# ---- design 1 ----
**Design 1: cell classes on the final placement**

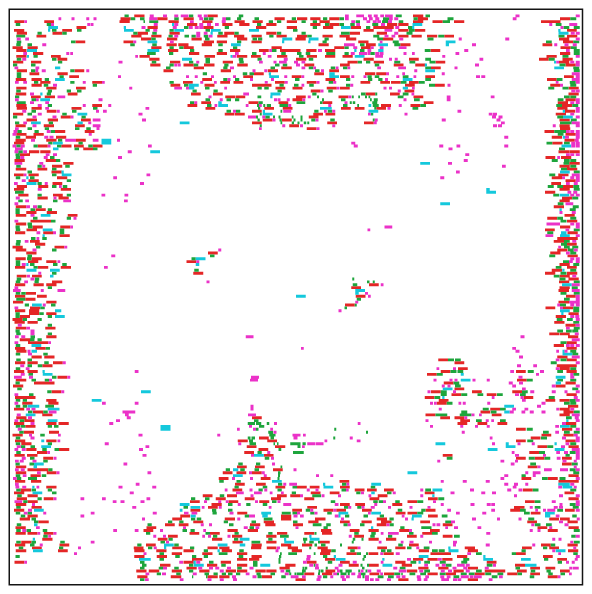

File: src/rtl/cache_arbiter_pkg.sv
// Shared types and default widths for the L1 I/D-cache to physical-memory arbiter.
package cache_arbiter_pkg;

    localparam int unsigned CA_LINE_W   = 256;
    localparam int unsigned CA_ADDR_W   = 32;
    localparam int unsigned CA_OFFSET_W = 5;

    typedef enum logic [2:0] {
        ST_IDLE   = 3'd0,
        ST_I_BUSY = 3'd1,
        ST_D_BUSY = 3'd2,
        ST_I_DONE = 3'd3,
        ST_D_DONE = 3'd4
    } arb_state_t;

    typedef enum logic {
        ARB_I = 1'b0,
        ARB_D = 1'b1
    } arb_port_t;

    // Round-robin tie-break: the port that did not win last time.
    function automatic arb_port_t arb_other(input arb_port_t p);
        return (p == ARB_I) ? ARB_D : ARB_I;
    endfunction

endpackage

File: src/rtl/cache_arbiter.sv
// Round-robin arbiter multiplexing I-cache and D-cache line transactions onto one memory port.
module cache_arbiter
    import cache_arbiter_pkg::*;
#(
    parameter int unsigned LINE_W   = CA_LINE_W,
    parameter int unsigned ADDR_W   = CA_ADDR_W,
    parameter int unsigned OFFSET_W = CA_OFFSET_W
) (
    input  logic              clk,
    input  logic              rst,
    input  logic              i_read,
    input  logic [ADDR_W-1:0] i_address,
    output logic [LINE_W-1:0] i_rdata,
    output logic              i_resp,
    input  logic              d_read,
    input  logic              d_write,
    input  logic [ADDR_W-1:0] d_address,
    input  logic [LINE_W-1:0] d_wdata,
    output logic [LINE_W-1:0] d_rdata,
    output logic              d_resp,
    output logic              pmem_read,
    output logic              pmem_write,
    output logic [ADDR_W-1:0] pmem_address,
    output logic [LINE_W-1:0] pmem_wdata,
    input  logic [LINE_W-1:0] pmem_rdata,
    input  logic              pmem_resp
);

    localparam logic [ADDR_W-1:0] ALIGN_MASK = ~ADDR_W'((ADDR_W'(1) << OFFSET_W) - ADDR_W'(1));

    arb_state_t        r_state;
    arb_port_t         r_last_grant;
    logic              r_pmem_read;
    logic              r_pmem_write;
    logic [ADDR_W-1:0] r_pmem_address;
    logic [LINE_W-1:0] r_pmem_wdata;
    logic [LINE_W-1:0] r_i_rdata;
    logic [LINE_W-1:0] r_d_rdata;
    logic              r_i_resp;
    logic              r_d_resp;

    arb_state_t        w_state_next;
    logic              w_grant_valid;
    arb_port_t         w_grant_port;
    logic              w_i_req;
    logic              w_d_req;
    logic              w_grant_write;
    logic [ADDR_W-1:0] w_grant_addr;
    logic              w_busy_done;

    assign w_i_req       = i_read;
    assign w_d_req       = d_read | d_write;
    assign w_grant_write = (w_grant_port == ARB_D) && d_write;
    assign w_grant_addr  = ((w_grant_port == ARB_I) ? i_address : d_address) & ALIGN_MASK;
    assign w_busy_done   = pmem_resp && ((r_state == ST_I_BUSY) || (r_state == ST_D_BUSY));

    // Next-state and grant selection.
    always_comb begin
        w_state_next  = r_state;
        w_grant_valid = 1'b0;
        w_grant_port  = ARB_I;
        case (r_state)
            ST_IDLE: begin
                if (w_i_req && w_d_req) begin
                    w_grant_valid = 1'b1;
                    w_grant_port  = arb_other(r_last_grant);
                end else if (w_i_req) begin
                    w_grant_valid = 1'b1;
                    w_grant_port  = ARB_I;
                end else if (w_d_req) begin
                    w_grant_valid = 1'b1;
                    w_grant_port  = ARB_D;
                end
                if (w_grant_valid) begin
                    w_state_next = (w_grant_port == ARB_I) ? ST_I_BUSY : ST_D_BUSY;
                end
            end
            ST_I_BUSY: if (pmem_resp) w_state_next = ST_I_DONE;
            ST_D_BUSY: if (pmem_resp) w_state_next = ST_D_DONE;
            // The DONE cycle absorbs the requester's still-high request line.
            ST_I_DONE, ST_D_DONE: w_state_next = ST_IDLE;
            default: w_state_next = ST_IDLE;
        endcase
    end

    always_ff @(posedge clk or negedge rst) begin
        if (!rst) begin
            r_state        <= ST_IDLE;
            r_last_grant   <= ARB_D;
            r_pmem_read    <= 1'b0;
            r_pmem_write   <= 1'b0;
            r_pmem_address <= '0;
            r_pmem_wdata   <= '0;
            r_i_rdata      <= '0;
            r_d_rdata      <= '0;
            r_i_resp       <= 1'b0;
            r_d_resp       <= 1'b0;
        end else begin
            r_state  <= w_state_next;
            r_i_resp <= (w_state_next == ST_I_DONE);
            r_d_resp <= (w_state_next == ST_D_DONE);
            if (w_grant_valid) begin
                r_last_grant   <= w_grant_port;
                r_pmem_address <= w_grant_addr;
                r_pmem_wdata   <= d_wdata;
                r_pmem_read    <= ~w_grant_write;
                r_pmem_write   <= w_grant_write;
            end else if (w_busy_done) begin
                r_pmem_read  <= 1'b0;
                r_pmem_write <= 1'b0;
                if (r_state == ST_I_BUSY) begin
                    r_i_rdata <= pmem_rdata;
                end else begin
                    r_d_rdata <= pmem_rdata;
                end
            end
        end
    end

    assign pmem_read    = r_pmem_read;
    assign pmem_write   = r_pmem_write;
    assign pmem_address = r_pmem_address;
    assign pmem_wdata   = r_pmem_wdata;
    assign i_rdata      = r_i_rdata;
    assign d_rdata      = r_d_rdata;
    assign i_resp       = r_i_resp;
    assign d_resp       = r_d_resp;

endmodule

File: config.mk
export PLATFORM = sky130hd
export DESIGN_NAME = cache_arbiter
export DESIGN_NICKNAME = d
export VERILOG_FILES = /design/src/rtl/cache_arbiter_pkg.sv /design/src/rtl/cache_arbiter.sv
export SDC_FILE = /design/constraint.sdc
export NUM_CORES = 1
export LEC_CHECK = 0
export ABC_CLOCK_PERIOD_IN_PS = 2090
export CORE_AREA = 2 2 536 538
export DETAILED_ROUTE_END_ITERATION = 10
export DIE_AREA = 0 0 538 540
export DONT_BUFFER_PORTS = 1
export PLACE_DENSITY = 0.3
export SYNTH_ARGS = -nofsm -noshare
export SYNTH_HDL_FRONTEND = slang
export SYNTH_SLANG_ARGS = --single-unit
File: constraint.sdc
create_clock -name clk -period 2.09 [get_ports clk]
set_input_delay 0.3135 -clock clk [delete_from_list [all_inputs] [get_ports clk]]
set_output_delay 0.3135 -clock clk [all_outputs]
set_load 0.1 [all_outputs]
# ---- design 2 ----
$ cat config.mk
export PLATFORM = sky130hd
export DESIGN_NAME = rgb_color_sequencer
export DESIGN_NICKNAME = d
export VERILOG_FILES = /design/src/rtl/rgb_pkg.sv /design/src/rtl/rgb_tick_gen.sv /design/src/rtl/rgb_color_sequencer.sv
export SDC_FILE = /design/constraint.sdc
export NUM_CORES = 1
export LEC_CHECK = 0
export ABC_AREA = 1
export CAP_MARGIN = 10
export CORE_MARGIN = 2
export CORE_UTILIZATION = 60
export CTS_CLUSTER_SIZE = 10
export DETAILED_ROUTE_END_ITERATION = 10
export PLACE_DENSITY = 0.83
export SETUP_SLACK_MARGIN = 0.02
export SLEW_MARGIN = 40
export SYNTH_ARGS = -nofsm -noshare
export SYNTH_HDL_FRONTEND = slang
export SYNTH_HIERARCHICAL = 1
export SYNTH_SLANG_ARGS = --single-unit
$ cat constraint.sdc
create_clock -name clk -period 4.65 [get_ports clk]
set_input_delay 1.1625 -clock clk [delete_from_list [all_inputs] [get_ports clk]]
set_output_delay 1.1625 -clock clk [all_outputs]
set_load 0.05 [all_outputs]
$ cat src/rtl/rgb_pkg.sv
// Shared definitions for the RGB LED path: channel selector codes, colour-wheel
// phase and sequencer state encodings, and per-phase channel/direction tables.
package rgb_pkg;

    typedef logic [1:0] sel_t;

    localparam sel_t SEL_RED   = 2'b00;
    localparam sel_t SEL_GREEN = 2'b01;
    localparam sel_t SEL_BLUE  = 2'b10;

    localparam logic [2:0] PH0 = 3'd0;
    localparam logic [2:0] PH1 = 3'd1;
    localparam logic [2:0] PH2 = 3'd2;
    localparam logic [2:0] PH3 = 3'd3;
    localparam logic [2:0] PH4 = 3'd4;
    localparam logic [2:0] PH5 = 3'd5;

    localparam logic [1:0] ST_INIT_R = 2'd0;
    localparam logic [1:0] ST_INIT_G = 2'd1;
    localparam logic [1:0] ST_INIT_B = 2'd2;
    localparam logic [1:0] ST_RUN    = 2'd3;

    // Wheel order: G up, R down, B up, G down, R up, B down.
    function automatic sel_t phase_channel(input logic [2:0] phase);
        sel_t ch;
        case (phase)
            PH0, PH3: ch = SEL_GREEN;
            PH1, PH4: ch = SEL_RED;
            default:  ch = SEL_BLUE;
        endcase
        return ch;
    endfunction

    function automatic logic phase_up(input logic [2:0] phase);
        logic up;
        case (phase)
            PH0, PH2, PH4: up = 1'b1;
            default:       up = 1'b0;
        endcase
        return up;
    endfunction

    function automatic logic [2:0] phase_next(input logic [2:0] phase);
        logic [2:0] nxt;
        if (phase >= PH5) begin
            nxt = PH0;
        end else begin
            nxt = phase + 3'd1;
        end
        return nxt;
    endfunction

endpackage

$ cat src/rtl/rgb_tick_gen.sv
// Step-rate divider: counts enabled cycles and pulses tick for one cycle at
// the wrap; the count freezes while run is low and clear forces it to zero.
module rgb_tick_gen #(
    parameter int STEP_TICKS = 1_000_000
) (
    input  logic clk,
    input  logic reset,
    input  logic run,
    input  logic clear,
    output logic tick
);

    localparam int CW = (STEP_TICKS > 2) ? $clog2(STEP_TICKS) : 1;
    localparam logic [CW-1:0] LAST = CW'(STEP_TICKS - 1);

    logic [CW-1:0] cnt;

    assign tick = run && (cnt == LAST);

    // Cycle counter between wheel steps.
    always_ff @(posedge clk or posedge reset) begin
        if (reset) begin
            cnt <= {CW{1'b0}};
        end else if (clear) begin
            cnt <= {CW{1'b0}};
        end else if (run) begin
            if (cnt == LAST) begin
                cnt <= {CW{1'b0}};
            end else begin
                cnt <= cnt + CW'(1);
            end
        end else begin
            cnt <= cnt;
        end
    end

endmodule

$ cat src/rtl/rgb_color_sequencer.sv
// Hue-wheel generator: walks R/G/B levels around a six-phase wheel and issues
// one-cycle write strobes to the downstream RGB LED stage.
module rgb_color_sequencer
    import rgb_pkg::*;
#(
    parameter int R          = 8,
    parameter int STEP_TICKS = 1_000_000,
    parameter int STEP       = 1
) (
    input  logic       clk,
    input  logic       reset,
    input  logic       enable,
    input  logic       restart,
    output logic [1:0] color_selector,
    output logic [R:0] color_intensity,
    output logic       change_color
);

    localparam logic [R:0]   MAX    = {1'b1, {R{1'b0}}};
    localparam logic [R+1:0] STEP_W = STEP[R+1:0];

    logic [1:0]   state;
    logic [2:0]   phase;
    logic [R:0]   lvl_r;
    logic [R:0]   lvl_g;
    logic [R:0]   lvl_b;
    logic         tick;
    logic         run;
    logic         clear;
    sel_t         cur_sel;
    logic         cur_up;
    logic [R:0]   cur_lvl;
    logic [R+1:0] sum;
    logic [R:0]   new_lvl;
    logic         wrap;

    assign run   = (state == ST_RUN) && enable && !restart;
    assign clear = (state != ST_RUN) || restart;

    rgb_tick_gen #(.STEP_TICKS(STEP_TICKS)) u_tick (
        .clk   (clk),
        .reset (reset),
        .run   (run),
        .clear (clear),
        .tick  (tick)
    );

    // Next level of the active channel; wrap marks the last step of a phase.
    always_comb begin
        cur_sel = phase_channel(phase);
        cur_up  = phase_up(phase);
        case (cur_sel)
            SEL_RED:   cur_lvl = lvl_r;
            SEL_GREEN: cur_lvl = lvl_g;
            default:   cur_lvl = lvl_b;
        endcase
        sum = {1'b0, cur_lvl} + STEP_W;
        if (cur_up) begin
            if (sum >= {1'b0, MAX}) begin
                new_lvl = MAX;
                wrap    = 1'b1;
            end else begin
                new_lvl = sum[R:0];
                wrap    = 1'b0;
            end
        end else begin
            if ({1'b0, cur_lvl} <= STEP_W) begin
                new_lvl = {(R+1){1'b0}};
                wrap    = 1'b1;
            end else begin
                new_lvl = cur_lvl - STEP_W[R:0];
                wrap    = 1'b0;
            end
        end
    end

    // Sequencer FSM, level/phase registers and registered write port.
    always_ff @(posedge clk or posedge reset) begin
        if (reset) begin
            state           <= ST_INIT_R;
            phase           <= PH0;
            lvl_r           <= {(R+1){1'b0}};
            lvl_g           <= {(R+1){1'b0}};
            lvl_b           <= {(R+1){1'b0}};
            change_color    <= 1'b0;
            color_selector  <= SEL_RED;
            color_intensity <= {(R+1){1'b0}};
        end else begin
            change_color <= 1'b0;
            if (restart) begin
                state <= ST_INIT_R;
            end else begin
                if (state != ST_RUN) begin
                    lvl_r <= MAX;
                    lvl_g <= {(R+1){1'b0}};
                    lvl_b <= {(R+1){1'b0}};
                    phase <= PH0;
                end
                case (state)
                    ST_INIT_R: begin
                        state           <= ST_INIT_G;
                        change_color    <= 1'b1;
                        color_selector  <= SEL_RED;
                        color_intensity <= MAX;
                    end
                    ST_INIT_G: begin
                        state           <= ST_INIT_B;
                        change_color    <= 1'b1;
                        color_selector  <= SEL_GREEN;
                        color_intensity <= {(R+1){1'b0}};
                    end
                    ST_INIT_B: begin
                        state           <= ST_RUN;
                        change_color    <= 1'b1;
                        color_selector  <= SEL_BLUE;
                        color_intensity <= {(R+1){1'b0}};
                    end
                    ST_RUN: begin
                        if (tick) begin
                            case (cur_sel)
                                SEL_RED:   lvl_r <= new_lvl;
                                SEL_GREEN: lvl_g <= new_lvl;
                                default:   lvl_b <= new_lvl;
                            endcase
                            if (wrap) begin
                                phase <= phase_next(phase);
                            end
                            change_color    <= 1'b1;
                            color_selector  <= cur_sel;
                            color_intensity <= new_lvl;
                        end
                    end
                    default: state <= ST_INIT_R;
                endcase
            end
        end
    end

endmodule

**Design 2: signal metal coverage by tile**

Bar = 20 um. The die is cut into 18 by 18 equal tiles; dark blue is low, red is high, scaled to the fullest tile. Values are wire area over tile area, all layers added.
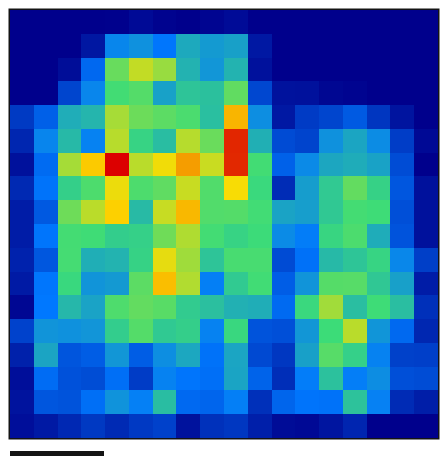
mean over tiles = 0.23
densest ninth of the die = center
emptiest ninth of the die = north-east
post-detailed-routing wire length: 11300 um
DR vias: 4249

==> results.sh, design 2 <==
# flow metrics
export IMPL_grt_pass1_wl_um=19400
export IMPL_relSlewSlack_pct=58.9
export IMPL_use_met1_pct=32.9
export IMPL_buf_share_pct=3.94
export IMPL_hold_buffers=0
export IMPL_ios=16
export IMPL_grt_pass1_vias=4274
export IMPL_finalNonFillerCells=762
export IMPL_grt_util_met2_pct=51.5
export IMPL_cts_sink_count=64
export IMPL_logic_area_um2=2580
export IMPL_regArea_um2=1600
export IMPL_setup_viol=0
export IMPL_area_growth_pct=9.53
export IMPL_top_usage_layer="met2"
export IMPL_dpl_instance_area_um2=4790
export IMPL_post_route_period_util_pct=78.1
export IMPL_cts_root_buf="clkbuf_8"
export IMPL_synth_cell_types=38
export IMPL_fin_area_um2=4960
export IMPL_num_rows=31
export IMPL_htree_levels=3
export IMPL_coreArea_um2=7290
export IMPL_worst_r2r_path_depth=20
export IMPL_m1WireLength_um=4470
export IMPL_hold_violations=0
export IMPL_fp_util_pct=62.1
export IMPL_yosysSeqAreaShare_pct=35.4
export IMPL_crit_end="lvl_r[6]"
export IMPL_cts_setup_buffers=0
export IMPL_holdPathEnd="color_intensity[5]"
export IMPL_cp_depth=10
export IMPL_async_flop_share_pct=100
export IMPL_syn_avg_cell_area_um2=7.12
export IMPL_critPathLaunch="enable"
export IMPL_lay_top_cells="nand2_1 (201), dfrtp_1 (64), inv_1 (60)"
export IMPL_die_w_um=90.9
export IMPL_buffers=21
export IMPL_die_area_um2=8260
export IMPL_start_kind="input port"
export IMPL_worstPathRequired_ns=4.88
export IMPL_fmax_mhz=275
export IMPL_ys_sh_xor_pct=3.48
export IMPL_cp_slowest_cell="nor2_1"
export IMPL_worst_r2r_startpoint="phase[0]"
export IMPL_met2_length_um=5690
export IMPL_route_detailed_drc=0
export IMPL_cp_buffers_inverters=4
export IMPL_finalMaxSlewViolations=0
export IMPL_arrival_ns=3.86
export IMPL_final_util_pct=68.0
export IMPL_top_register="u_tick/cnt"
export IMPL_outcome="finished, final reports clean"
export IMPL_r2r_slack_ns=1.34
export IMPL_common_cells="nand2_1 (201), dfrtp_1 (64), inv_1 (62), nor2_1 (54), nand3_1 (46)"
export IMPL_setup_worst_path_end_class="flop"
export IMPL_yosysTopAreaCellShare_pct=35.4
export IMPL_top_area_cell="dfrtp_1"
export IMPL_via_per_inst=5.58
export IMPL_ant_nets=0
export IMPL_inverters=74
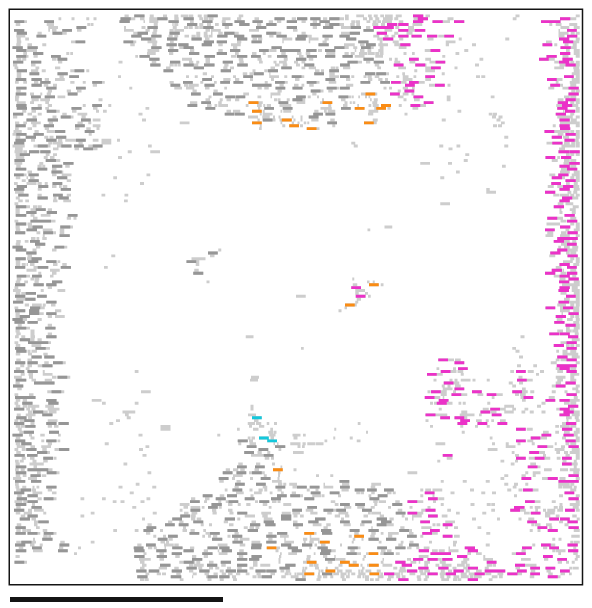
**Above:** design 1 (sequential cells colored by netlist name).
Bar = 200 um.
pmem_address -> orange  # placed flops 27
r_state -> cyan  # placed flops 3
pmem_wdata -> magenta  # placed flops 256

About 'cell classes on the final placement' of design 1:
registers -> red  # cells 803, share of their area 47%
remaining logic cells -> green  # cells 905, share of their area 24%
clock drivers and dummy loads -> cyan  # cells 197, share of their area 8.0%
remaining buffers and delay cells -> magenta  # cells 988, share of their area 21%
Core Util, Final: 17.1%
core area: 284000 um^2

==> results.sh, design 1 <==
# flow metrics
export IMPL_wl_met3_um=21500
export IMPL_outcome="finished with violations"
export IMPL_grt_use_total_pct=11.9
export IMPL_numCtsBuffers=109
export IMPL_lay_top_count="dlygate4sd3_1"
export IMPL_clock_latency_ns=0.81
export IMPL_cp_depth=0
export IMPL_post_route_period_util_pct=96.1
export IMPL_regArea_um2=20700
export IMPL_async_flop_share_pct=100
export IMPL_critPathLaunch="pmem_wdata[158]"
export IMPL_ys_cells=1815
export IMPL_grt_pass1_wl_um=230000
export IMPL_nNetsFinal=3389
export IMPL_ys_sh_mux_pct=30.6
export IMPL_simple_gate_share_pct=0.717
export IMPL_grt_util_met2_pct=19.7
export IMPL_ff_type="dfrtp_1"
export IMPL_gp_congestion=0.872
export IMPL_inverters=0
export IMPL_finalNonFillerCells=6715
export IMPL_violations="negative hold slack"
export IMPL_cts_sink_count=803
export IMPL_yosys_warnings=0
export IMPL_dr_pass1_iters=4
export IMPL_area_growth_pct=56.7
export IMPL_num_vias=20800
export IMPL_worst_r2r_path_depth=6
export IMPL_hold_buffers=571
export IMPL_grt_overflow=0
export IMPL_die_w_um=538
export IMPL_yosysTopAreaCellShare_pct=64.6
export IMPL_whs_ns=-0.780
export IMPL_area_leaders="dfrtp_1 (65%), mux2_2 (19%), mux2_4 (11%), buf_6 (1.0%), buf_2 (1.0%)"
export IMPL_ios=1386
export IMPL_via_per_inst=3.09
export IMPL_dp_hpwl_um=146000
export IMPL_ctsResizeCount=471
export IMPL_comb_area_share_pct=21.2
export IMPL_relSlewSlack_pct=20.2
export IMPL_worstPathRequired_ns=1.78
export IMPL_timing_final_ws_setup_ns=0.0822
export IMPL_n_antenna_cell=60
export IMPL_clockBufferDepth=4
export IMPL_largest_class="flip-flops and latches"
export IMPL_setup_worst_path_end_class="output port"
export IMPL_htree_levels=3
export IMPL_fp_util_pct=10.9
export IMPL_hold_violations=473
export IMPL_maxCapViolations=0
export IMPL_routedWlPerCell_um=27.0
export IMPL_rsz0062_at_grt="false"
export IMPL_yosysSeqAreaShare_pct=64.7
export IMPL_netlist_area_um2=31100
export IMPL_hp_class="input port to async pin"
export IMPL_grt_antenna_before_repair=159
export IMPL_start_kind="flop"
export IMPL_ys_sh_xor_pct=0.0282
export IMPL_logic_area_um2=10300
export IMPL_dpl_instance_area_um2=38600
export IMPL_nFlopsAndLatches=803
export IMPL_multi_input_comb_cells=905
export IMPL_synth_edff_count=0

==> screenshots <==
Signal wires by layer.
panel A
Bar = 200 um.
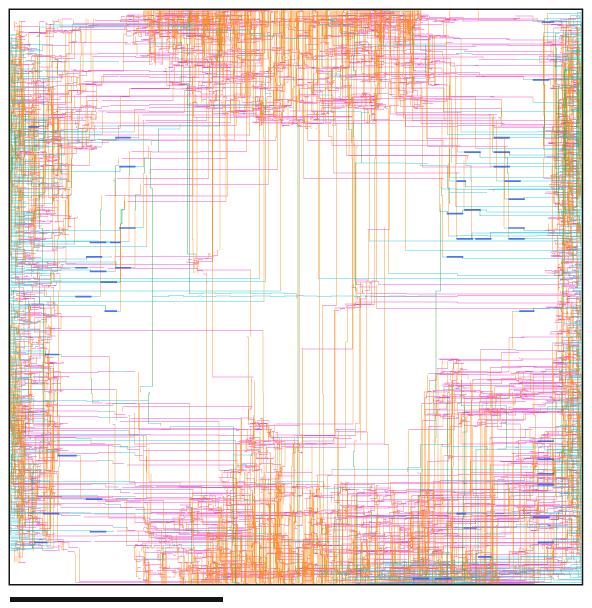
panel B
Bar = 20 um.
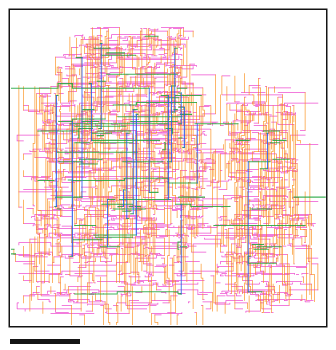
Panel A comes from design 1.
Panel B comes from design 2.
Of these, largest die: panel A
Of these, most wire: panel A


# ---- design 3 ----
<file path="src/rtl/main_mem_arbiter_if.sv">
// Bundle of requester, memory and status signals around main_mem_arbiter.
// The master modport is the arbiter's view. The slave modport is the caches-plus-memory side.
interface main_mem_arbiter_if #(
  parameter int ADDR_W = 32,
  parameter int WORD_W = 32,
  parameter int LINE_W = 512
);
  logic [ADDR_W-1:0] p0_addr;
  logic [WORD_W-1:0] p0_wdata;
  logic              p0_read_req;
  logic              p0_write_req;
  logic [LINE_W-1:0] p0_rdata;
  logic              p0_ready;
  logic              p0_err;

  logic [ADDR_W-1:0] p1_addr;
  logic [WORD_W-1:0] p1_wdata;
  logic              p1_read_req;
  logic              p1_write_req;
  logic [LINE_W-1:0] p1_rdata;
  logic              p1_ready;
  logic              p1_err;

  logic [ADDR_W-1:0] mem_addr;
  logic [WORD_W-1:0] mem_data_out;
  logic              mem_read_req;
  logic              mem_write_req;
  logic [LINE_W-1:0] mem_data_in;
  logic              mem_ready;

  logic              grant;
  logic              busy;

  modport master (
    input  p0_addr, p0_wdata, p0_read_req, p0_write_req,
    input  p1_addr, p1_wdata, p1_read_req, p1_write_req,
    input  mem_data_in, mem_ready,
    output p0_rdata, p0_ready, p0_err,
    output p1_rdata, p1_ready, p1_err,
    output mem_addr, mem_data_out, mem_read_req, mem_write_req,
    output grant, busy
  );

  modport slave (
    output p0_addr, p0_wdata, p0_read_req, p0_write_req,
    output p1_addr, p1_wdata, p1_read_req, p1_write_req,
    output mem_data_in, mem_ready,
    input  p0_rdata, p0_ready, p0_err,
    input  p1_rdata, p1_ready, p1_err,
    input  mem_addr, mem_data_out, mem_read_req, mem_write_req,
    input  grant, busy
  );
endinterface

</file>
<file path="src/rtl/main_mem_arbiter.sv">
// Round-robin arbiter that shares the main-memory port between I-cache (port 0) and D-cache (port 1).
// Define ARB_TIMEOUT_EN to add a WAIT watchdog that completes the transaction with pN_err set.
//
// state    | meaning
// ---------+-------------------------------------------------------
// ST_IDLE  | sample requests, pick a port, capture addr/wdata/op
// ST_ISSUE | one-cycle mem_read_req or mem_write_req pulse
// ST_WAIT  | wait for mem_ready (or the watchdog, when enabled)
// ST_DONE  | one-cycle ready pulse to the granted port
module main_mem_arbiter #(
  parameter int ADDR_W         = 32,
  parameter int WORD_W         = 32,
  parameter int LINE_W         = 512,
  parameter int TIMEOUT_CYCLES = 64
) (
  input  logic               clk,
  input  logic               rst,
  main_mem_arbiter_if.master bus
);

  typedef enum logic [1:0] {ST_IDLE, ST_ISSUE, ST_WAIT, ST_DONE} state_t;

  state_t            state;
  logic              last_grant;
  logic              grant_q;
  logic              op_write;
  logic [ADDR_W-1:0] addr_q;
  logic [WORD_W-1:0] wdata_q;
  logic [LINE_W-1:0] line_buf;
  logic              rd_req_q;
  logic              wr_req_q;
  logic              rdy0_q;
  logic              rdy1_q;
  logic              busy_q;

  logic              req0;
  logic              req1;
  logic              sel;
  logic              sel_write;

  always_comb begin
    req0      = bus.p0_read_req | bus.p0_write_req;
    req1      = bus.p1_read_req | bus.p1_write_req;
    // On a tie the port that did not win last time goes next.
    sel       = (req0 & req1) ? ~last_grant : ~req0;
    sel_write = sel ? bus.p1_write_req : bus.p0_write_req;
  end

`ifdef ARB_TIMEOUT_EN
  localparam int CNT_W = (TIMEOUT_CYCLES > 1) ? $clog2(TIMEOUT_CYCLES) : 1;
  logic [CNT_W-1:0] tmo_cnt;
  logic             err_q;
`else
  logic unused_timeout;
  assign unused_timeout = (TIMEOUT_CYCLES != 0);
`endif

  always_ff @(posedge clk) begin
    if (rst) begin
      state      <= ST_IDLE;
      last_grant <= 1'b1;
      grant_q    <= 1'b0;
      op_write   <= 1'b0;
      addr_q     <= '0;
      wdata_q    <= '0;
      line_buf   <= '0;
      rd_req_q   <= 1'b0;
      wr_req_q   <= 1'b0;
      rdy0_q     <= 1'b0;
      rdy1_q     <= 1'b0;
      busy_q     <= 1'b0;
`ifdef ARB_TIMEOUT_EN
      tmo_cnt    <= '0;
      err_q      <= 1'b0;
`endif
    end else begin
      rd_req_q <= 1'b0;
      wr_req_q <= 1'b0;
      rdy0_q   <= 1'b0;
      rdy1_q   <= 1'b0;
`ifdef ARB_TIMEOUT_EN
      err_q    <= 1'b0;
`endif
      case (state)
        ST_IDLE: begin
          if (req0 | req1) begin
            grant_q    <= sel;
            last_grant <= sel;
            addr_q     <= sel ? bus.p1_addr : bus.p0_addr;
            wdata_q    <= sel ? bus.p1_wdata : bus.p0_wdata;
            op_write   <= sel_write;
            rd_req_q   <= ~sel_write;
            wr_req_q   <= sel_write;
            busy_q     <= 1'b1;
            state      <= ST_ISSUE;
          end
        end
        ST_ISSUE: begin
          state <= ST_WAIT;
`ifdef ARB_TIMEOUT_EN
          tmo_cnt <= CNT_W'(TIMEOUT_CYCLES - 1);
`endif
        end
        ST_WAIT: begin
          if (bus.mem_ready) begin
            if (!op_write) line_buf <= bus.mem_data_in;
            rdy0_q <= ~grant_q;
            rdy1_q <= grant_q;
            state  <= ST_DONE;
          end
`ifdef ARB_TIMEOUT_EN
          else if (tmo_cnt == '0) begin
            rdy0_q <= ~grant_q;
            rdy1_q <= grant_q;
            err_q  <= 1'b1;
            state  <= ST_DONE;
          end else begin
            tmo_cnt <= tmo_cnt - 1'b1;
          end
`endif
        end
        ST_DONE: begin
          busy_q <= 1'b0;
          state  <= ST_IDLE;
        end
        default: state <= ST_IDLE;
      endcase
    end
  end

  assign bus.mem_addr      = addr_q;
  assign bus.mem_data_out  = wdata_q;
  assign bus.mem_read_req  = rd_req_q;
  assign bus.mem_write_req = wr_req_q;
  assign bus.grant         = grant_q;
  assign bus.busy          = busy_q;
  assign bus.p0_ready      = rdy0_q;
  assign bus.p1_ready      = rdy1_q;
  // One shared line buffer, exposed only to the port being acknowledged.
  assign bus.p0_rdata      = rdy0_q ? line_buf : '0;
  assign bus.p1_rdata      = rdy1_q ? line_buf : '0;
`ifdef ARB_TIMEOUT_EN
  assign bus.p0_err        = err_q & rdy0_q;
  assign bus.p1_err        = err_q & rdy1_q;
`else
  assign bus.p0_err        = 1'b0;
  assign bus.p1_err        = 1'b0;
`endif

endmodule

</file>
<file path="src/flat_wrapper.sv">
// flat-port wrapper written by rule: the top's interface ports become plain ports
module main_mem_arbiter_flat 
#(
  parameter int ADDR_W         = 32,
  parameter int WORD_W         = 32,
  parameter int LINE_W         = 512,
  parameter int TIMEOUT_CYCLES = 64
)
  (clk, rst, bus_p0_addr, bus_p0_wdata, bus_p0_read_req, bus_p0_write_req, bus_p1_addr, bus_p1_wdata, bus_p1_read_req, bus_p1_write_req, bus_mem_data_in, bus_mem_ready, bus_p0_rdata, bus_p0_ready, bus_p0_err, bus_p1_rdata, bus_p1_ready, bus_p1_err, bus_mem_addr, bus_mem_data_out, bus_mem_read_req, bus_mem_write_req, bus_grant, bus_busy);
  main_mem_arbiter_if #(.ADDR_W(ADDR_W), .WORD_W(WORD_W), .LINE_W(LINE_W)) bus_i ();
  input  logic clk;
  input  logic rst;
  input wire logic [$bits(bus_i.p0_addr)-1:0] bus_p0_addr;
  input wire logic [$bits(bus_i.p0_wdata)-1:0] bus_p0_wdata;
  input wire logic [$bits(bus_i.p0_read_req)-1:0] bus_p0_read_req;
  input wire logic [$bits(bus_i.p0_write_req)-1:0] bus_p0_write_req;
  input wire logic [$bits(bus_i.p1_addr)-1:0] bus_p1_addr;
  input wire logic [$bits(bus_i.p1_wdata)-1:0] bus_p1_wdata;
  input wire logic [$bits(bus_i.p1_read_req)-1:0] bus_p1_read_req;
  input wire logic [$bits(bus_i.p1_write_req)-1:0] bus_p1_write_req;
  input wire logic [$bits(bus_i.mem_data_in)-1:0] bus_mem_data_in;
  input wire logic [$bits(bus_i.mem_ready)-1:0] bus_mem_ready;
  output wire logic [$bits(bus_i.p0_rdata)-1:0] bus_p0_rdata;
  output wire logic [$bits(bus_i.p0_ready)-1:0] bus_p0_ready;
  output wire logic [$bits(bus_i.p0_err)-1:0] bus_p0_err;
  output wire logic [$bits(bus_i.p1_rdata)-1:0] bus_p1_rdata;
  output wire logic [$bits(bus_i.p1_ready)-1:0] bus_p1_ready;
  output wire logic [$bits(bus_i.p1_err)-1:0] bus_p1_err;
  output wire logic [$bits(bus_i.mem_addr)-1:0] bus_mem_addr;
  output wire logic [$bits(bus_i.mem_data_out)-1:0] bus_mem_data_out;
  output wire logic [$bits(bus_i.mem_read_req)-1:0] bus_mem_read_req;
  output wire logic [$bits(bus_i.mem_write_req)-1:0] bus_mem_write_req;
  output wire logic [$bits(bus_i.grant)-1:0] bus_grant;
  output wire logic [$bits(bus_i.busy)-1:0] bus_busy;
  assign bus_i.p0_addr = bus_p0_addr;
  assign bus_i.p0_wdata = bus_p0_wdata;
  assign bus_i.p0_read_req = bus_p0_read_req;
  assign bus_i.p0_write_req = bus_p0_write_req;
  assign bus_i.p1_addr = bus_p1_addr;
  assign bus_i.p1_wdata = bus_p1_wdata;
  assign bus_i.p1_read_req = bus_p1_read_req;
  assign bus_i.p1_write_req = bus_p1_write_req;
  assign bus_i.mem_data_in = bus_mem_data_in;
  assign bus_i.mem_ready = bus_mem_ready;
  assign bus_p0_rdata = bus_i.p0_rdata;
  assign bus_p0_ready = bus_i.p0_ready;
  assign bus_p0_err = bus_i.p0_err;
  assign bus_p1_rdata = bus_i.p1_rdata;
  assign bus_p1_ready = bus_i.p1_ready;
  assign bus_p1_err = bus_i.p1_err;
  assign bus_mem_addr = bus_i.mem_addr;
  assign bus_mem_data_out = bus_i.mem_data_out;
  assign bus_mem_read_req = bus_i.mem_read_req;
  assign bus_mem_write_req = bus_i.mem_write_req;
  assign bus_grant = bus_i.grant;
  assign bus_busy = bus_i.busy;
  main_mem_arbiter #(.ADDR_W(ADDR_W), .WORD_W(WORD_W), .LINE_W(LINE_W), .TIMEOUT_CYCLES(TIMEOUT_CYCLES)) u_core (.clk(clk), .rst(rst), .bus(bus_i));
endmodule
</file>
<file path="config.mk">
export PLATFORM = sky130hd
export DESIGN_NAME = main_mem_arbiter_flat
export DESIGN_NICKNAME = d
export VERILOG_FILES = /design/src/rtl/main_mem_arbiter_if.sv /design/src/rtl/main_mem_arbiter.sv /design/src/flat_wrapper.sv
export SDC_FILE = /design/constraint.sdc
export NUM_CORES = 2
export LEC_CHECK = 0
export CAP_MARGIN = 20
export CORE_AREA = 5 5 680 682
export CTS_BUF_LIST = sky130_fd_sc_hd__clkbuf_2 sky130_fd_sc_hd__clkbuf_4 sky130_fd_sc_hd__clkbuf_8
export CTS_CLUSTER_DIAMETER = 60
export DETAILED_ROUTE_END_ITERATION = 12
export DIE_AREA = 0 0 685 687
export HOLD_SLACK_MARGIN = 0.15
export PLACE_DENSITY = 0.3
export SLEW_MARGIN = 20
export SYNTH_ARGS = -nofsm -noshare
export SYNTH_HDL_FRONTEND = slang
export SYNTH_SLANG_ARGS = --single-unit
export TNS_END_PERCENT = 10
</file>
<file path="constraint.sdc">
create_clock -name clk -period 2 [get_ports clk]
set_input_delay 0.4 -clock clk [delete_from_list [all_inputs] [get_ports clk]]
set_output_delay 0.4 -clock clk [all_outputs]
set_load 0.1 [all_outputs]
</file>
# ---- design 4 ----
===== src/rtl/fifo_entrada.sv =====
// fifo_entrada: synchronous input FIFO feeding the arbiter stage.
// Occupancy is tracked by a registered counter. All status flags are decoded
// from that counter, so they change on the same edge as the count.
// Optional feature: define FIFO_ERR_EN to build the sticky overflow/underflow
// flag on `error`. Without it, `error` is tied low and no error logic exists.
module fifo_entrada #(
  parameter int DATA_WIDTH = 12,
  parameter int ADDR_WIDTH = 3,
  parameter int AF_THRESH  = 6,
  parameter int AE_THRESH  = 2
) (
  input  logic                  clk,
  input  logic                  reset,
  input  logic                  push,
  input  logic [DATA_WIDTH-1:0] data_in,
  input  logic                  pop,
  output logic [DATA_WIDTH-1:0] fifo_out,
  output logic                  fifo_valid,
  output logic                  empty,
  output logic                  full,
  output logic                  almost_full,
  output logic                  almost_empty,
  output logic [ADDR_WIDTH:0]   count,
  output logic                  error
);

  localparam int                DEPTH   = 1 << ADDR_WIDTH;
  localparam logic [ADDR_WIDTH:0] DEPTH_C = (ADDR_WIDTH+1)'(DEPTH);
  localparam logic [ADDR_WIDTH:0] AF_C    = (ADDR_WIDTH+1)'(AF_THRESH);
  localparam logic [ADDR_WIDTH:0] AE_C    = (ADDR_WIDTH+1)'(AE_THRESH);

  logic [DATA_WIDTH-1:0] r_mem [DEPTH];
  logic [ADDR_WIDTH-1:0] r_wr_ptr;
  logic [ADDR_WIDTH-1:0] r_rd_ptr;
  logic [ADDR_WIDTH:0]   r_count;
  logic [DATA_WIDTH-1:0] r_fifo_out;
  logic                  r_fifo_valid;

  logic w_empty;
  logic w_full;
  logic w_wr_en;
  logic w_rd_en;

  assign w_empty = (r_count == '0);
  assign w_full  = (r_count == DEPTH_C);

  // A write is accepted while full only when a pop frees a slot on the same
  // edge. A pop is never accepted while empty, so there is no fall-through.
  assign w_wr_en = push && (!w_full || pop);
  assign w_rd_en = pop && !w_empty;

  // Storage array. Contents are not reset; writes are blocked during reset.
  always_ff @(posedge clk) begin
    if (reset && w_wr_en) begin
      r_mem[r_wr_ptr] <= data_in;
    end
  end

  // Pointers and occupancy counter. The pointers wrap by natural overflow.
  always_ff @(posedge clk) begin
    if (!reset) begin
      r_wr_ptr <= '0;
      r_rd_ptr <= '0;
      r_count  <= '0;
    end else begin
      if (w_wr_en) r_wr_ptr <= r_wr_ptr + 1'b1;
      if (w_rd_en) r_rd_ptr <= r_rd_ptr + 1'b1;
      case ({w_wr_en, w_rd_en})
        2'b10:   r_count <= r_count + 1'b1;
        2'b01:   r_count <= r_count - 1'b1;
        default: r_count <= r_count;
      endcase
    end
  end

  // Registered read port. fifo_out holds its last word when no read occurs.
  always_ff @(posedge clk) begin
    if (!reset) begin
      r_fifo_out   <= '0;
      r_fifo_valid <= 1'b0;
    end else begin
      r_fifo_valid <= w_rd_en;
      if (w_rd_en) r_fifo_out <= r_mem[r_rd_ptr];
    end
  end

`ifdef FIFO_ERR_EN
  logic r_error;

  // Sticky error: overflow (push while full, no pop) or underflow (pop while empty).
  always_ff @(posedge clk) begin
    if (!reset) begin
      r_error <= 1'b0;
    end else if ((push && w_full && !pop) || (pop && w_empty)) begin
      r_error <= 1'b1;
    end
  end

  assign error = r_error;
`else
  assign error = 1'b0;
`endif

  assign fifo_out     = r_fifo_out;
  assign fifo_valid   = r_fifo_valid;
  assign count        = r_count;
  assign empty        = w_empty;
  assign full         = w_full;
  assign almost_full  = (r_count >= AF_C);
  assign almost_empty = (r_count <= AE_C);

endmodule

===== config.mk =====
export PLATFORM = sky130hd
export DESIGN_NAME = fifo_entrada
export DESIGN_NICKNAME = d
export VERILOG_FILES = /design/src/rtl/fifo_entrada.sv
export SDC_FILE = /design/constraint.sdc
export NUM_CORES = 1
export LEC_CHECK = 0
export CELL_PAD_IN_SITES_DETAIL_PLACEMENT = 1
export CELL_PAD_IN_SITES_GLOBAL_PLACEMENT = 2
export CORE_MARGIN = 1.5
export CORE_UTILIZATION = 45
export CTS_BUF_LIST = sky130_fd_sc_hd__clkbuf_8
export CTS_CLUSTER_SIZE = 12
export DETAILED_ROUTE_END_ITERATION = 16
export PLACE_DENSITY = 0.91
export SLEW_MARGIN = 10
export SYNTH_ARGS = -nofsm -noshare
export SYNTH_HDL_FRONTEND = slang
export SYNTH_SLANG_ARGS = --single-unit

===== constraint.sdc =====
create_clock -name clk -period 3.31 [get_ports clk]
set_input_delay 0.662 -clock clk [delete_from_list [all_inputs] [get_ports clk]]
set_output_delay 0.662 -clock clk [all_outputs]
set_load 0.01 [all_outputs]

# ---- design 5 ----
===== src/rtl/alarm_ring_ctrl_if.sv =====
// Signal bundle between the alarm clock core and the ring controller:
// second tick, comparator flags and keys in, buzzer/status out.
interface alarm_ring_ctrl_if;
    logic       tick_1hz;
    logic [2:0] alarm_req;
    logic       key_stop;
    logic       key_snooze;
    logic       buzzer_en;
    logic       ringing;
    logic [1:0] active_id;
    logic [2:0] snooze_busy;

    modport master (
        output tick_1hz, alarm_req, key_stop, key_snooze,
        input  buzzer_en, ringing, active_id, snooze_busy
    );

    modport slave (
        input  tick_1hz, alarm_req, key_stop, key_snooze,
        output buzzer_en, ringing, active_id, snooze_busy
    );
endinterface


===== src/rtl/alarm_ring_ctrl.sv =====
// Arbitrates three alarm sources onto one buzzer: edge-triggered pending
// requests, fixed-priority service, timed auto-stop and per-alarm snooze.
module alarm_ring_ctrl #(
    parameter int RING_SEC   = 10,
    parameter int SNOOZE_SEC = 60,
    parameter int SNOOZE_MAX = 3
) (
    input  logic               clk,
    input  logic               rst_n,
    alarm_ring_ctrl_if.slave   bus
);
    localparam logic [5:0] RING_INIT   = 6'(RING_SEC);
    localparam logic [6:0] SNOOZE_INIT = 7'(SNOOZE_SEC);
    localparam logic [1:0] USE_MAX     = 2'(SNOOZE_MAX);

    typedef enum logic {IDLE, RING} state_t;

    state_t     state_reg, state_next;
    logic [5:0] ring_cnt_reg, ring_cnt_next;
    logic       beep_reg, beep_next;
    logic [1:0] active_reg, active_next;
    logic [2:0] req_reg;
    logic       armed_reg;

    logic [2:0] pend;
    logic [2:0] req_rise;
    logic [2:0] snz_busy;
    logic [2:0] use_at_max;
    logic [2:0] pend_clr;
    logic [2:0] snz_load;
    logic [2:0] use_clr;
    logic [2:0] use_inc;
    logic [1:0] grant;
    logic [2:0] ring_mask;

    // armed_reg masks the first cycle after reset so a level already high is not an edge
    always_ff @(posedge clk or negedge rst_n) begin
        if (!rst_n) begin
            req_reg   <= 3'b000;
            armed_reg <= 1'b0;
        end else begin
            req_reg   <= bus.alarm_req;
            armed_reg <= 1'b1;
        end
    end

    assign ring_mask = (state_reg == RING) ? (3'b001 << active_reg) : 3'b000;
    assign req_rise  = armed_reg ? (bus.alarm_req & ~req_reg & ~ring_mask) : 3'b000;

    genvar gi;
    generate
        for (gi = 0; gi < 3; gi++) begin : g_alarm
            logic [6:0] snz_cnt_reg;
            logic [1:0] use_cnt_reg;
            logic       pend_bit_reg;
            logic       snz_expire;

            assign snz_expire     = bus.tick_1hz && (snz_cnt_reg == 7'd1);
            assign snz_busy[gi]   = (snz_cnt_reg != 7'd0);
            assign use_at_max[gi] = (use_cnt_reg == USE_MAX);
            assign pend[gi]       = pend_bit_reg;

            always_ff @(posedge clk or negedge rst_n) begin
                if (!rst_n) begin
                    snz_cnt_reg  <= 7'd0;
                    use_cnt_reg  <= 2'd0;
                    pend_bit_reg <= 1'b0;
                end else begin
                    // A fresh edge during snooze replaces the countdown with an immediate ring
                    if (snz_load[gi])
                        snz_cnt_reg <= SNOOZE_INIT;
                    else if (req_rise[gi])
                        snz_cnt_reg <= 7'd0;
                    else if (bus.tick_1hz && snz_busy[gi])
                        snz_cnt_reg <= snz_cnt_reg - 7'd1;

                    if (use_clr[gi])
                        use_cnt_reg <= 2'd0;
                    else if (use_inc[gi])
                        use_cnt_reg <= use_cnt_reg + 2'd1;

                    pend_bit_reg <= (pend_bit_reg | req_rise[gi] | snz_expire) & ~pend_clr[gi];
                end
            end
        end
    endgenerate

    always_ff @(posedge clk or negedge rst_n) begin
        if (!rst_n) begin
            state_reg    <= IDLE;
            ring_cnt_reg <= 6'd0;
            beep_reg     <= 1'b0;
            active_reg   <= 2'd0;
        end else begin
            state_reg    <= state_next;
            ring_cnt_reg <= ring_cnt_next;
            beep_reg     <= beep_next;
            active_reg   <= active_next;
        end
    end

    always_comb begin
        state_next    = state_reg;
        ring_cnt_next = ring_cnt_reg;
        beep_next     = beep_reg;
        active_next   = active_reg;
        pend_clr      = 3'b000;
        snz_load      = 3'b000;
        use_clr       = 3'b000;
        use_inc       = 3'b000;

        grant = 2'd2;
        if (pend[1]) grant = 2'd1;
        if (pend[0]) grant = 2'd0;

        case (state_reg)
            IDLE: begin
                if (|pend) begin
                    state_next      = RING;
                    active_next     = grant;
                    pend_clr[grant] = 1'b1;
                    ring_cnt_next   = RING_INIT;
                    beep_next       = 1'b1;
                end
            end
            RING: begin
                // Keys outrank the timeout tick; stop outranks snooze
                if (bus.key_stop || (bus.key_snooze && use_at_max[active_reg])) begin
                    state_next          = IDLE;
                    use_clr[active_reg] = 1'b1;
                end else if (bus.key_snooze) begin
                    state_next           = IDLE;
                    snz_load[active_reg] = 1'b1;
                    use_inc[active_reg]  = 1'b1;
                end else if (bus.tick_1hz) begin
                    if (ring_cnt_reg == 6'd1) begin
                        state_next          = IDLE;
                        use_clr[active_reg] = 1'b1;
                    end else begin
                        ring_cnt_next = ring_cnt_reg - 6'd1;
                        beep_next     = ~beep_reg;
                    end
                end
            end
            default: state_next = IDLE;
        endcase
    end

    assign bus.ringing     = (state_reg == RING);
    assign bus.buzzer_en   = (state_reg == RING) && beep_reg;
    assign bus.active_id   = active_reg;
    assign bus.snooze_busy = snz_busy;

endmodule


===== src/flat_wrapper.sv =====
// flat-port wrapper written by rule: the top's interface ports become plain ports
module alarm_ring_ctrl_flat 
#(
    parameter int RING_SEC   = 10,
    parameter int SNOOZE_SEC = 60,
    parameter int SNOOZE_MAX = 3
)
  (clk, rst_n, bus_tick_1hz, bus_alarm_req, bus_key_stop, bus_key_snooze, bus_buzzer_en, bus_ringing, bus_active_id, bus_snooze_busy);
  alarm_ring_ctrl_if bus_i ();
  input  logic clk;
  input  logic rst_n;
  input wire logic [$bits(bus_i.tick_1hz)-1:0] bus_tick_1hz;
  input wire logic [$bits(bus_i.alarm_req)-1:0] bus_alarm_req;
  input wire logic [$bits(bus_i.key_stop)-1:0] bus_key_stop;
  input wire logic [$bits(bus_i.key_snooze)-1:0] bus_key_snooze;
  output wire logic [$bits(bus_i.buzzer_en)-1:0] bus_buzzer_en;
  output wire logic [$bits(bus_i.ringing)-1:0] bus_ringing;
  output wire logic [$bits(bus_i.active_id)-1:0] bus_active_id;
  output wire logic [$bits(bus_i.snooze_busy)-1:0] bus_snooze_busy;
  assign bus_i.tick_1hz = bus_tick_1hz;
  assign bus_i.alarm_req = bus_alarm_req;
  assign bus_i.key_stop = bus_key_stop;
  assign bus_i.key_snooze = bus_key_snooze;
  assign bus_buzzer_en = bus_i.buzzer_en;
  assign bus_ringing = bus_i.ringing;
  assign bus_active_id = bus_i.active_id;
  assign bus_snooze_busy = bus_i.snooze_busy;
  alarm_ring_ctrl #(.RING_SEC(RING_SEC), .SNOOZE_SEC(SNOOZE_SEC), .SNOOZE_MAX(SNOOZE_MAX)) u_core (.clk(clk), .rst_n(rst_n), .bus(bus_i));
endmodule

===== config.mk =====
export PLATFORM = sky130hd
export DESIGN_NAME = alarm_ring_ctrl_flat
export DESIGN_NICKNAME = d
export VERILOG_FILES = /design/src/rtl/alarm_ring_ctrl_if.sv /design/src/rtl/alarm_ring_ctrl.sv /design/src/flat_wrapper.sv
export SDC_FILE = /design/constraint.sdc
export NUM_CORES = 1
export LEC_CHECK = 0
export ABC_CLOCK_PERIOD_IN_PS = 2100
export CELL_PAD_IN_SITES_DETAIL_PLACEMENT = 1
export CELL_PAD_IN_SITES_GLOBAL_PLACEMENT = 1
export CORE_UTILIZATION = 30
export CTS_CLUSTER_SIZE = 28
export DETAILED_ROUTE_END_ITERATION = 10
export PLACE_DENSITY_LB_ADDON = 0.1
export SYNTH_ARGS = -nofsm -noshare
export SYNTH_HDL_FRONTEND = slang
export SYNTH_SLANG_ARGS = --single-unit

===== constraint.sdc =====
create_clock -name clk -period 2.1 [get_ports clk]
set_input_delay 0.63 -clock clk [delete_from_list [all_inputs] [get_ports clk]]
set_output_delay 0.63 -clock clk [all_outputs]
set_load 0.05 [all_outputs]

# ---- design 6 ----
--- src/rtl/y86_pkg.sv ---
// Shared Y86-64 encodings: instruction codes, ALU functions, branch conditions,
// register ids and the condition-code record with its branch evaluator.
package y86_pkg;

  localparam logic [3:0] IHALT   = 4'h0;
  localparam logic [3:0] INOP    = 4'h1;
  localparam logic [3:0] IRRMOVQ = 4'h2;
  localparam logic [3:0] IIRMOVQ = 4'h3;
  localparam logic [3:0] IRMMOVQ = 4'h4;
  localparam logic [3:0] IMRMOVQ = 4'h5;
  localparam logic [3:0] IOPQ    = 4'h6;
  localparam logic [3:0] IJXX    = 4'h7;
  localparam logic [3:0] ICALL   = 4'h8;
  localparam logic [3:0] IRET    = 4'h9;
  localparam logic [3:0] IPUSHQ  = 4'hA;
  localparam logic [3:0] IPOPQ   = 4'hB;

  localparam logic [3:0] ALUADD = 4'h0;
  localparam logic [3:0] ALUSUB = 4'h1;
  localparam logic [3:0] ALUAND = 4'h2;
  localparam logic [3:0] ALUXOR = 4'h3;

  localparam logic [3:0] C_YES = 4'h0;
  localparam logic [3:0] C_LE  = 4'h1;
  localparam logic [3:0] C_L   = 4'h2;
  localparam logic [3:0] C_E   = 4'h3;
  localparam logic [3:0] C_NE  = 4'h4;
  localparam logic [3:0] C_GE  = 4'h5;
  localparam logic [3:0] C_G   = 4'h6;

  localparam logic [3:0] RSP   = 4'h4;
  localparam logic [3:0] RNONE = 4'hF;

  typedef struct packed {
    logic zf;
    logic sf;
    logic of;
  } cc_t;

  localparam cc_t CC_RESET = cc_t'(3'b100);

  function automatic logic cond_met(input cc_t cc, input logic [3:0] fn);
    logic lt;
    lt = cc.sf ^ cc.of;
    case (fn)
      C_YES:   cond_met = 1'b1;
      C_LE:    cond_met = lt | cc.zf;
      C_L:     cond_met = lt;
      C_E:     cond_met = cc.zf;
      C_NE:    cond_met = ~cc.zf;
      C_GE:    cond_met = ~lt;
      C_G:     cond_met = ~lt & ~cc.zf;
      default: cond_met = 1'b0;
    endcase
  endfunction

endpackage

--- src/rtl/y86_regfile.sv ---
// 15 x 64-bit register file: two combinational reads (id 0xF reads 0), two writes at the edge.
// Reads are zero-latency, writes land at the next rising edge; the M port wins a same-register clash.
module y86_regfile
  import y86_pkg::*;
(
  input  logic        clk,
  input  logic        rst,
  input  logic [3:0]  src_a,
  input  logic [3:0]  src_b,
  output logic [63:0] rd_a,
  output logic [63:0] rd_b,
  input  logic        we,
  input  logic [3:0]  dst_e,
  input  logic [63:0] val_e,
  input  logic [3:0]  dst_m,
  input  logic [63:0] val_m
);

  logic [63:0] regs [15];

  always_comb begin
    rd_a = (src_a == RNONE) ? '0 : regs[src_a];
    rd_b = (src_b == RNONE) ? '0 : regs[src_b];
  end

  always_ff @(posedge clk or posedge rst) begin
    if (rst) begin
      for (int i = 0; i < 15; i++) regs[i] <= '0;
    end else if (we) begin
      for (int i = 0; i < 15; i++) begin
        if (dst_m == 4'(i))      regs[i] <= val_m;
        else if (dst_e == 4'(i)) regs[i] <= val_e;
      end
    end
  end

endmodule

--- src/rtl/fetch_decode_execute.sv ---
// Y86-64 single-cycle fetch, decode and execute with register file and condition codes.
// All outputs are combinational from pc/instr/state; state commits at the next edge; no backpressure.
module fetch_decode_execute
  import y86_pkg::*;
#(
  parameter int IMEM_BYTES = 1024
) (
  input  logic        clk,
  input  logic        rst,
  input  logic [63:0] pc,
  input  logic [79:0] instr,
  input  logic [63:0] valM,
  output logic [3:0]  icode,
  output logic [3:0]  ifun,
  output logic [3:0]  rA,
  output logic [3:0]  rB,
  output logic [63:0] valC,
  output logic [63:0] valP,
  output logic [63:0] valA,
  output logic [63:0] valB,
  output logic [63:0] valE,
  output logic        cnd,
  output logic        instr_valid,
  output logic        imem_error
);

  logic [3:0]  ilen;
  logic        has_regs;
  logic [3:0]  src_a, src_b, dst_e, dst_m;
  logic [63:0] alu_a, alu_b;
  logic [3:0]  alu_fn;
  cc_t         cc_q, cc_d;
  logic        state_we;

  // Fetch: field split, length, constant word and encoding legality.
  always_comb begin
    icode    = instr[7:4];
    ifun     = instr[3:0];
    has_regs = icode inside {IRRMOVQ, IIRMOVQ, IRMMOVQ, IMRMOVQ, IOPQ, IPUSHQ, IPOPQ};
    rA       = has_regs ? instr[15:12] : RNONE;
    rB       = has_regs ? instr[11:8]  : RNONE;
    ilen     = 4'd1;
    valC     = '0;
    case (icode)
      IIRMOVQ, IRMMOVQ, IMRMOVQ: begin ilen = 4'd10; valC = instr[79:16]; end
      IJXX, ICALL:               begin ilen = 4'd9;  valC = instr[71:8];  end
      IRRMOVQ, IOPQ, IPUSHQ, IPOPQ: ilen = 4'd2;
      default:                   ilen = 4'd1;
    endcase
    valP = pc + {60'd0, ilen};
    case (icode)
      IRRMOVQ, IJXX: instr_valid = (ifun <= C_G);
      IOPQ:          instr_valid = (ifun <= ALUXOR);
      IHALT, INOP, IIRMOVQ, IRMMOVQ, IMRMOVQ, ICALL, IRET, IPUSHQ, IPOPQ:
                     instr_valid = (ifun == 4'h0);
      default:       instr_valid = 1'b0;
    endcase
  end

  // Widened so a pc near the top of the address space cannot wrap past the check.
  assign imem_error = ({1'b0, pc} + {61'd0, ilen}) > 65'(IMEM_BYTES);

  assign cnd = ((icode == IRRMOVQ) || (icode == IJXX)) && cond_met(cc_q, ifun);

  always_comb begin
    case (icode)
      IRRMOVQ, IRMMOVQ, IOPQ, IPUSHQ: src_a = rA;
      IRET, IPOPQ:                    src_a = RSP;
      default:                        src_a = RNONE;
    endcase
    case (icode)
      IRMMOVQ, IMRMOVQ, IOPQ:         src_b = rB;
      ICALL, IRET, IPUSHQ, IPOPQ:     src_b = RSP;
      default:                        src_b = RNONE;
    endcase
    case (icode)
      IIRMOVQ, IOPQ:                  dst_e = rB;
      IRRMOVQ:                        dst_e = cnd ? rB : RNONE;
      ICALL, IRET, IPUSHQ, IPOPQ:     dst_e = RSP;
      default:                        dst_e = RNONE;
    endcase
    dst_m = (icode == IMRMOVQ || icode == IPOPQ) ? rA : RNONE;
  end

  always_comb begin
    case (icode)
      IRRMOVQ, IOPQ:             alu_a = valA;
      IIRMOVQ, IRMMOVQ, IMRMOVQ: alu_a = valC;
      ICALL, IPUSHQ:             alu_a = 64'hFFFF_FFFF_FFFF_FFF8;
      IRET, IPOPQ:               alu_a = 64'd8;
      default:                   alu_a = '0;
    endcase
    case (icode)
      IRMMOVQ, IMRMOVQ, IOPQ, ICALL, IRET, IPUSHQ, IPOPQ: alu_b = valB;
      default:                                           alu_b = '0;
    endcase
    alu_fn = (icode == IOPQ) ? ifun : ALUADD;
    case (alu_fn)
      ALUSUB:  valE = alu_b - alu_a;
      ALUAND:  valE = alu_a & alu_b;
      ALUXOR:  valE = alu_a ^ alu_b;
      default: valE = alu_a + alu_b;
    endcase
    cc_d.zf = (valE == '0);
    cc_d.sf = valE[63];
    case (alu_fn)
      ALUADD:  cc_d.of = (alu_a[63] == alu_b[63]) && (valE[63] != alu_a[63]);
      ALUSUB:  cc_d.of = (alu_a[63] != alu_b[63]) && (valE[63] != alu_b[63]);
      default: cc_d.of = 1'b0;
    endcase
  end

  assign state_we = instr_valid && !imem_error && (icode != IHALT);

  always_ff @(posedge clk or posedge rst) begin
    if (rst)                           cc_q <= CC_RESET;
    else if (state_we && icode == IOPQ) cc_q <= cc_d;
  end

  y86_regfile u_regfile (
    .clk   (clk),
    .rst   (rst),
    .src_a (src_a),
    .src_b (src_b),
    .rd_a  (valA),
    .rd_b  (valB),
    .we    (state_we),
    .dst_e (dst_e),
    .val_e (valE),
    .dst_m (dst_m),
    .val_m (valM)
  );

endmodule

--- config.mk ---
export PLATFORM = sky130hd
export DESIGN_NAME = fetch_decode_execute
export DESIGN_NICKNAME = d
export VERILOG_FILES = /design/src/rtl/y86_pkg.sv /design/src/rtl/y86_regfile.sv /design/src/rtl/fetch_decode_execute.sv
export SDC_FILE = /design/constraint.sdc
export NUM_CORES = 2
export LEC_CHECK = 0
export CAP_MARGIN = 30
export CORE_MARGIN = 5
export CORE_UTILIZATION = 45
export CTS_CLUSTER_SIZE = 12
export DETAILED_ROUTE_END_ITERATION = 8
export PLACE_DENSITY = 0.67
export SLEW_MARGIN = 10
export SYNTH_ARGS = -nofsm -noshare
export SYNTH_HDL_FRONTEND = slang
export SYNTH_HIERARCHICAL = 1
export SYNTH_SLANG_ARGS = --single-unit
--- constraint.sdc ---
create_clock -name clk -period 39.4 [get_ports clk]
set_clock_uncertainty 0.05 [all_clocks]
set_input_delay 7.88 -clock clk [delete_from_list [all_inputs] [get_ports clk]]
set_output_delay 7.88 -clock clk [all_outputs]
set_load 0.01 [all_outputs]

==> screenshots <==
Signal wires by layer.
shot_01.png
Bar = 100 um.
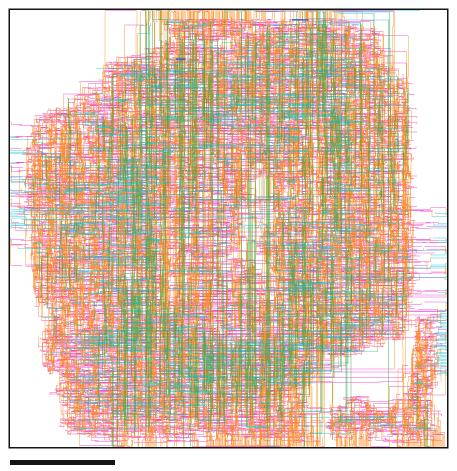
shot_02.png
Bar = 20 um.
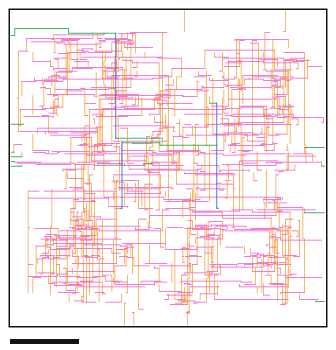
shot_03.png
Bar = 20 um.
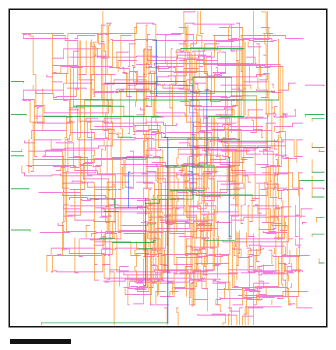
shot_04.png
Bar = 200 um.
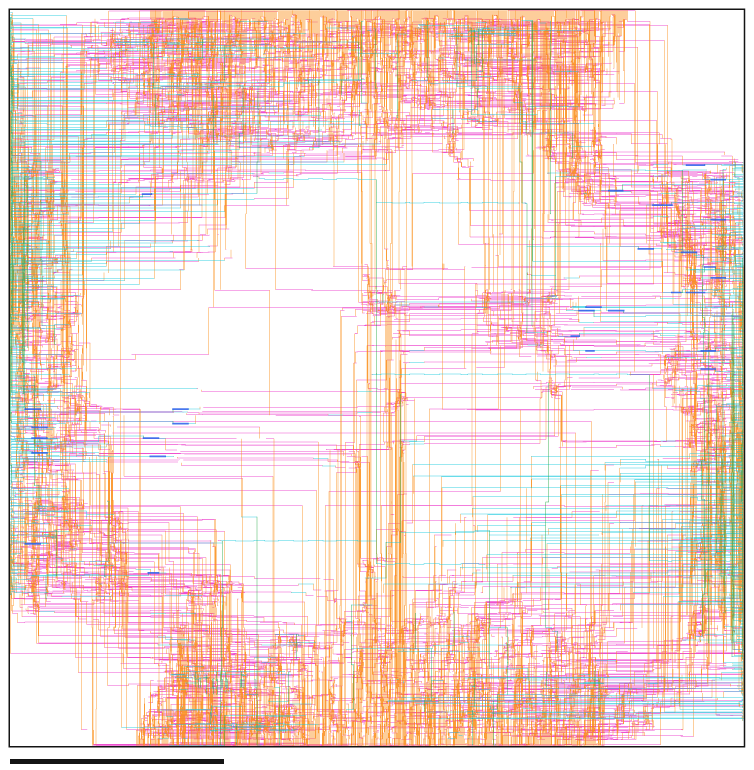
The one with the smallest die is shot_02.png.
For design 4, see shot_03.png.
For design 3, see shot_04.png.
For design 5, see shot_02.png.
For design 6, see shot_01.png.

**Design 3: cell classes on the final placement**

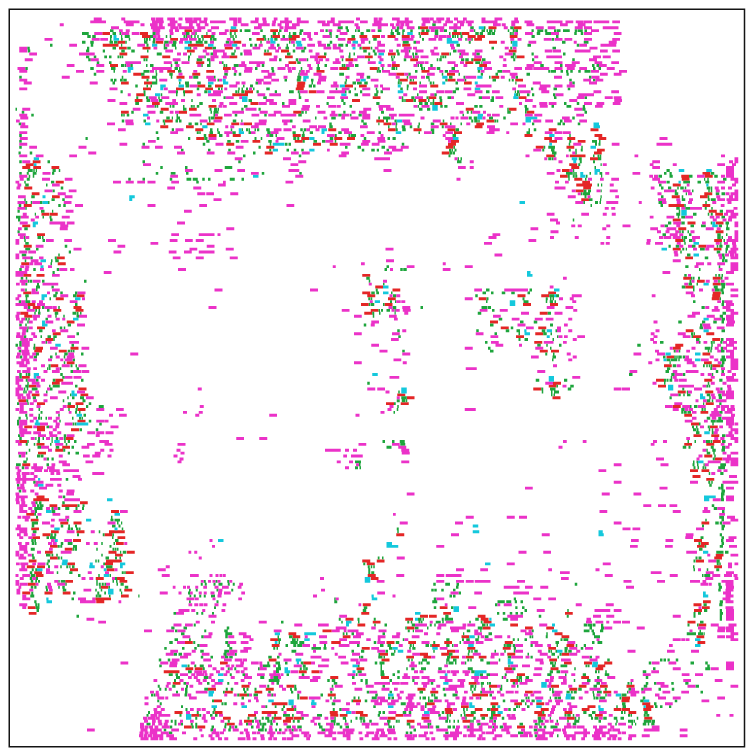
remaining logic cells -> green  # cells 2859, share of their area 22%
remaining buffers and delay cells -> magenta  # cells 2782, share of their area 57%
clock drivers and dummy loads -> cyan  # cells 259, share of their area 4.6%
registers -> red  # cells 586, share of their area 17%

==> results.sh, design 3 <==
# flow metrics
export IMPL_common_cells="nand2_1 (1028), and2_1 (1025), dfxtp_1 (586), a21oi_1 (576), clkbuf_1 (248)"
export IMPL_logic_area_um2=15300
export IMPL_cp_depth=6
export IMPL_ctsResizeCount=108
export IMPL_timing_final_ws_setup_ns=-0.914
export IMPL_grt_util_met2_pct=26.7
export IMPL_use_met1_pct=16.6
export IMPL_via_per_inst=3.05
export IMPL_largest_register_ffs=512
export IMPL_hold_buffers=632
export IMPL_worstPathRequired_ns=1.60
export IMPL_setup_worst_path_end_class="output port"
export IMPL_final_fill_count=50700
export IMPL_violations="negative setup slack"
export IMPL_die_y_um=687
export IMPL_grt_overflow=0
export IMPL_p_int_mw=30.4
export IMPL_port_buffer_count=1740
export IMPL_outcome="finished with violations"
export IMPL_seq_cell_share_pct=15.0
export IMPL_grt_use_total_pct=15.3
export IMPL_grtUsageMet3_pct=7.83
export IMPL_setup_viol=1030
export IMPL_cp_top_family="buffers and inverters"
export IMPL_crit_chain="buf_16, buf_4, buf_12, buf_16, and2_1, buf_12"
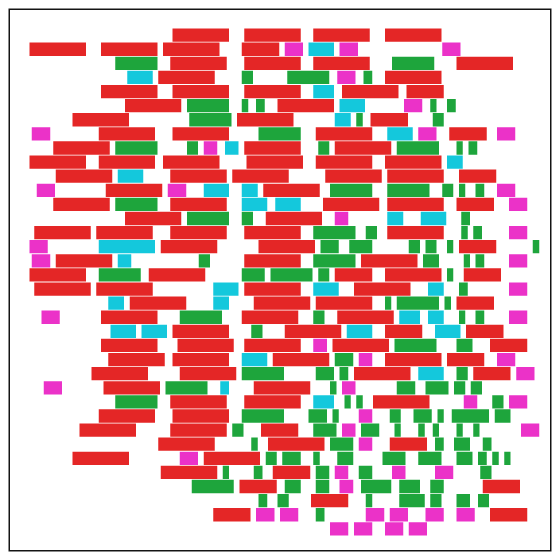
**Above:** design 4 (cell classes on the final placement).
registers -> red  # cells 119, share of their area 62%
remaining logic cells -> green  # cells 125, share of their area 22%
clock drivers and dummy loads -> cyan  # cells 32, share of their area 7.2%
remaining buffers and delay cells -> magenta  # cells 48, share of their area 8.4%
Finished Cell Area: 5560 um^2
core area: 9860 um^2
Seq area share: 60.1%
Core Util, Final: 56.4%

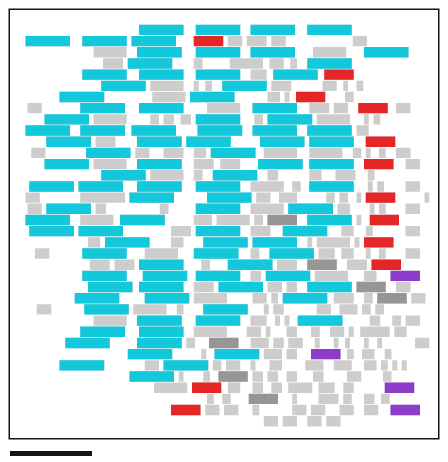
**Above:** design 4 (sequential cells colored by netlist name).
Bar = 20 um.
r_mem -> cyan  # placed flops 96
fifo_out -> red  # placed flops 12
count -> purple  # placed flops 4, where south-east
sequential power: 1.84 mW
Reg area: 3340 um^2

==> results.sh, design 4 <==
# flow metrics
export IMPL_worst_r2r_startpoint="count[2]"
export IMPL_wl_met3_um=605
export IMPL_min_delay_start="fifo_out[9]"
export IMPL_dpl_cell_count=425
export IMPL_start_kind="flop"
export IMPL_maxCapViolations=0
export IMPL_outcome="finished, final reports clean"
export IMPL_use_met1_pct=25.8
export IMPL_grt_max_degree=28
export IMPL_grt_pass1_vias=2668
export IMPL_netlist_area_um2=4600
export IMPL_cp_slowest_cell="or4b_4"
export IMPL_cp_buffers_inverters=0
export IMPL_worst_r2r_path_depth=8
export IMPL_dr_max_layer_used="met4"
export IMPL_top_usage_layer="met2"
export IMPL_r2r_slack_ns=0.55
export IMPL_timing_final_ws_setup_ns=0.548
export IMPL_yosysSeqAreaShare_pct=72.6
export IMPL_p_int_mw=2.83
export IMPL_hold_violations=0
export IMPL_yosys_area_share_adder_pct=1.79
export IMPL_grt_antenna_before_repair=0
export IMPL_clkbuf_count=17
export IMPL_finalNonFillerCells=457
export IMPL_inverters=5
export IMPL_yosysChipArea_um2=4600
export IMPL_ys_sh_aoi_pct=4.81
export IMPL_m1WireLength_um=4080
export IMPL_relSlewSlack_pct=40.9
export IMPL_power_share_clock_pct=32.1
export IMPL_power_leakage_nw=1.85
export IMPL_gp_congestion=0.688
export IMPL_cts_root_buf="clkbuf_8"
export IMPL_buffers=48
export IMPL_fin_skew_ns=0.0161
export IMPL_die_w_um=104
export IMPL_num_rows=36
export IMPL_comb_area_share_pct=21.5
export IMPL_ys_cells=259
export IMPL_clk_power_mw=1.29
export IMPL_largest_class="flip-flops and latches"
export IMPL_nNetsFinal=333
export IMPL_grt_pass1_wl_um=15400
export IMPL_async_flop_share_pct=0
export IMPL_area_leaders="edfxtp_1 (63%), mux4_2 (12%), dfxtp_1 (10%), o21ai_0 (1.6%), o22ai_1 (1.6%)"
export IMPL_whs_ns=0.514
export IMPL_lay_top_cells="edfxtp_1 (96), clkdlybuf4s50_1 (36), mux4_2 (24)"
export IMPL_arrival_ns=3.13
export IMPL_syn_avg_cell_area_um2=17.8
export IMPL_die_y_um=104
export IMPL_fp_util_pct=46.7
export IMPL_synth_flop_count=119
export IMPL_lay_top_count="edfxtp_1"
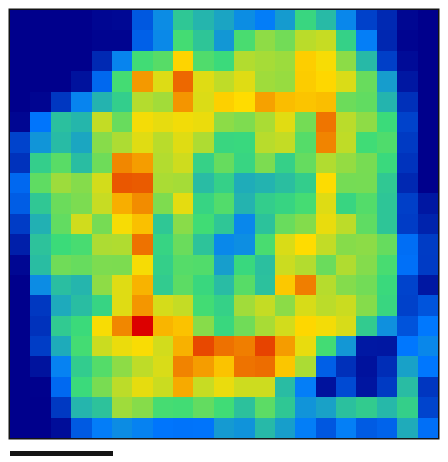
**Above:** design 6 (signal metal coverage by tile).
Bar = 100 um. The die is cut into 21 by 21 equal tiles; dark blue is low, red is high, scaled to the fullest tile. Values are wire area over tile area, all layers added.
tiles over half the peak = 48%
emptiest ninth of the die = north-west
mean over tiles = 0.34
fullest tile = 0.76
Tot GR Track Use: 36.5%
DR vias: 69.5k
routed len/inst: 31.8 um

==> results.sh, design 6 <==
# flow metrics
export IMPL_synth_edff_count=0
export IMPL_dr_max_layer_used="met5"
export IMPL_whs_ns=0.436
export IMPL_common_cells="mux2i_1 (1321), nand2_1 (1155), o21ai_0 (1025), dfrtp_1 (962), clkbuf_1 (440)"
export IMPL_r2r_slack_ns=30.11
export IMPL_reg_top3="u_regfile/regs x960, cc_q x3"
export IMPL_tritoncts="done"
export IMPL_maxCapViolations=0
export IMPL_inverters=102
export IMPL_gp_congestion=1.00
export IMPL_routed_wirelength_um=330000
export IMPL_timing_final_ws_setup_ns=11.91
export IMPL_yosysSeqAreaShare_pct=32.5
export IMPL_cp_slowest_cell="clkdlybuf4s50_1"
export IMPL_outcome="finished, final reports clean"
export IMPL_route_detailed_drc=0
export IMPL_largest_register_ffs=960
export IMPL_whs_path_depth=2
export IMPL_yosysTopAreaCellShare_pct=32.5
export IMPL_die_w_um=416
export IMPL_post_route_period_util_pct=69.8
export IMPL_yosys_area_share_adder_pct=2.22
export IMPL_drt_iter0_markers=8455
export IMPL_cp_top_family="buffers and inverters"
export IMPL_clk_power_mw=1.11
export IMPL_cp_buffers_inverters=8
export IMPL_arrival_ns=19.56
export IMPL_worstPathRequired_ns=31.47
export IMPL_final_util_pct=52.0
export IMPL_power_leader="the clock network"
export IMPL_top_area_cell="dfrtp_1"
export IMPL_reg2reg_to="cc_q[2]"
export IMPL_synth_most_common_cell="mux2i_1"
export IMPL_report_power_total_mw=2.66
export IMPL_syn_num_nets=8341
export IMPL_met2_length_um=142000
export IMPL_area_leaders="dfrtp_1 (32%), mux2i_1 (18%), mux4_2 (7.8%), o21ai_0 (6.9%), nand2_1 (5.9%)"
export IMPL_vdd_ir_drop_max_v=0.0000377
export IMPL_clkTransAtPathRegs_ns=0.06
export IMPL_setup_tns_final_ns=0
export IMPL_fp_util_pct=45.4
export IMPL_sw_frac_of_total_pct=31.1
export IMPL_top_register="u_regfile/regs"
export IMPL_cts_setup_buffers=0
export IMPL_m1WireLength_um=120000
export IMPL_regArea_um2=24100
export IMPL_synth_flop_count=963
export IMPL_drive_gt1_share_pct=11.0
export IMPL_async_flop_share_pct=100
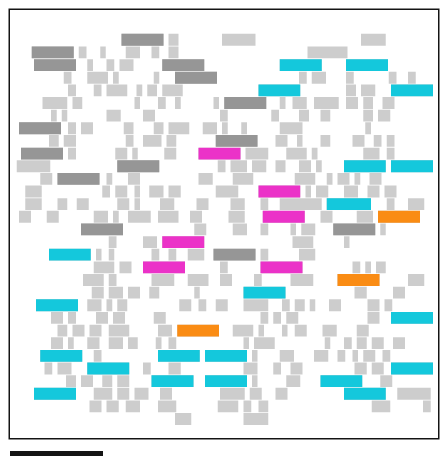
**Above:** design 5 (sequential cells colored by netlist name).
Bar = 20 um.
u_core.req_reg -> orange  # placed flops 3
u_core.g_alarm.use_cnt_reg -> magenta  # placed flops 6, where center
u_core.g_alarm.snz_cnt_reg -> cyan  # placed flops 21, where widely spread

==> results.sh, design 5 <==
# flow metrics
export IMPL_combPwrFrac_pct=52.2
export IMPL_regArea_um2=1100
export IMPL_hp_class="input port to async pin"
export IMPL_grt_overflow=0
export IMPL_power_share_clock_pct=13.3
export IMPL_grt_util_met2_pct=25.1
export IMPL_routed_wirelength_um=5980
export IMPL_dpl_instance_area_um2=2970
export IMPL_hold_buffers=0
export IMPL_critPathLaunch="u_core.g_alarm[0].snz_cnt_reg[2]"
export IMPL_port_buffer_count=14
export IMPL_synth_most_common_cell="dfrtp_1"
export IMPL_ant_nets=0
export IMPL_report_power_total_mw=4.40
export IMPL_clockBufferDepth=2
export IMPL_die_area_um2=8480
export IMPL_cp_slowest_cell="or4_4"
export IMPL_setup_viol=2
export IMPL_ios=15
export IMPL_comb_area_share_pct=40.8
export IMPL_cp_top_family="simple AND/OR/NAND/NOR gates"
export IMPL_die_w_um=92.1
export IMPL_largest_register_ffs=21
export IMPL_use_met1_pct=22.4
export IMPL_yosysTopAreaCellShare_pct=45.2
export IMPL_ctsResizeCount=12
export IMPL_arrival_ns=1.65
export IMPL_grt_use_total_pct=16.0
export IMPL_buf_share_pct=16.1
export IMPL_n_antenna_cell=0
export IMPL_area_growth_pct=30.6
export IMPL_crit_end="bus_snooze_busy[0]"
export IMPL_pre_cts_ws_ns=-0.211
export IMPL_coreArea_um2=7810
export IMPL_ys_sh_aoi_pct=17.4
export IMPL_die_y_um=92.1
export IMPL_worstPathRequired_ns=1.47
export IMPL_violations="negative setup slack"
export IMPL_multi_input_comb_cells=180
export IMPL_critPathMaxStageDelay_ns=0.55
export IMPL_grt_max_degree=45
export IMPL_p_int_mw=2.56
export IMPL_worst_r2r_path_depth=6
export IMPL_simple_gate_share_pct=20.2
export IMPL_setup_tns_final_ns=-0.325
export IMPL_netlist_area_um2=2430
export IMPL_m1WireLength_um=3180
export IMPL_timing_final_ws_setup_ns=-0.177
export IMPL_start_kind="flop"
export IMPL_tritoncts="done"
export IMPL_setup_worst_path_end_class="output port"
export IMPL_largest_class="logic gates"
export IMPL_gp_congestion=0.749
export IMPL_final_util_pct=40.7
export IMPL_dp_hpwl_um=4350
export IMPL_common_cells="dfrtp_1 (44), a21oi_1 (19), nand2_1 (15), ha_1 (14), nor2_1 (14)"
export IMPL_met2_length_um=2600
export IMPL_routedWlPerCell_um=14.7
export IMPL_final_clk_cell_share_pct=2.95
export IMPL_outcome="finished with violations"


## Gallery

Sequential cells colored by netlist name.
picture 1
Bar = 20 um.
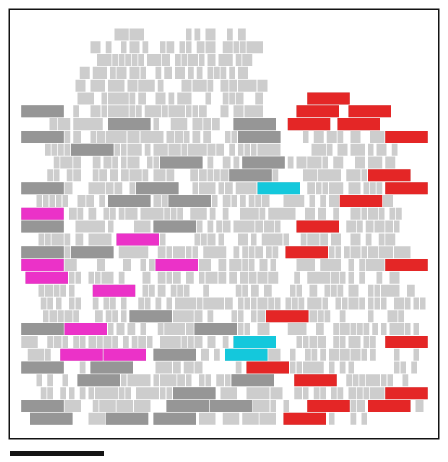
picture 2
Bar = 100 um.
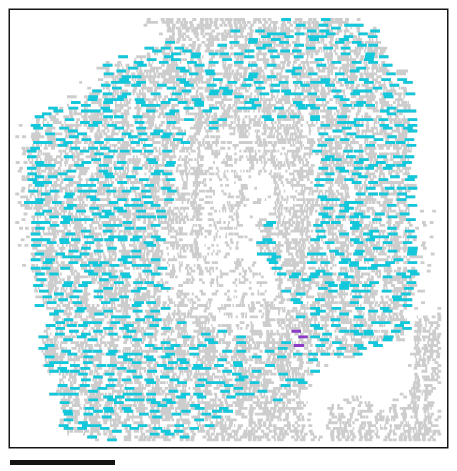
picture 3
Bar = 200 um.
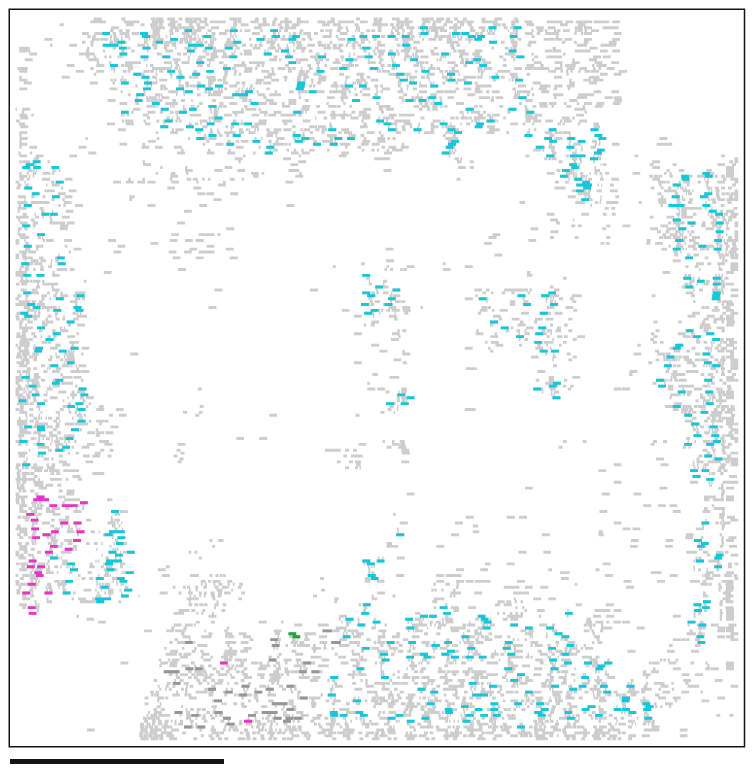
| picture | from |
|---|---|
| picture 2 | design 6 |
| picture 3 | design 3 |
| picture 1 | design 2 |
- fewest sequential cells: picture 1


## Gallery

Routing congestion.
image #1
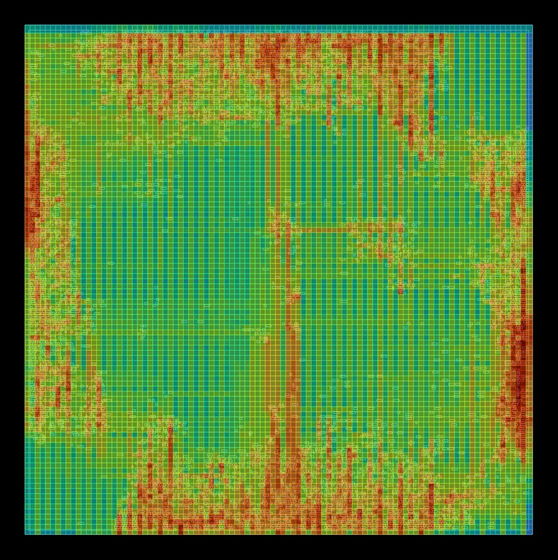
image #2
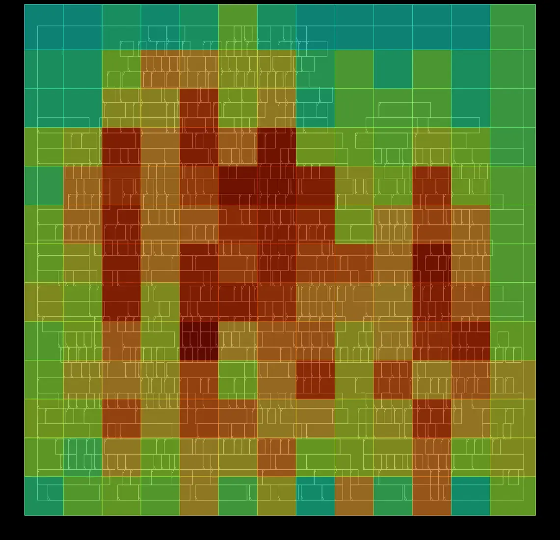
image #3
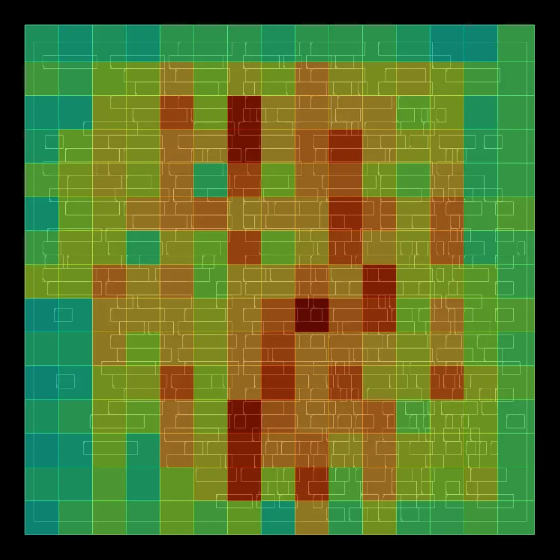
image #4
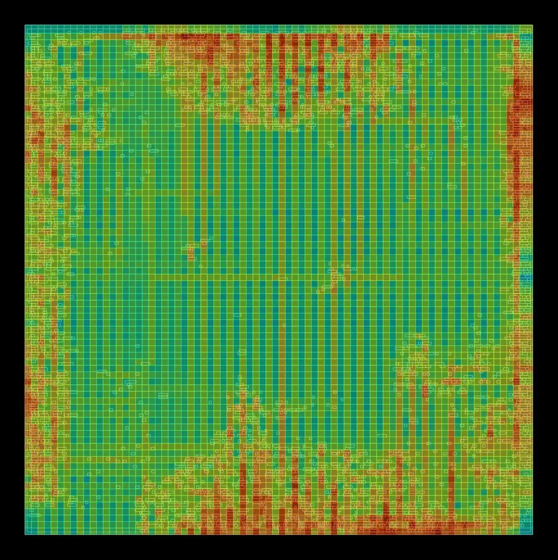
image #5
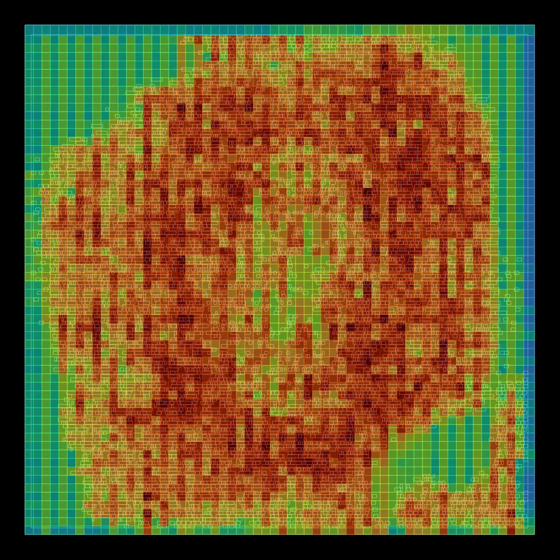
image #6
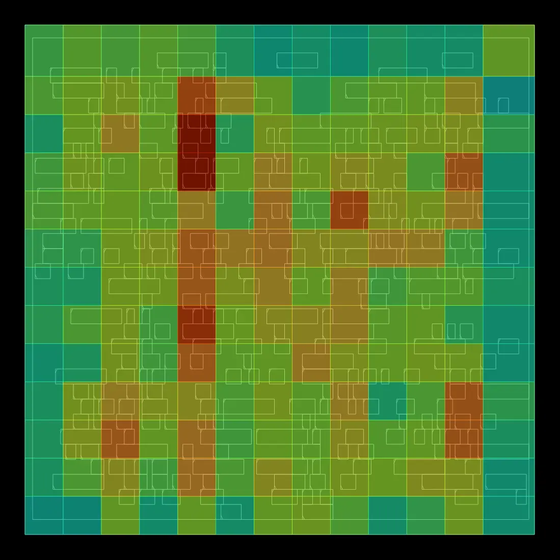
| from | picture |
|---|---|
| design 3 | image #1 |
| design 2 | image #2 |
| design 1 | image #4 |
| design 6 | image #5 |
| design 4 | image #3 |
| design 5 | image #6 |
The one with the highest track usage is image #5.

Power figures rest on the tool's default switching activity, not on a simulated workload.
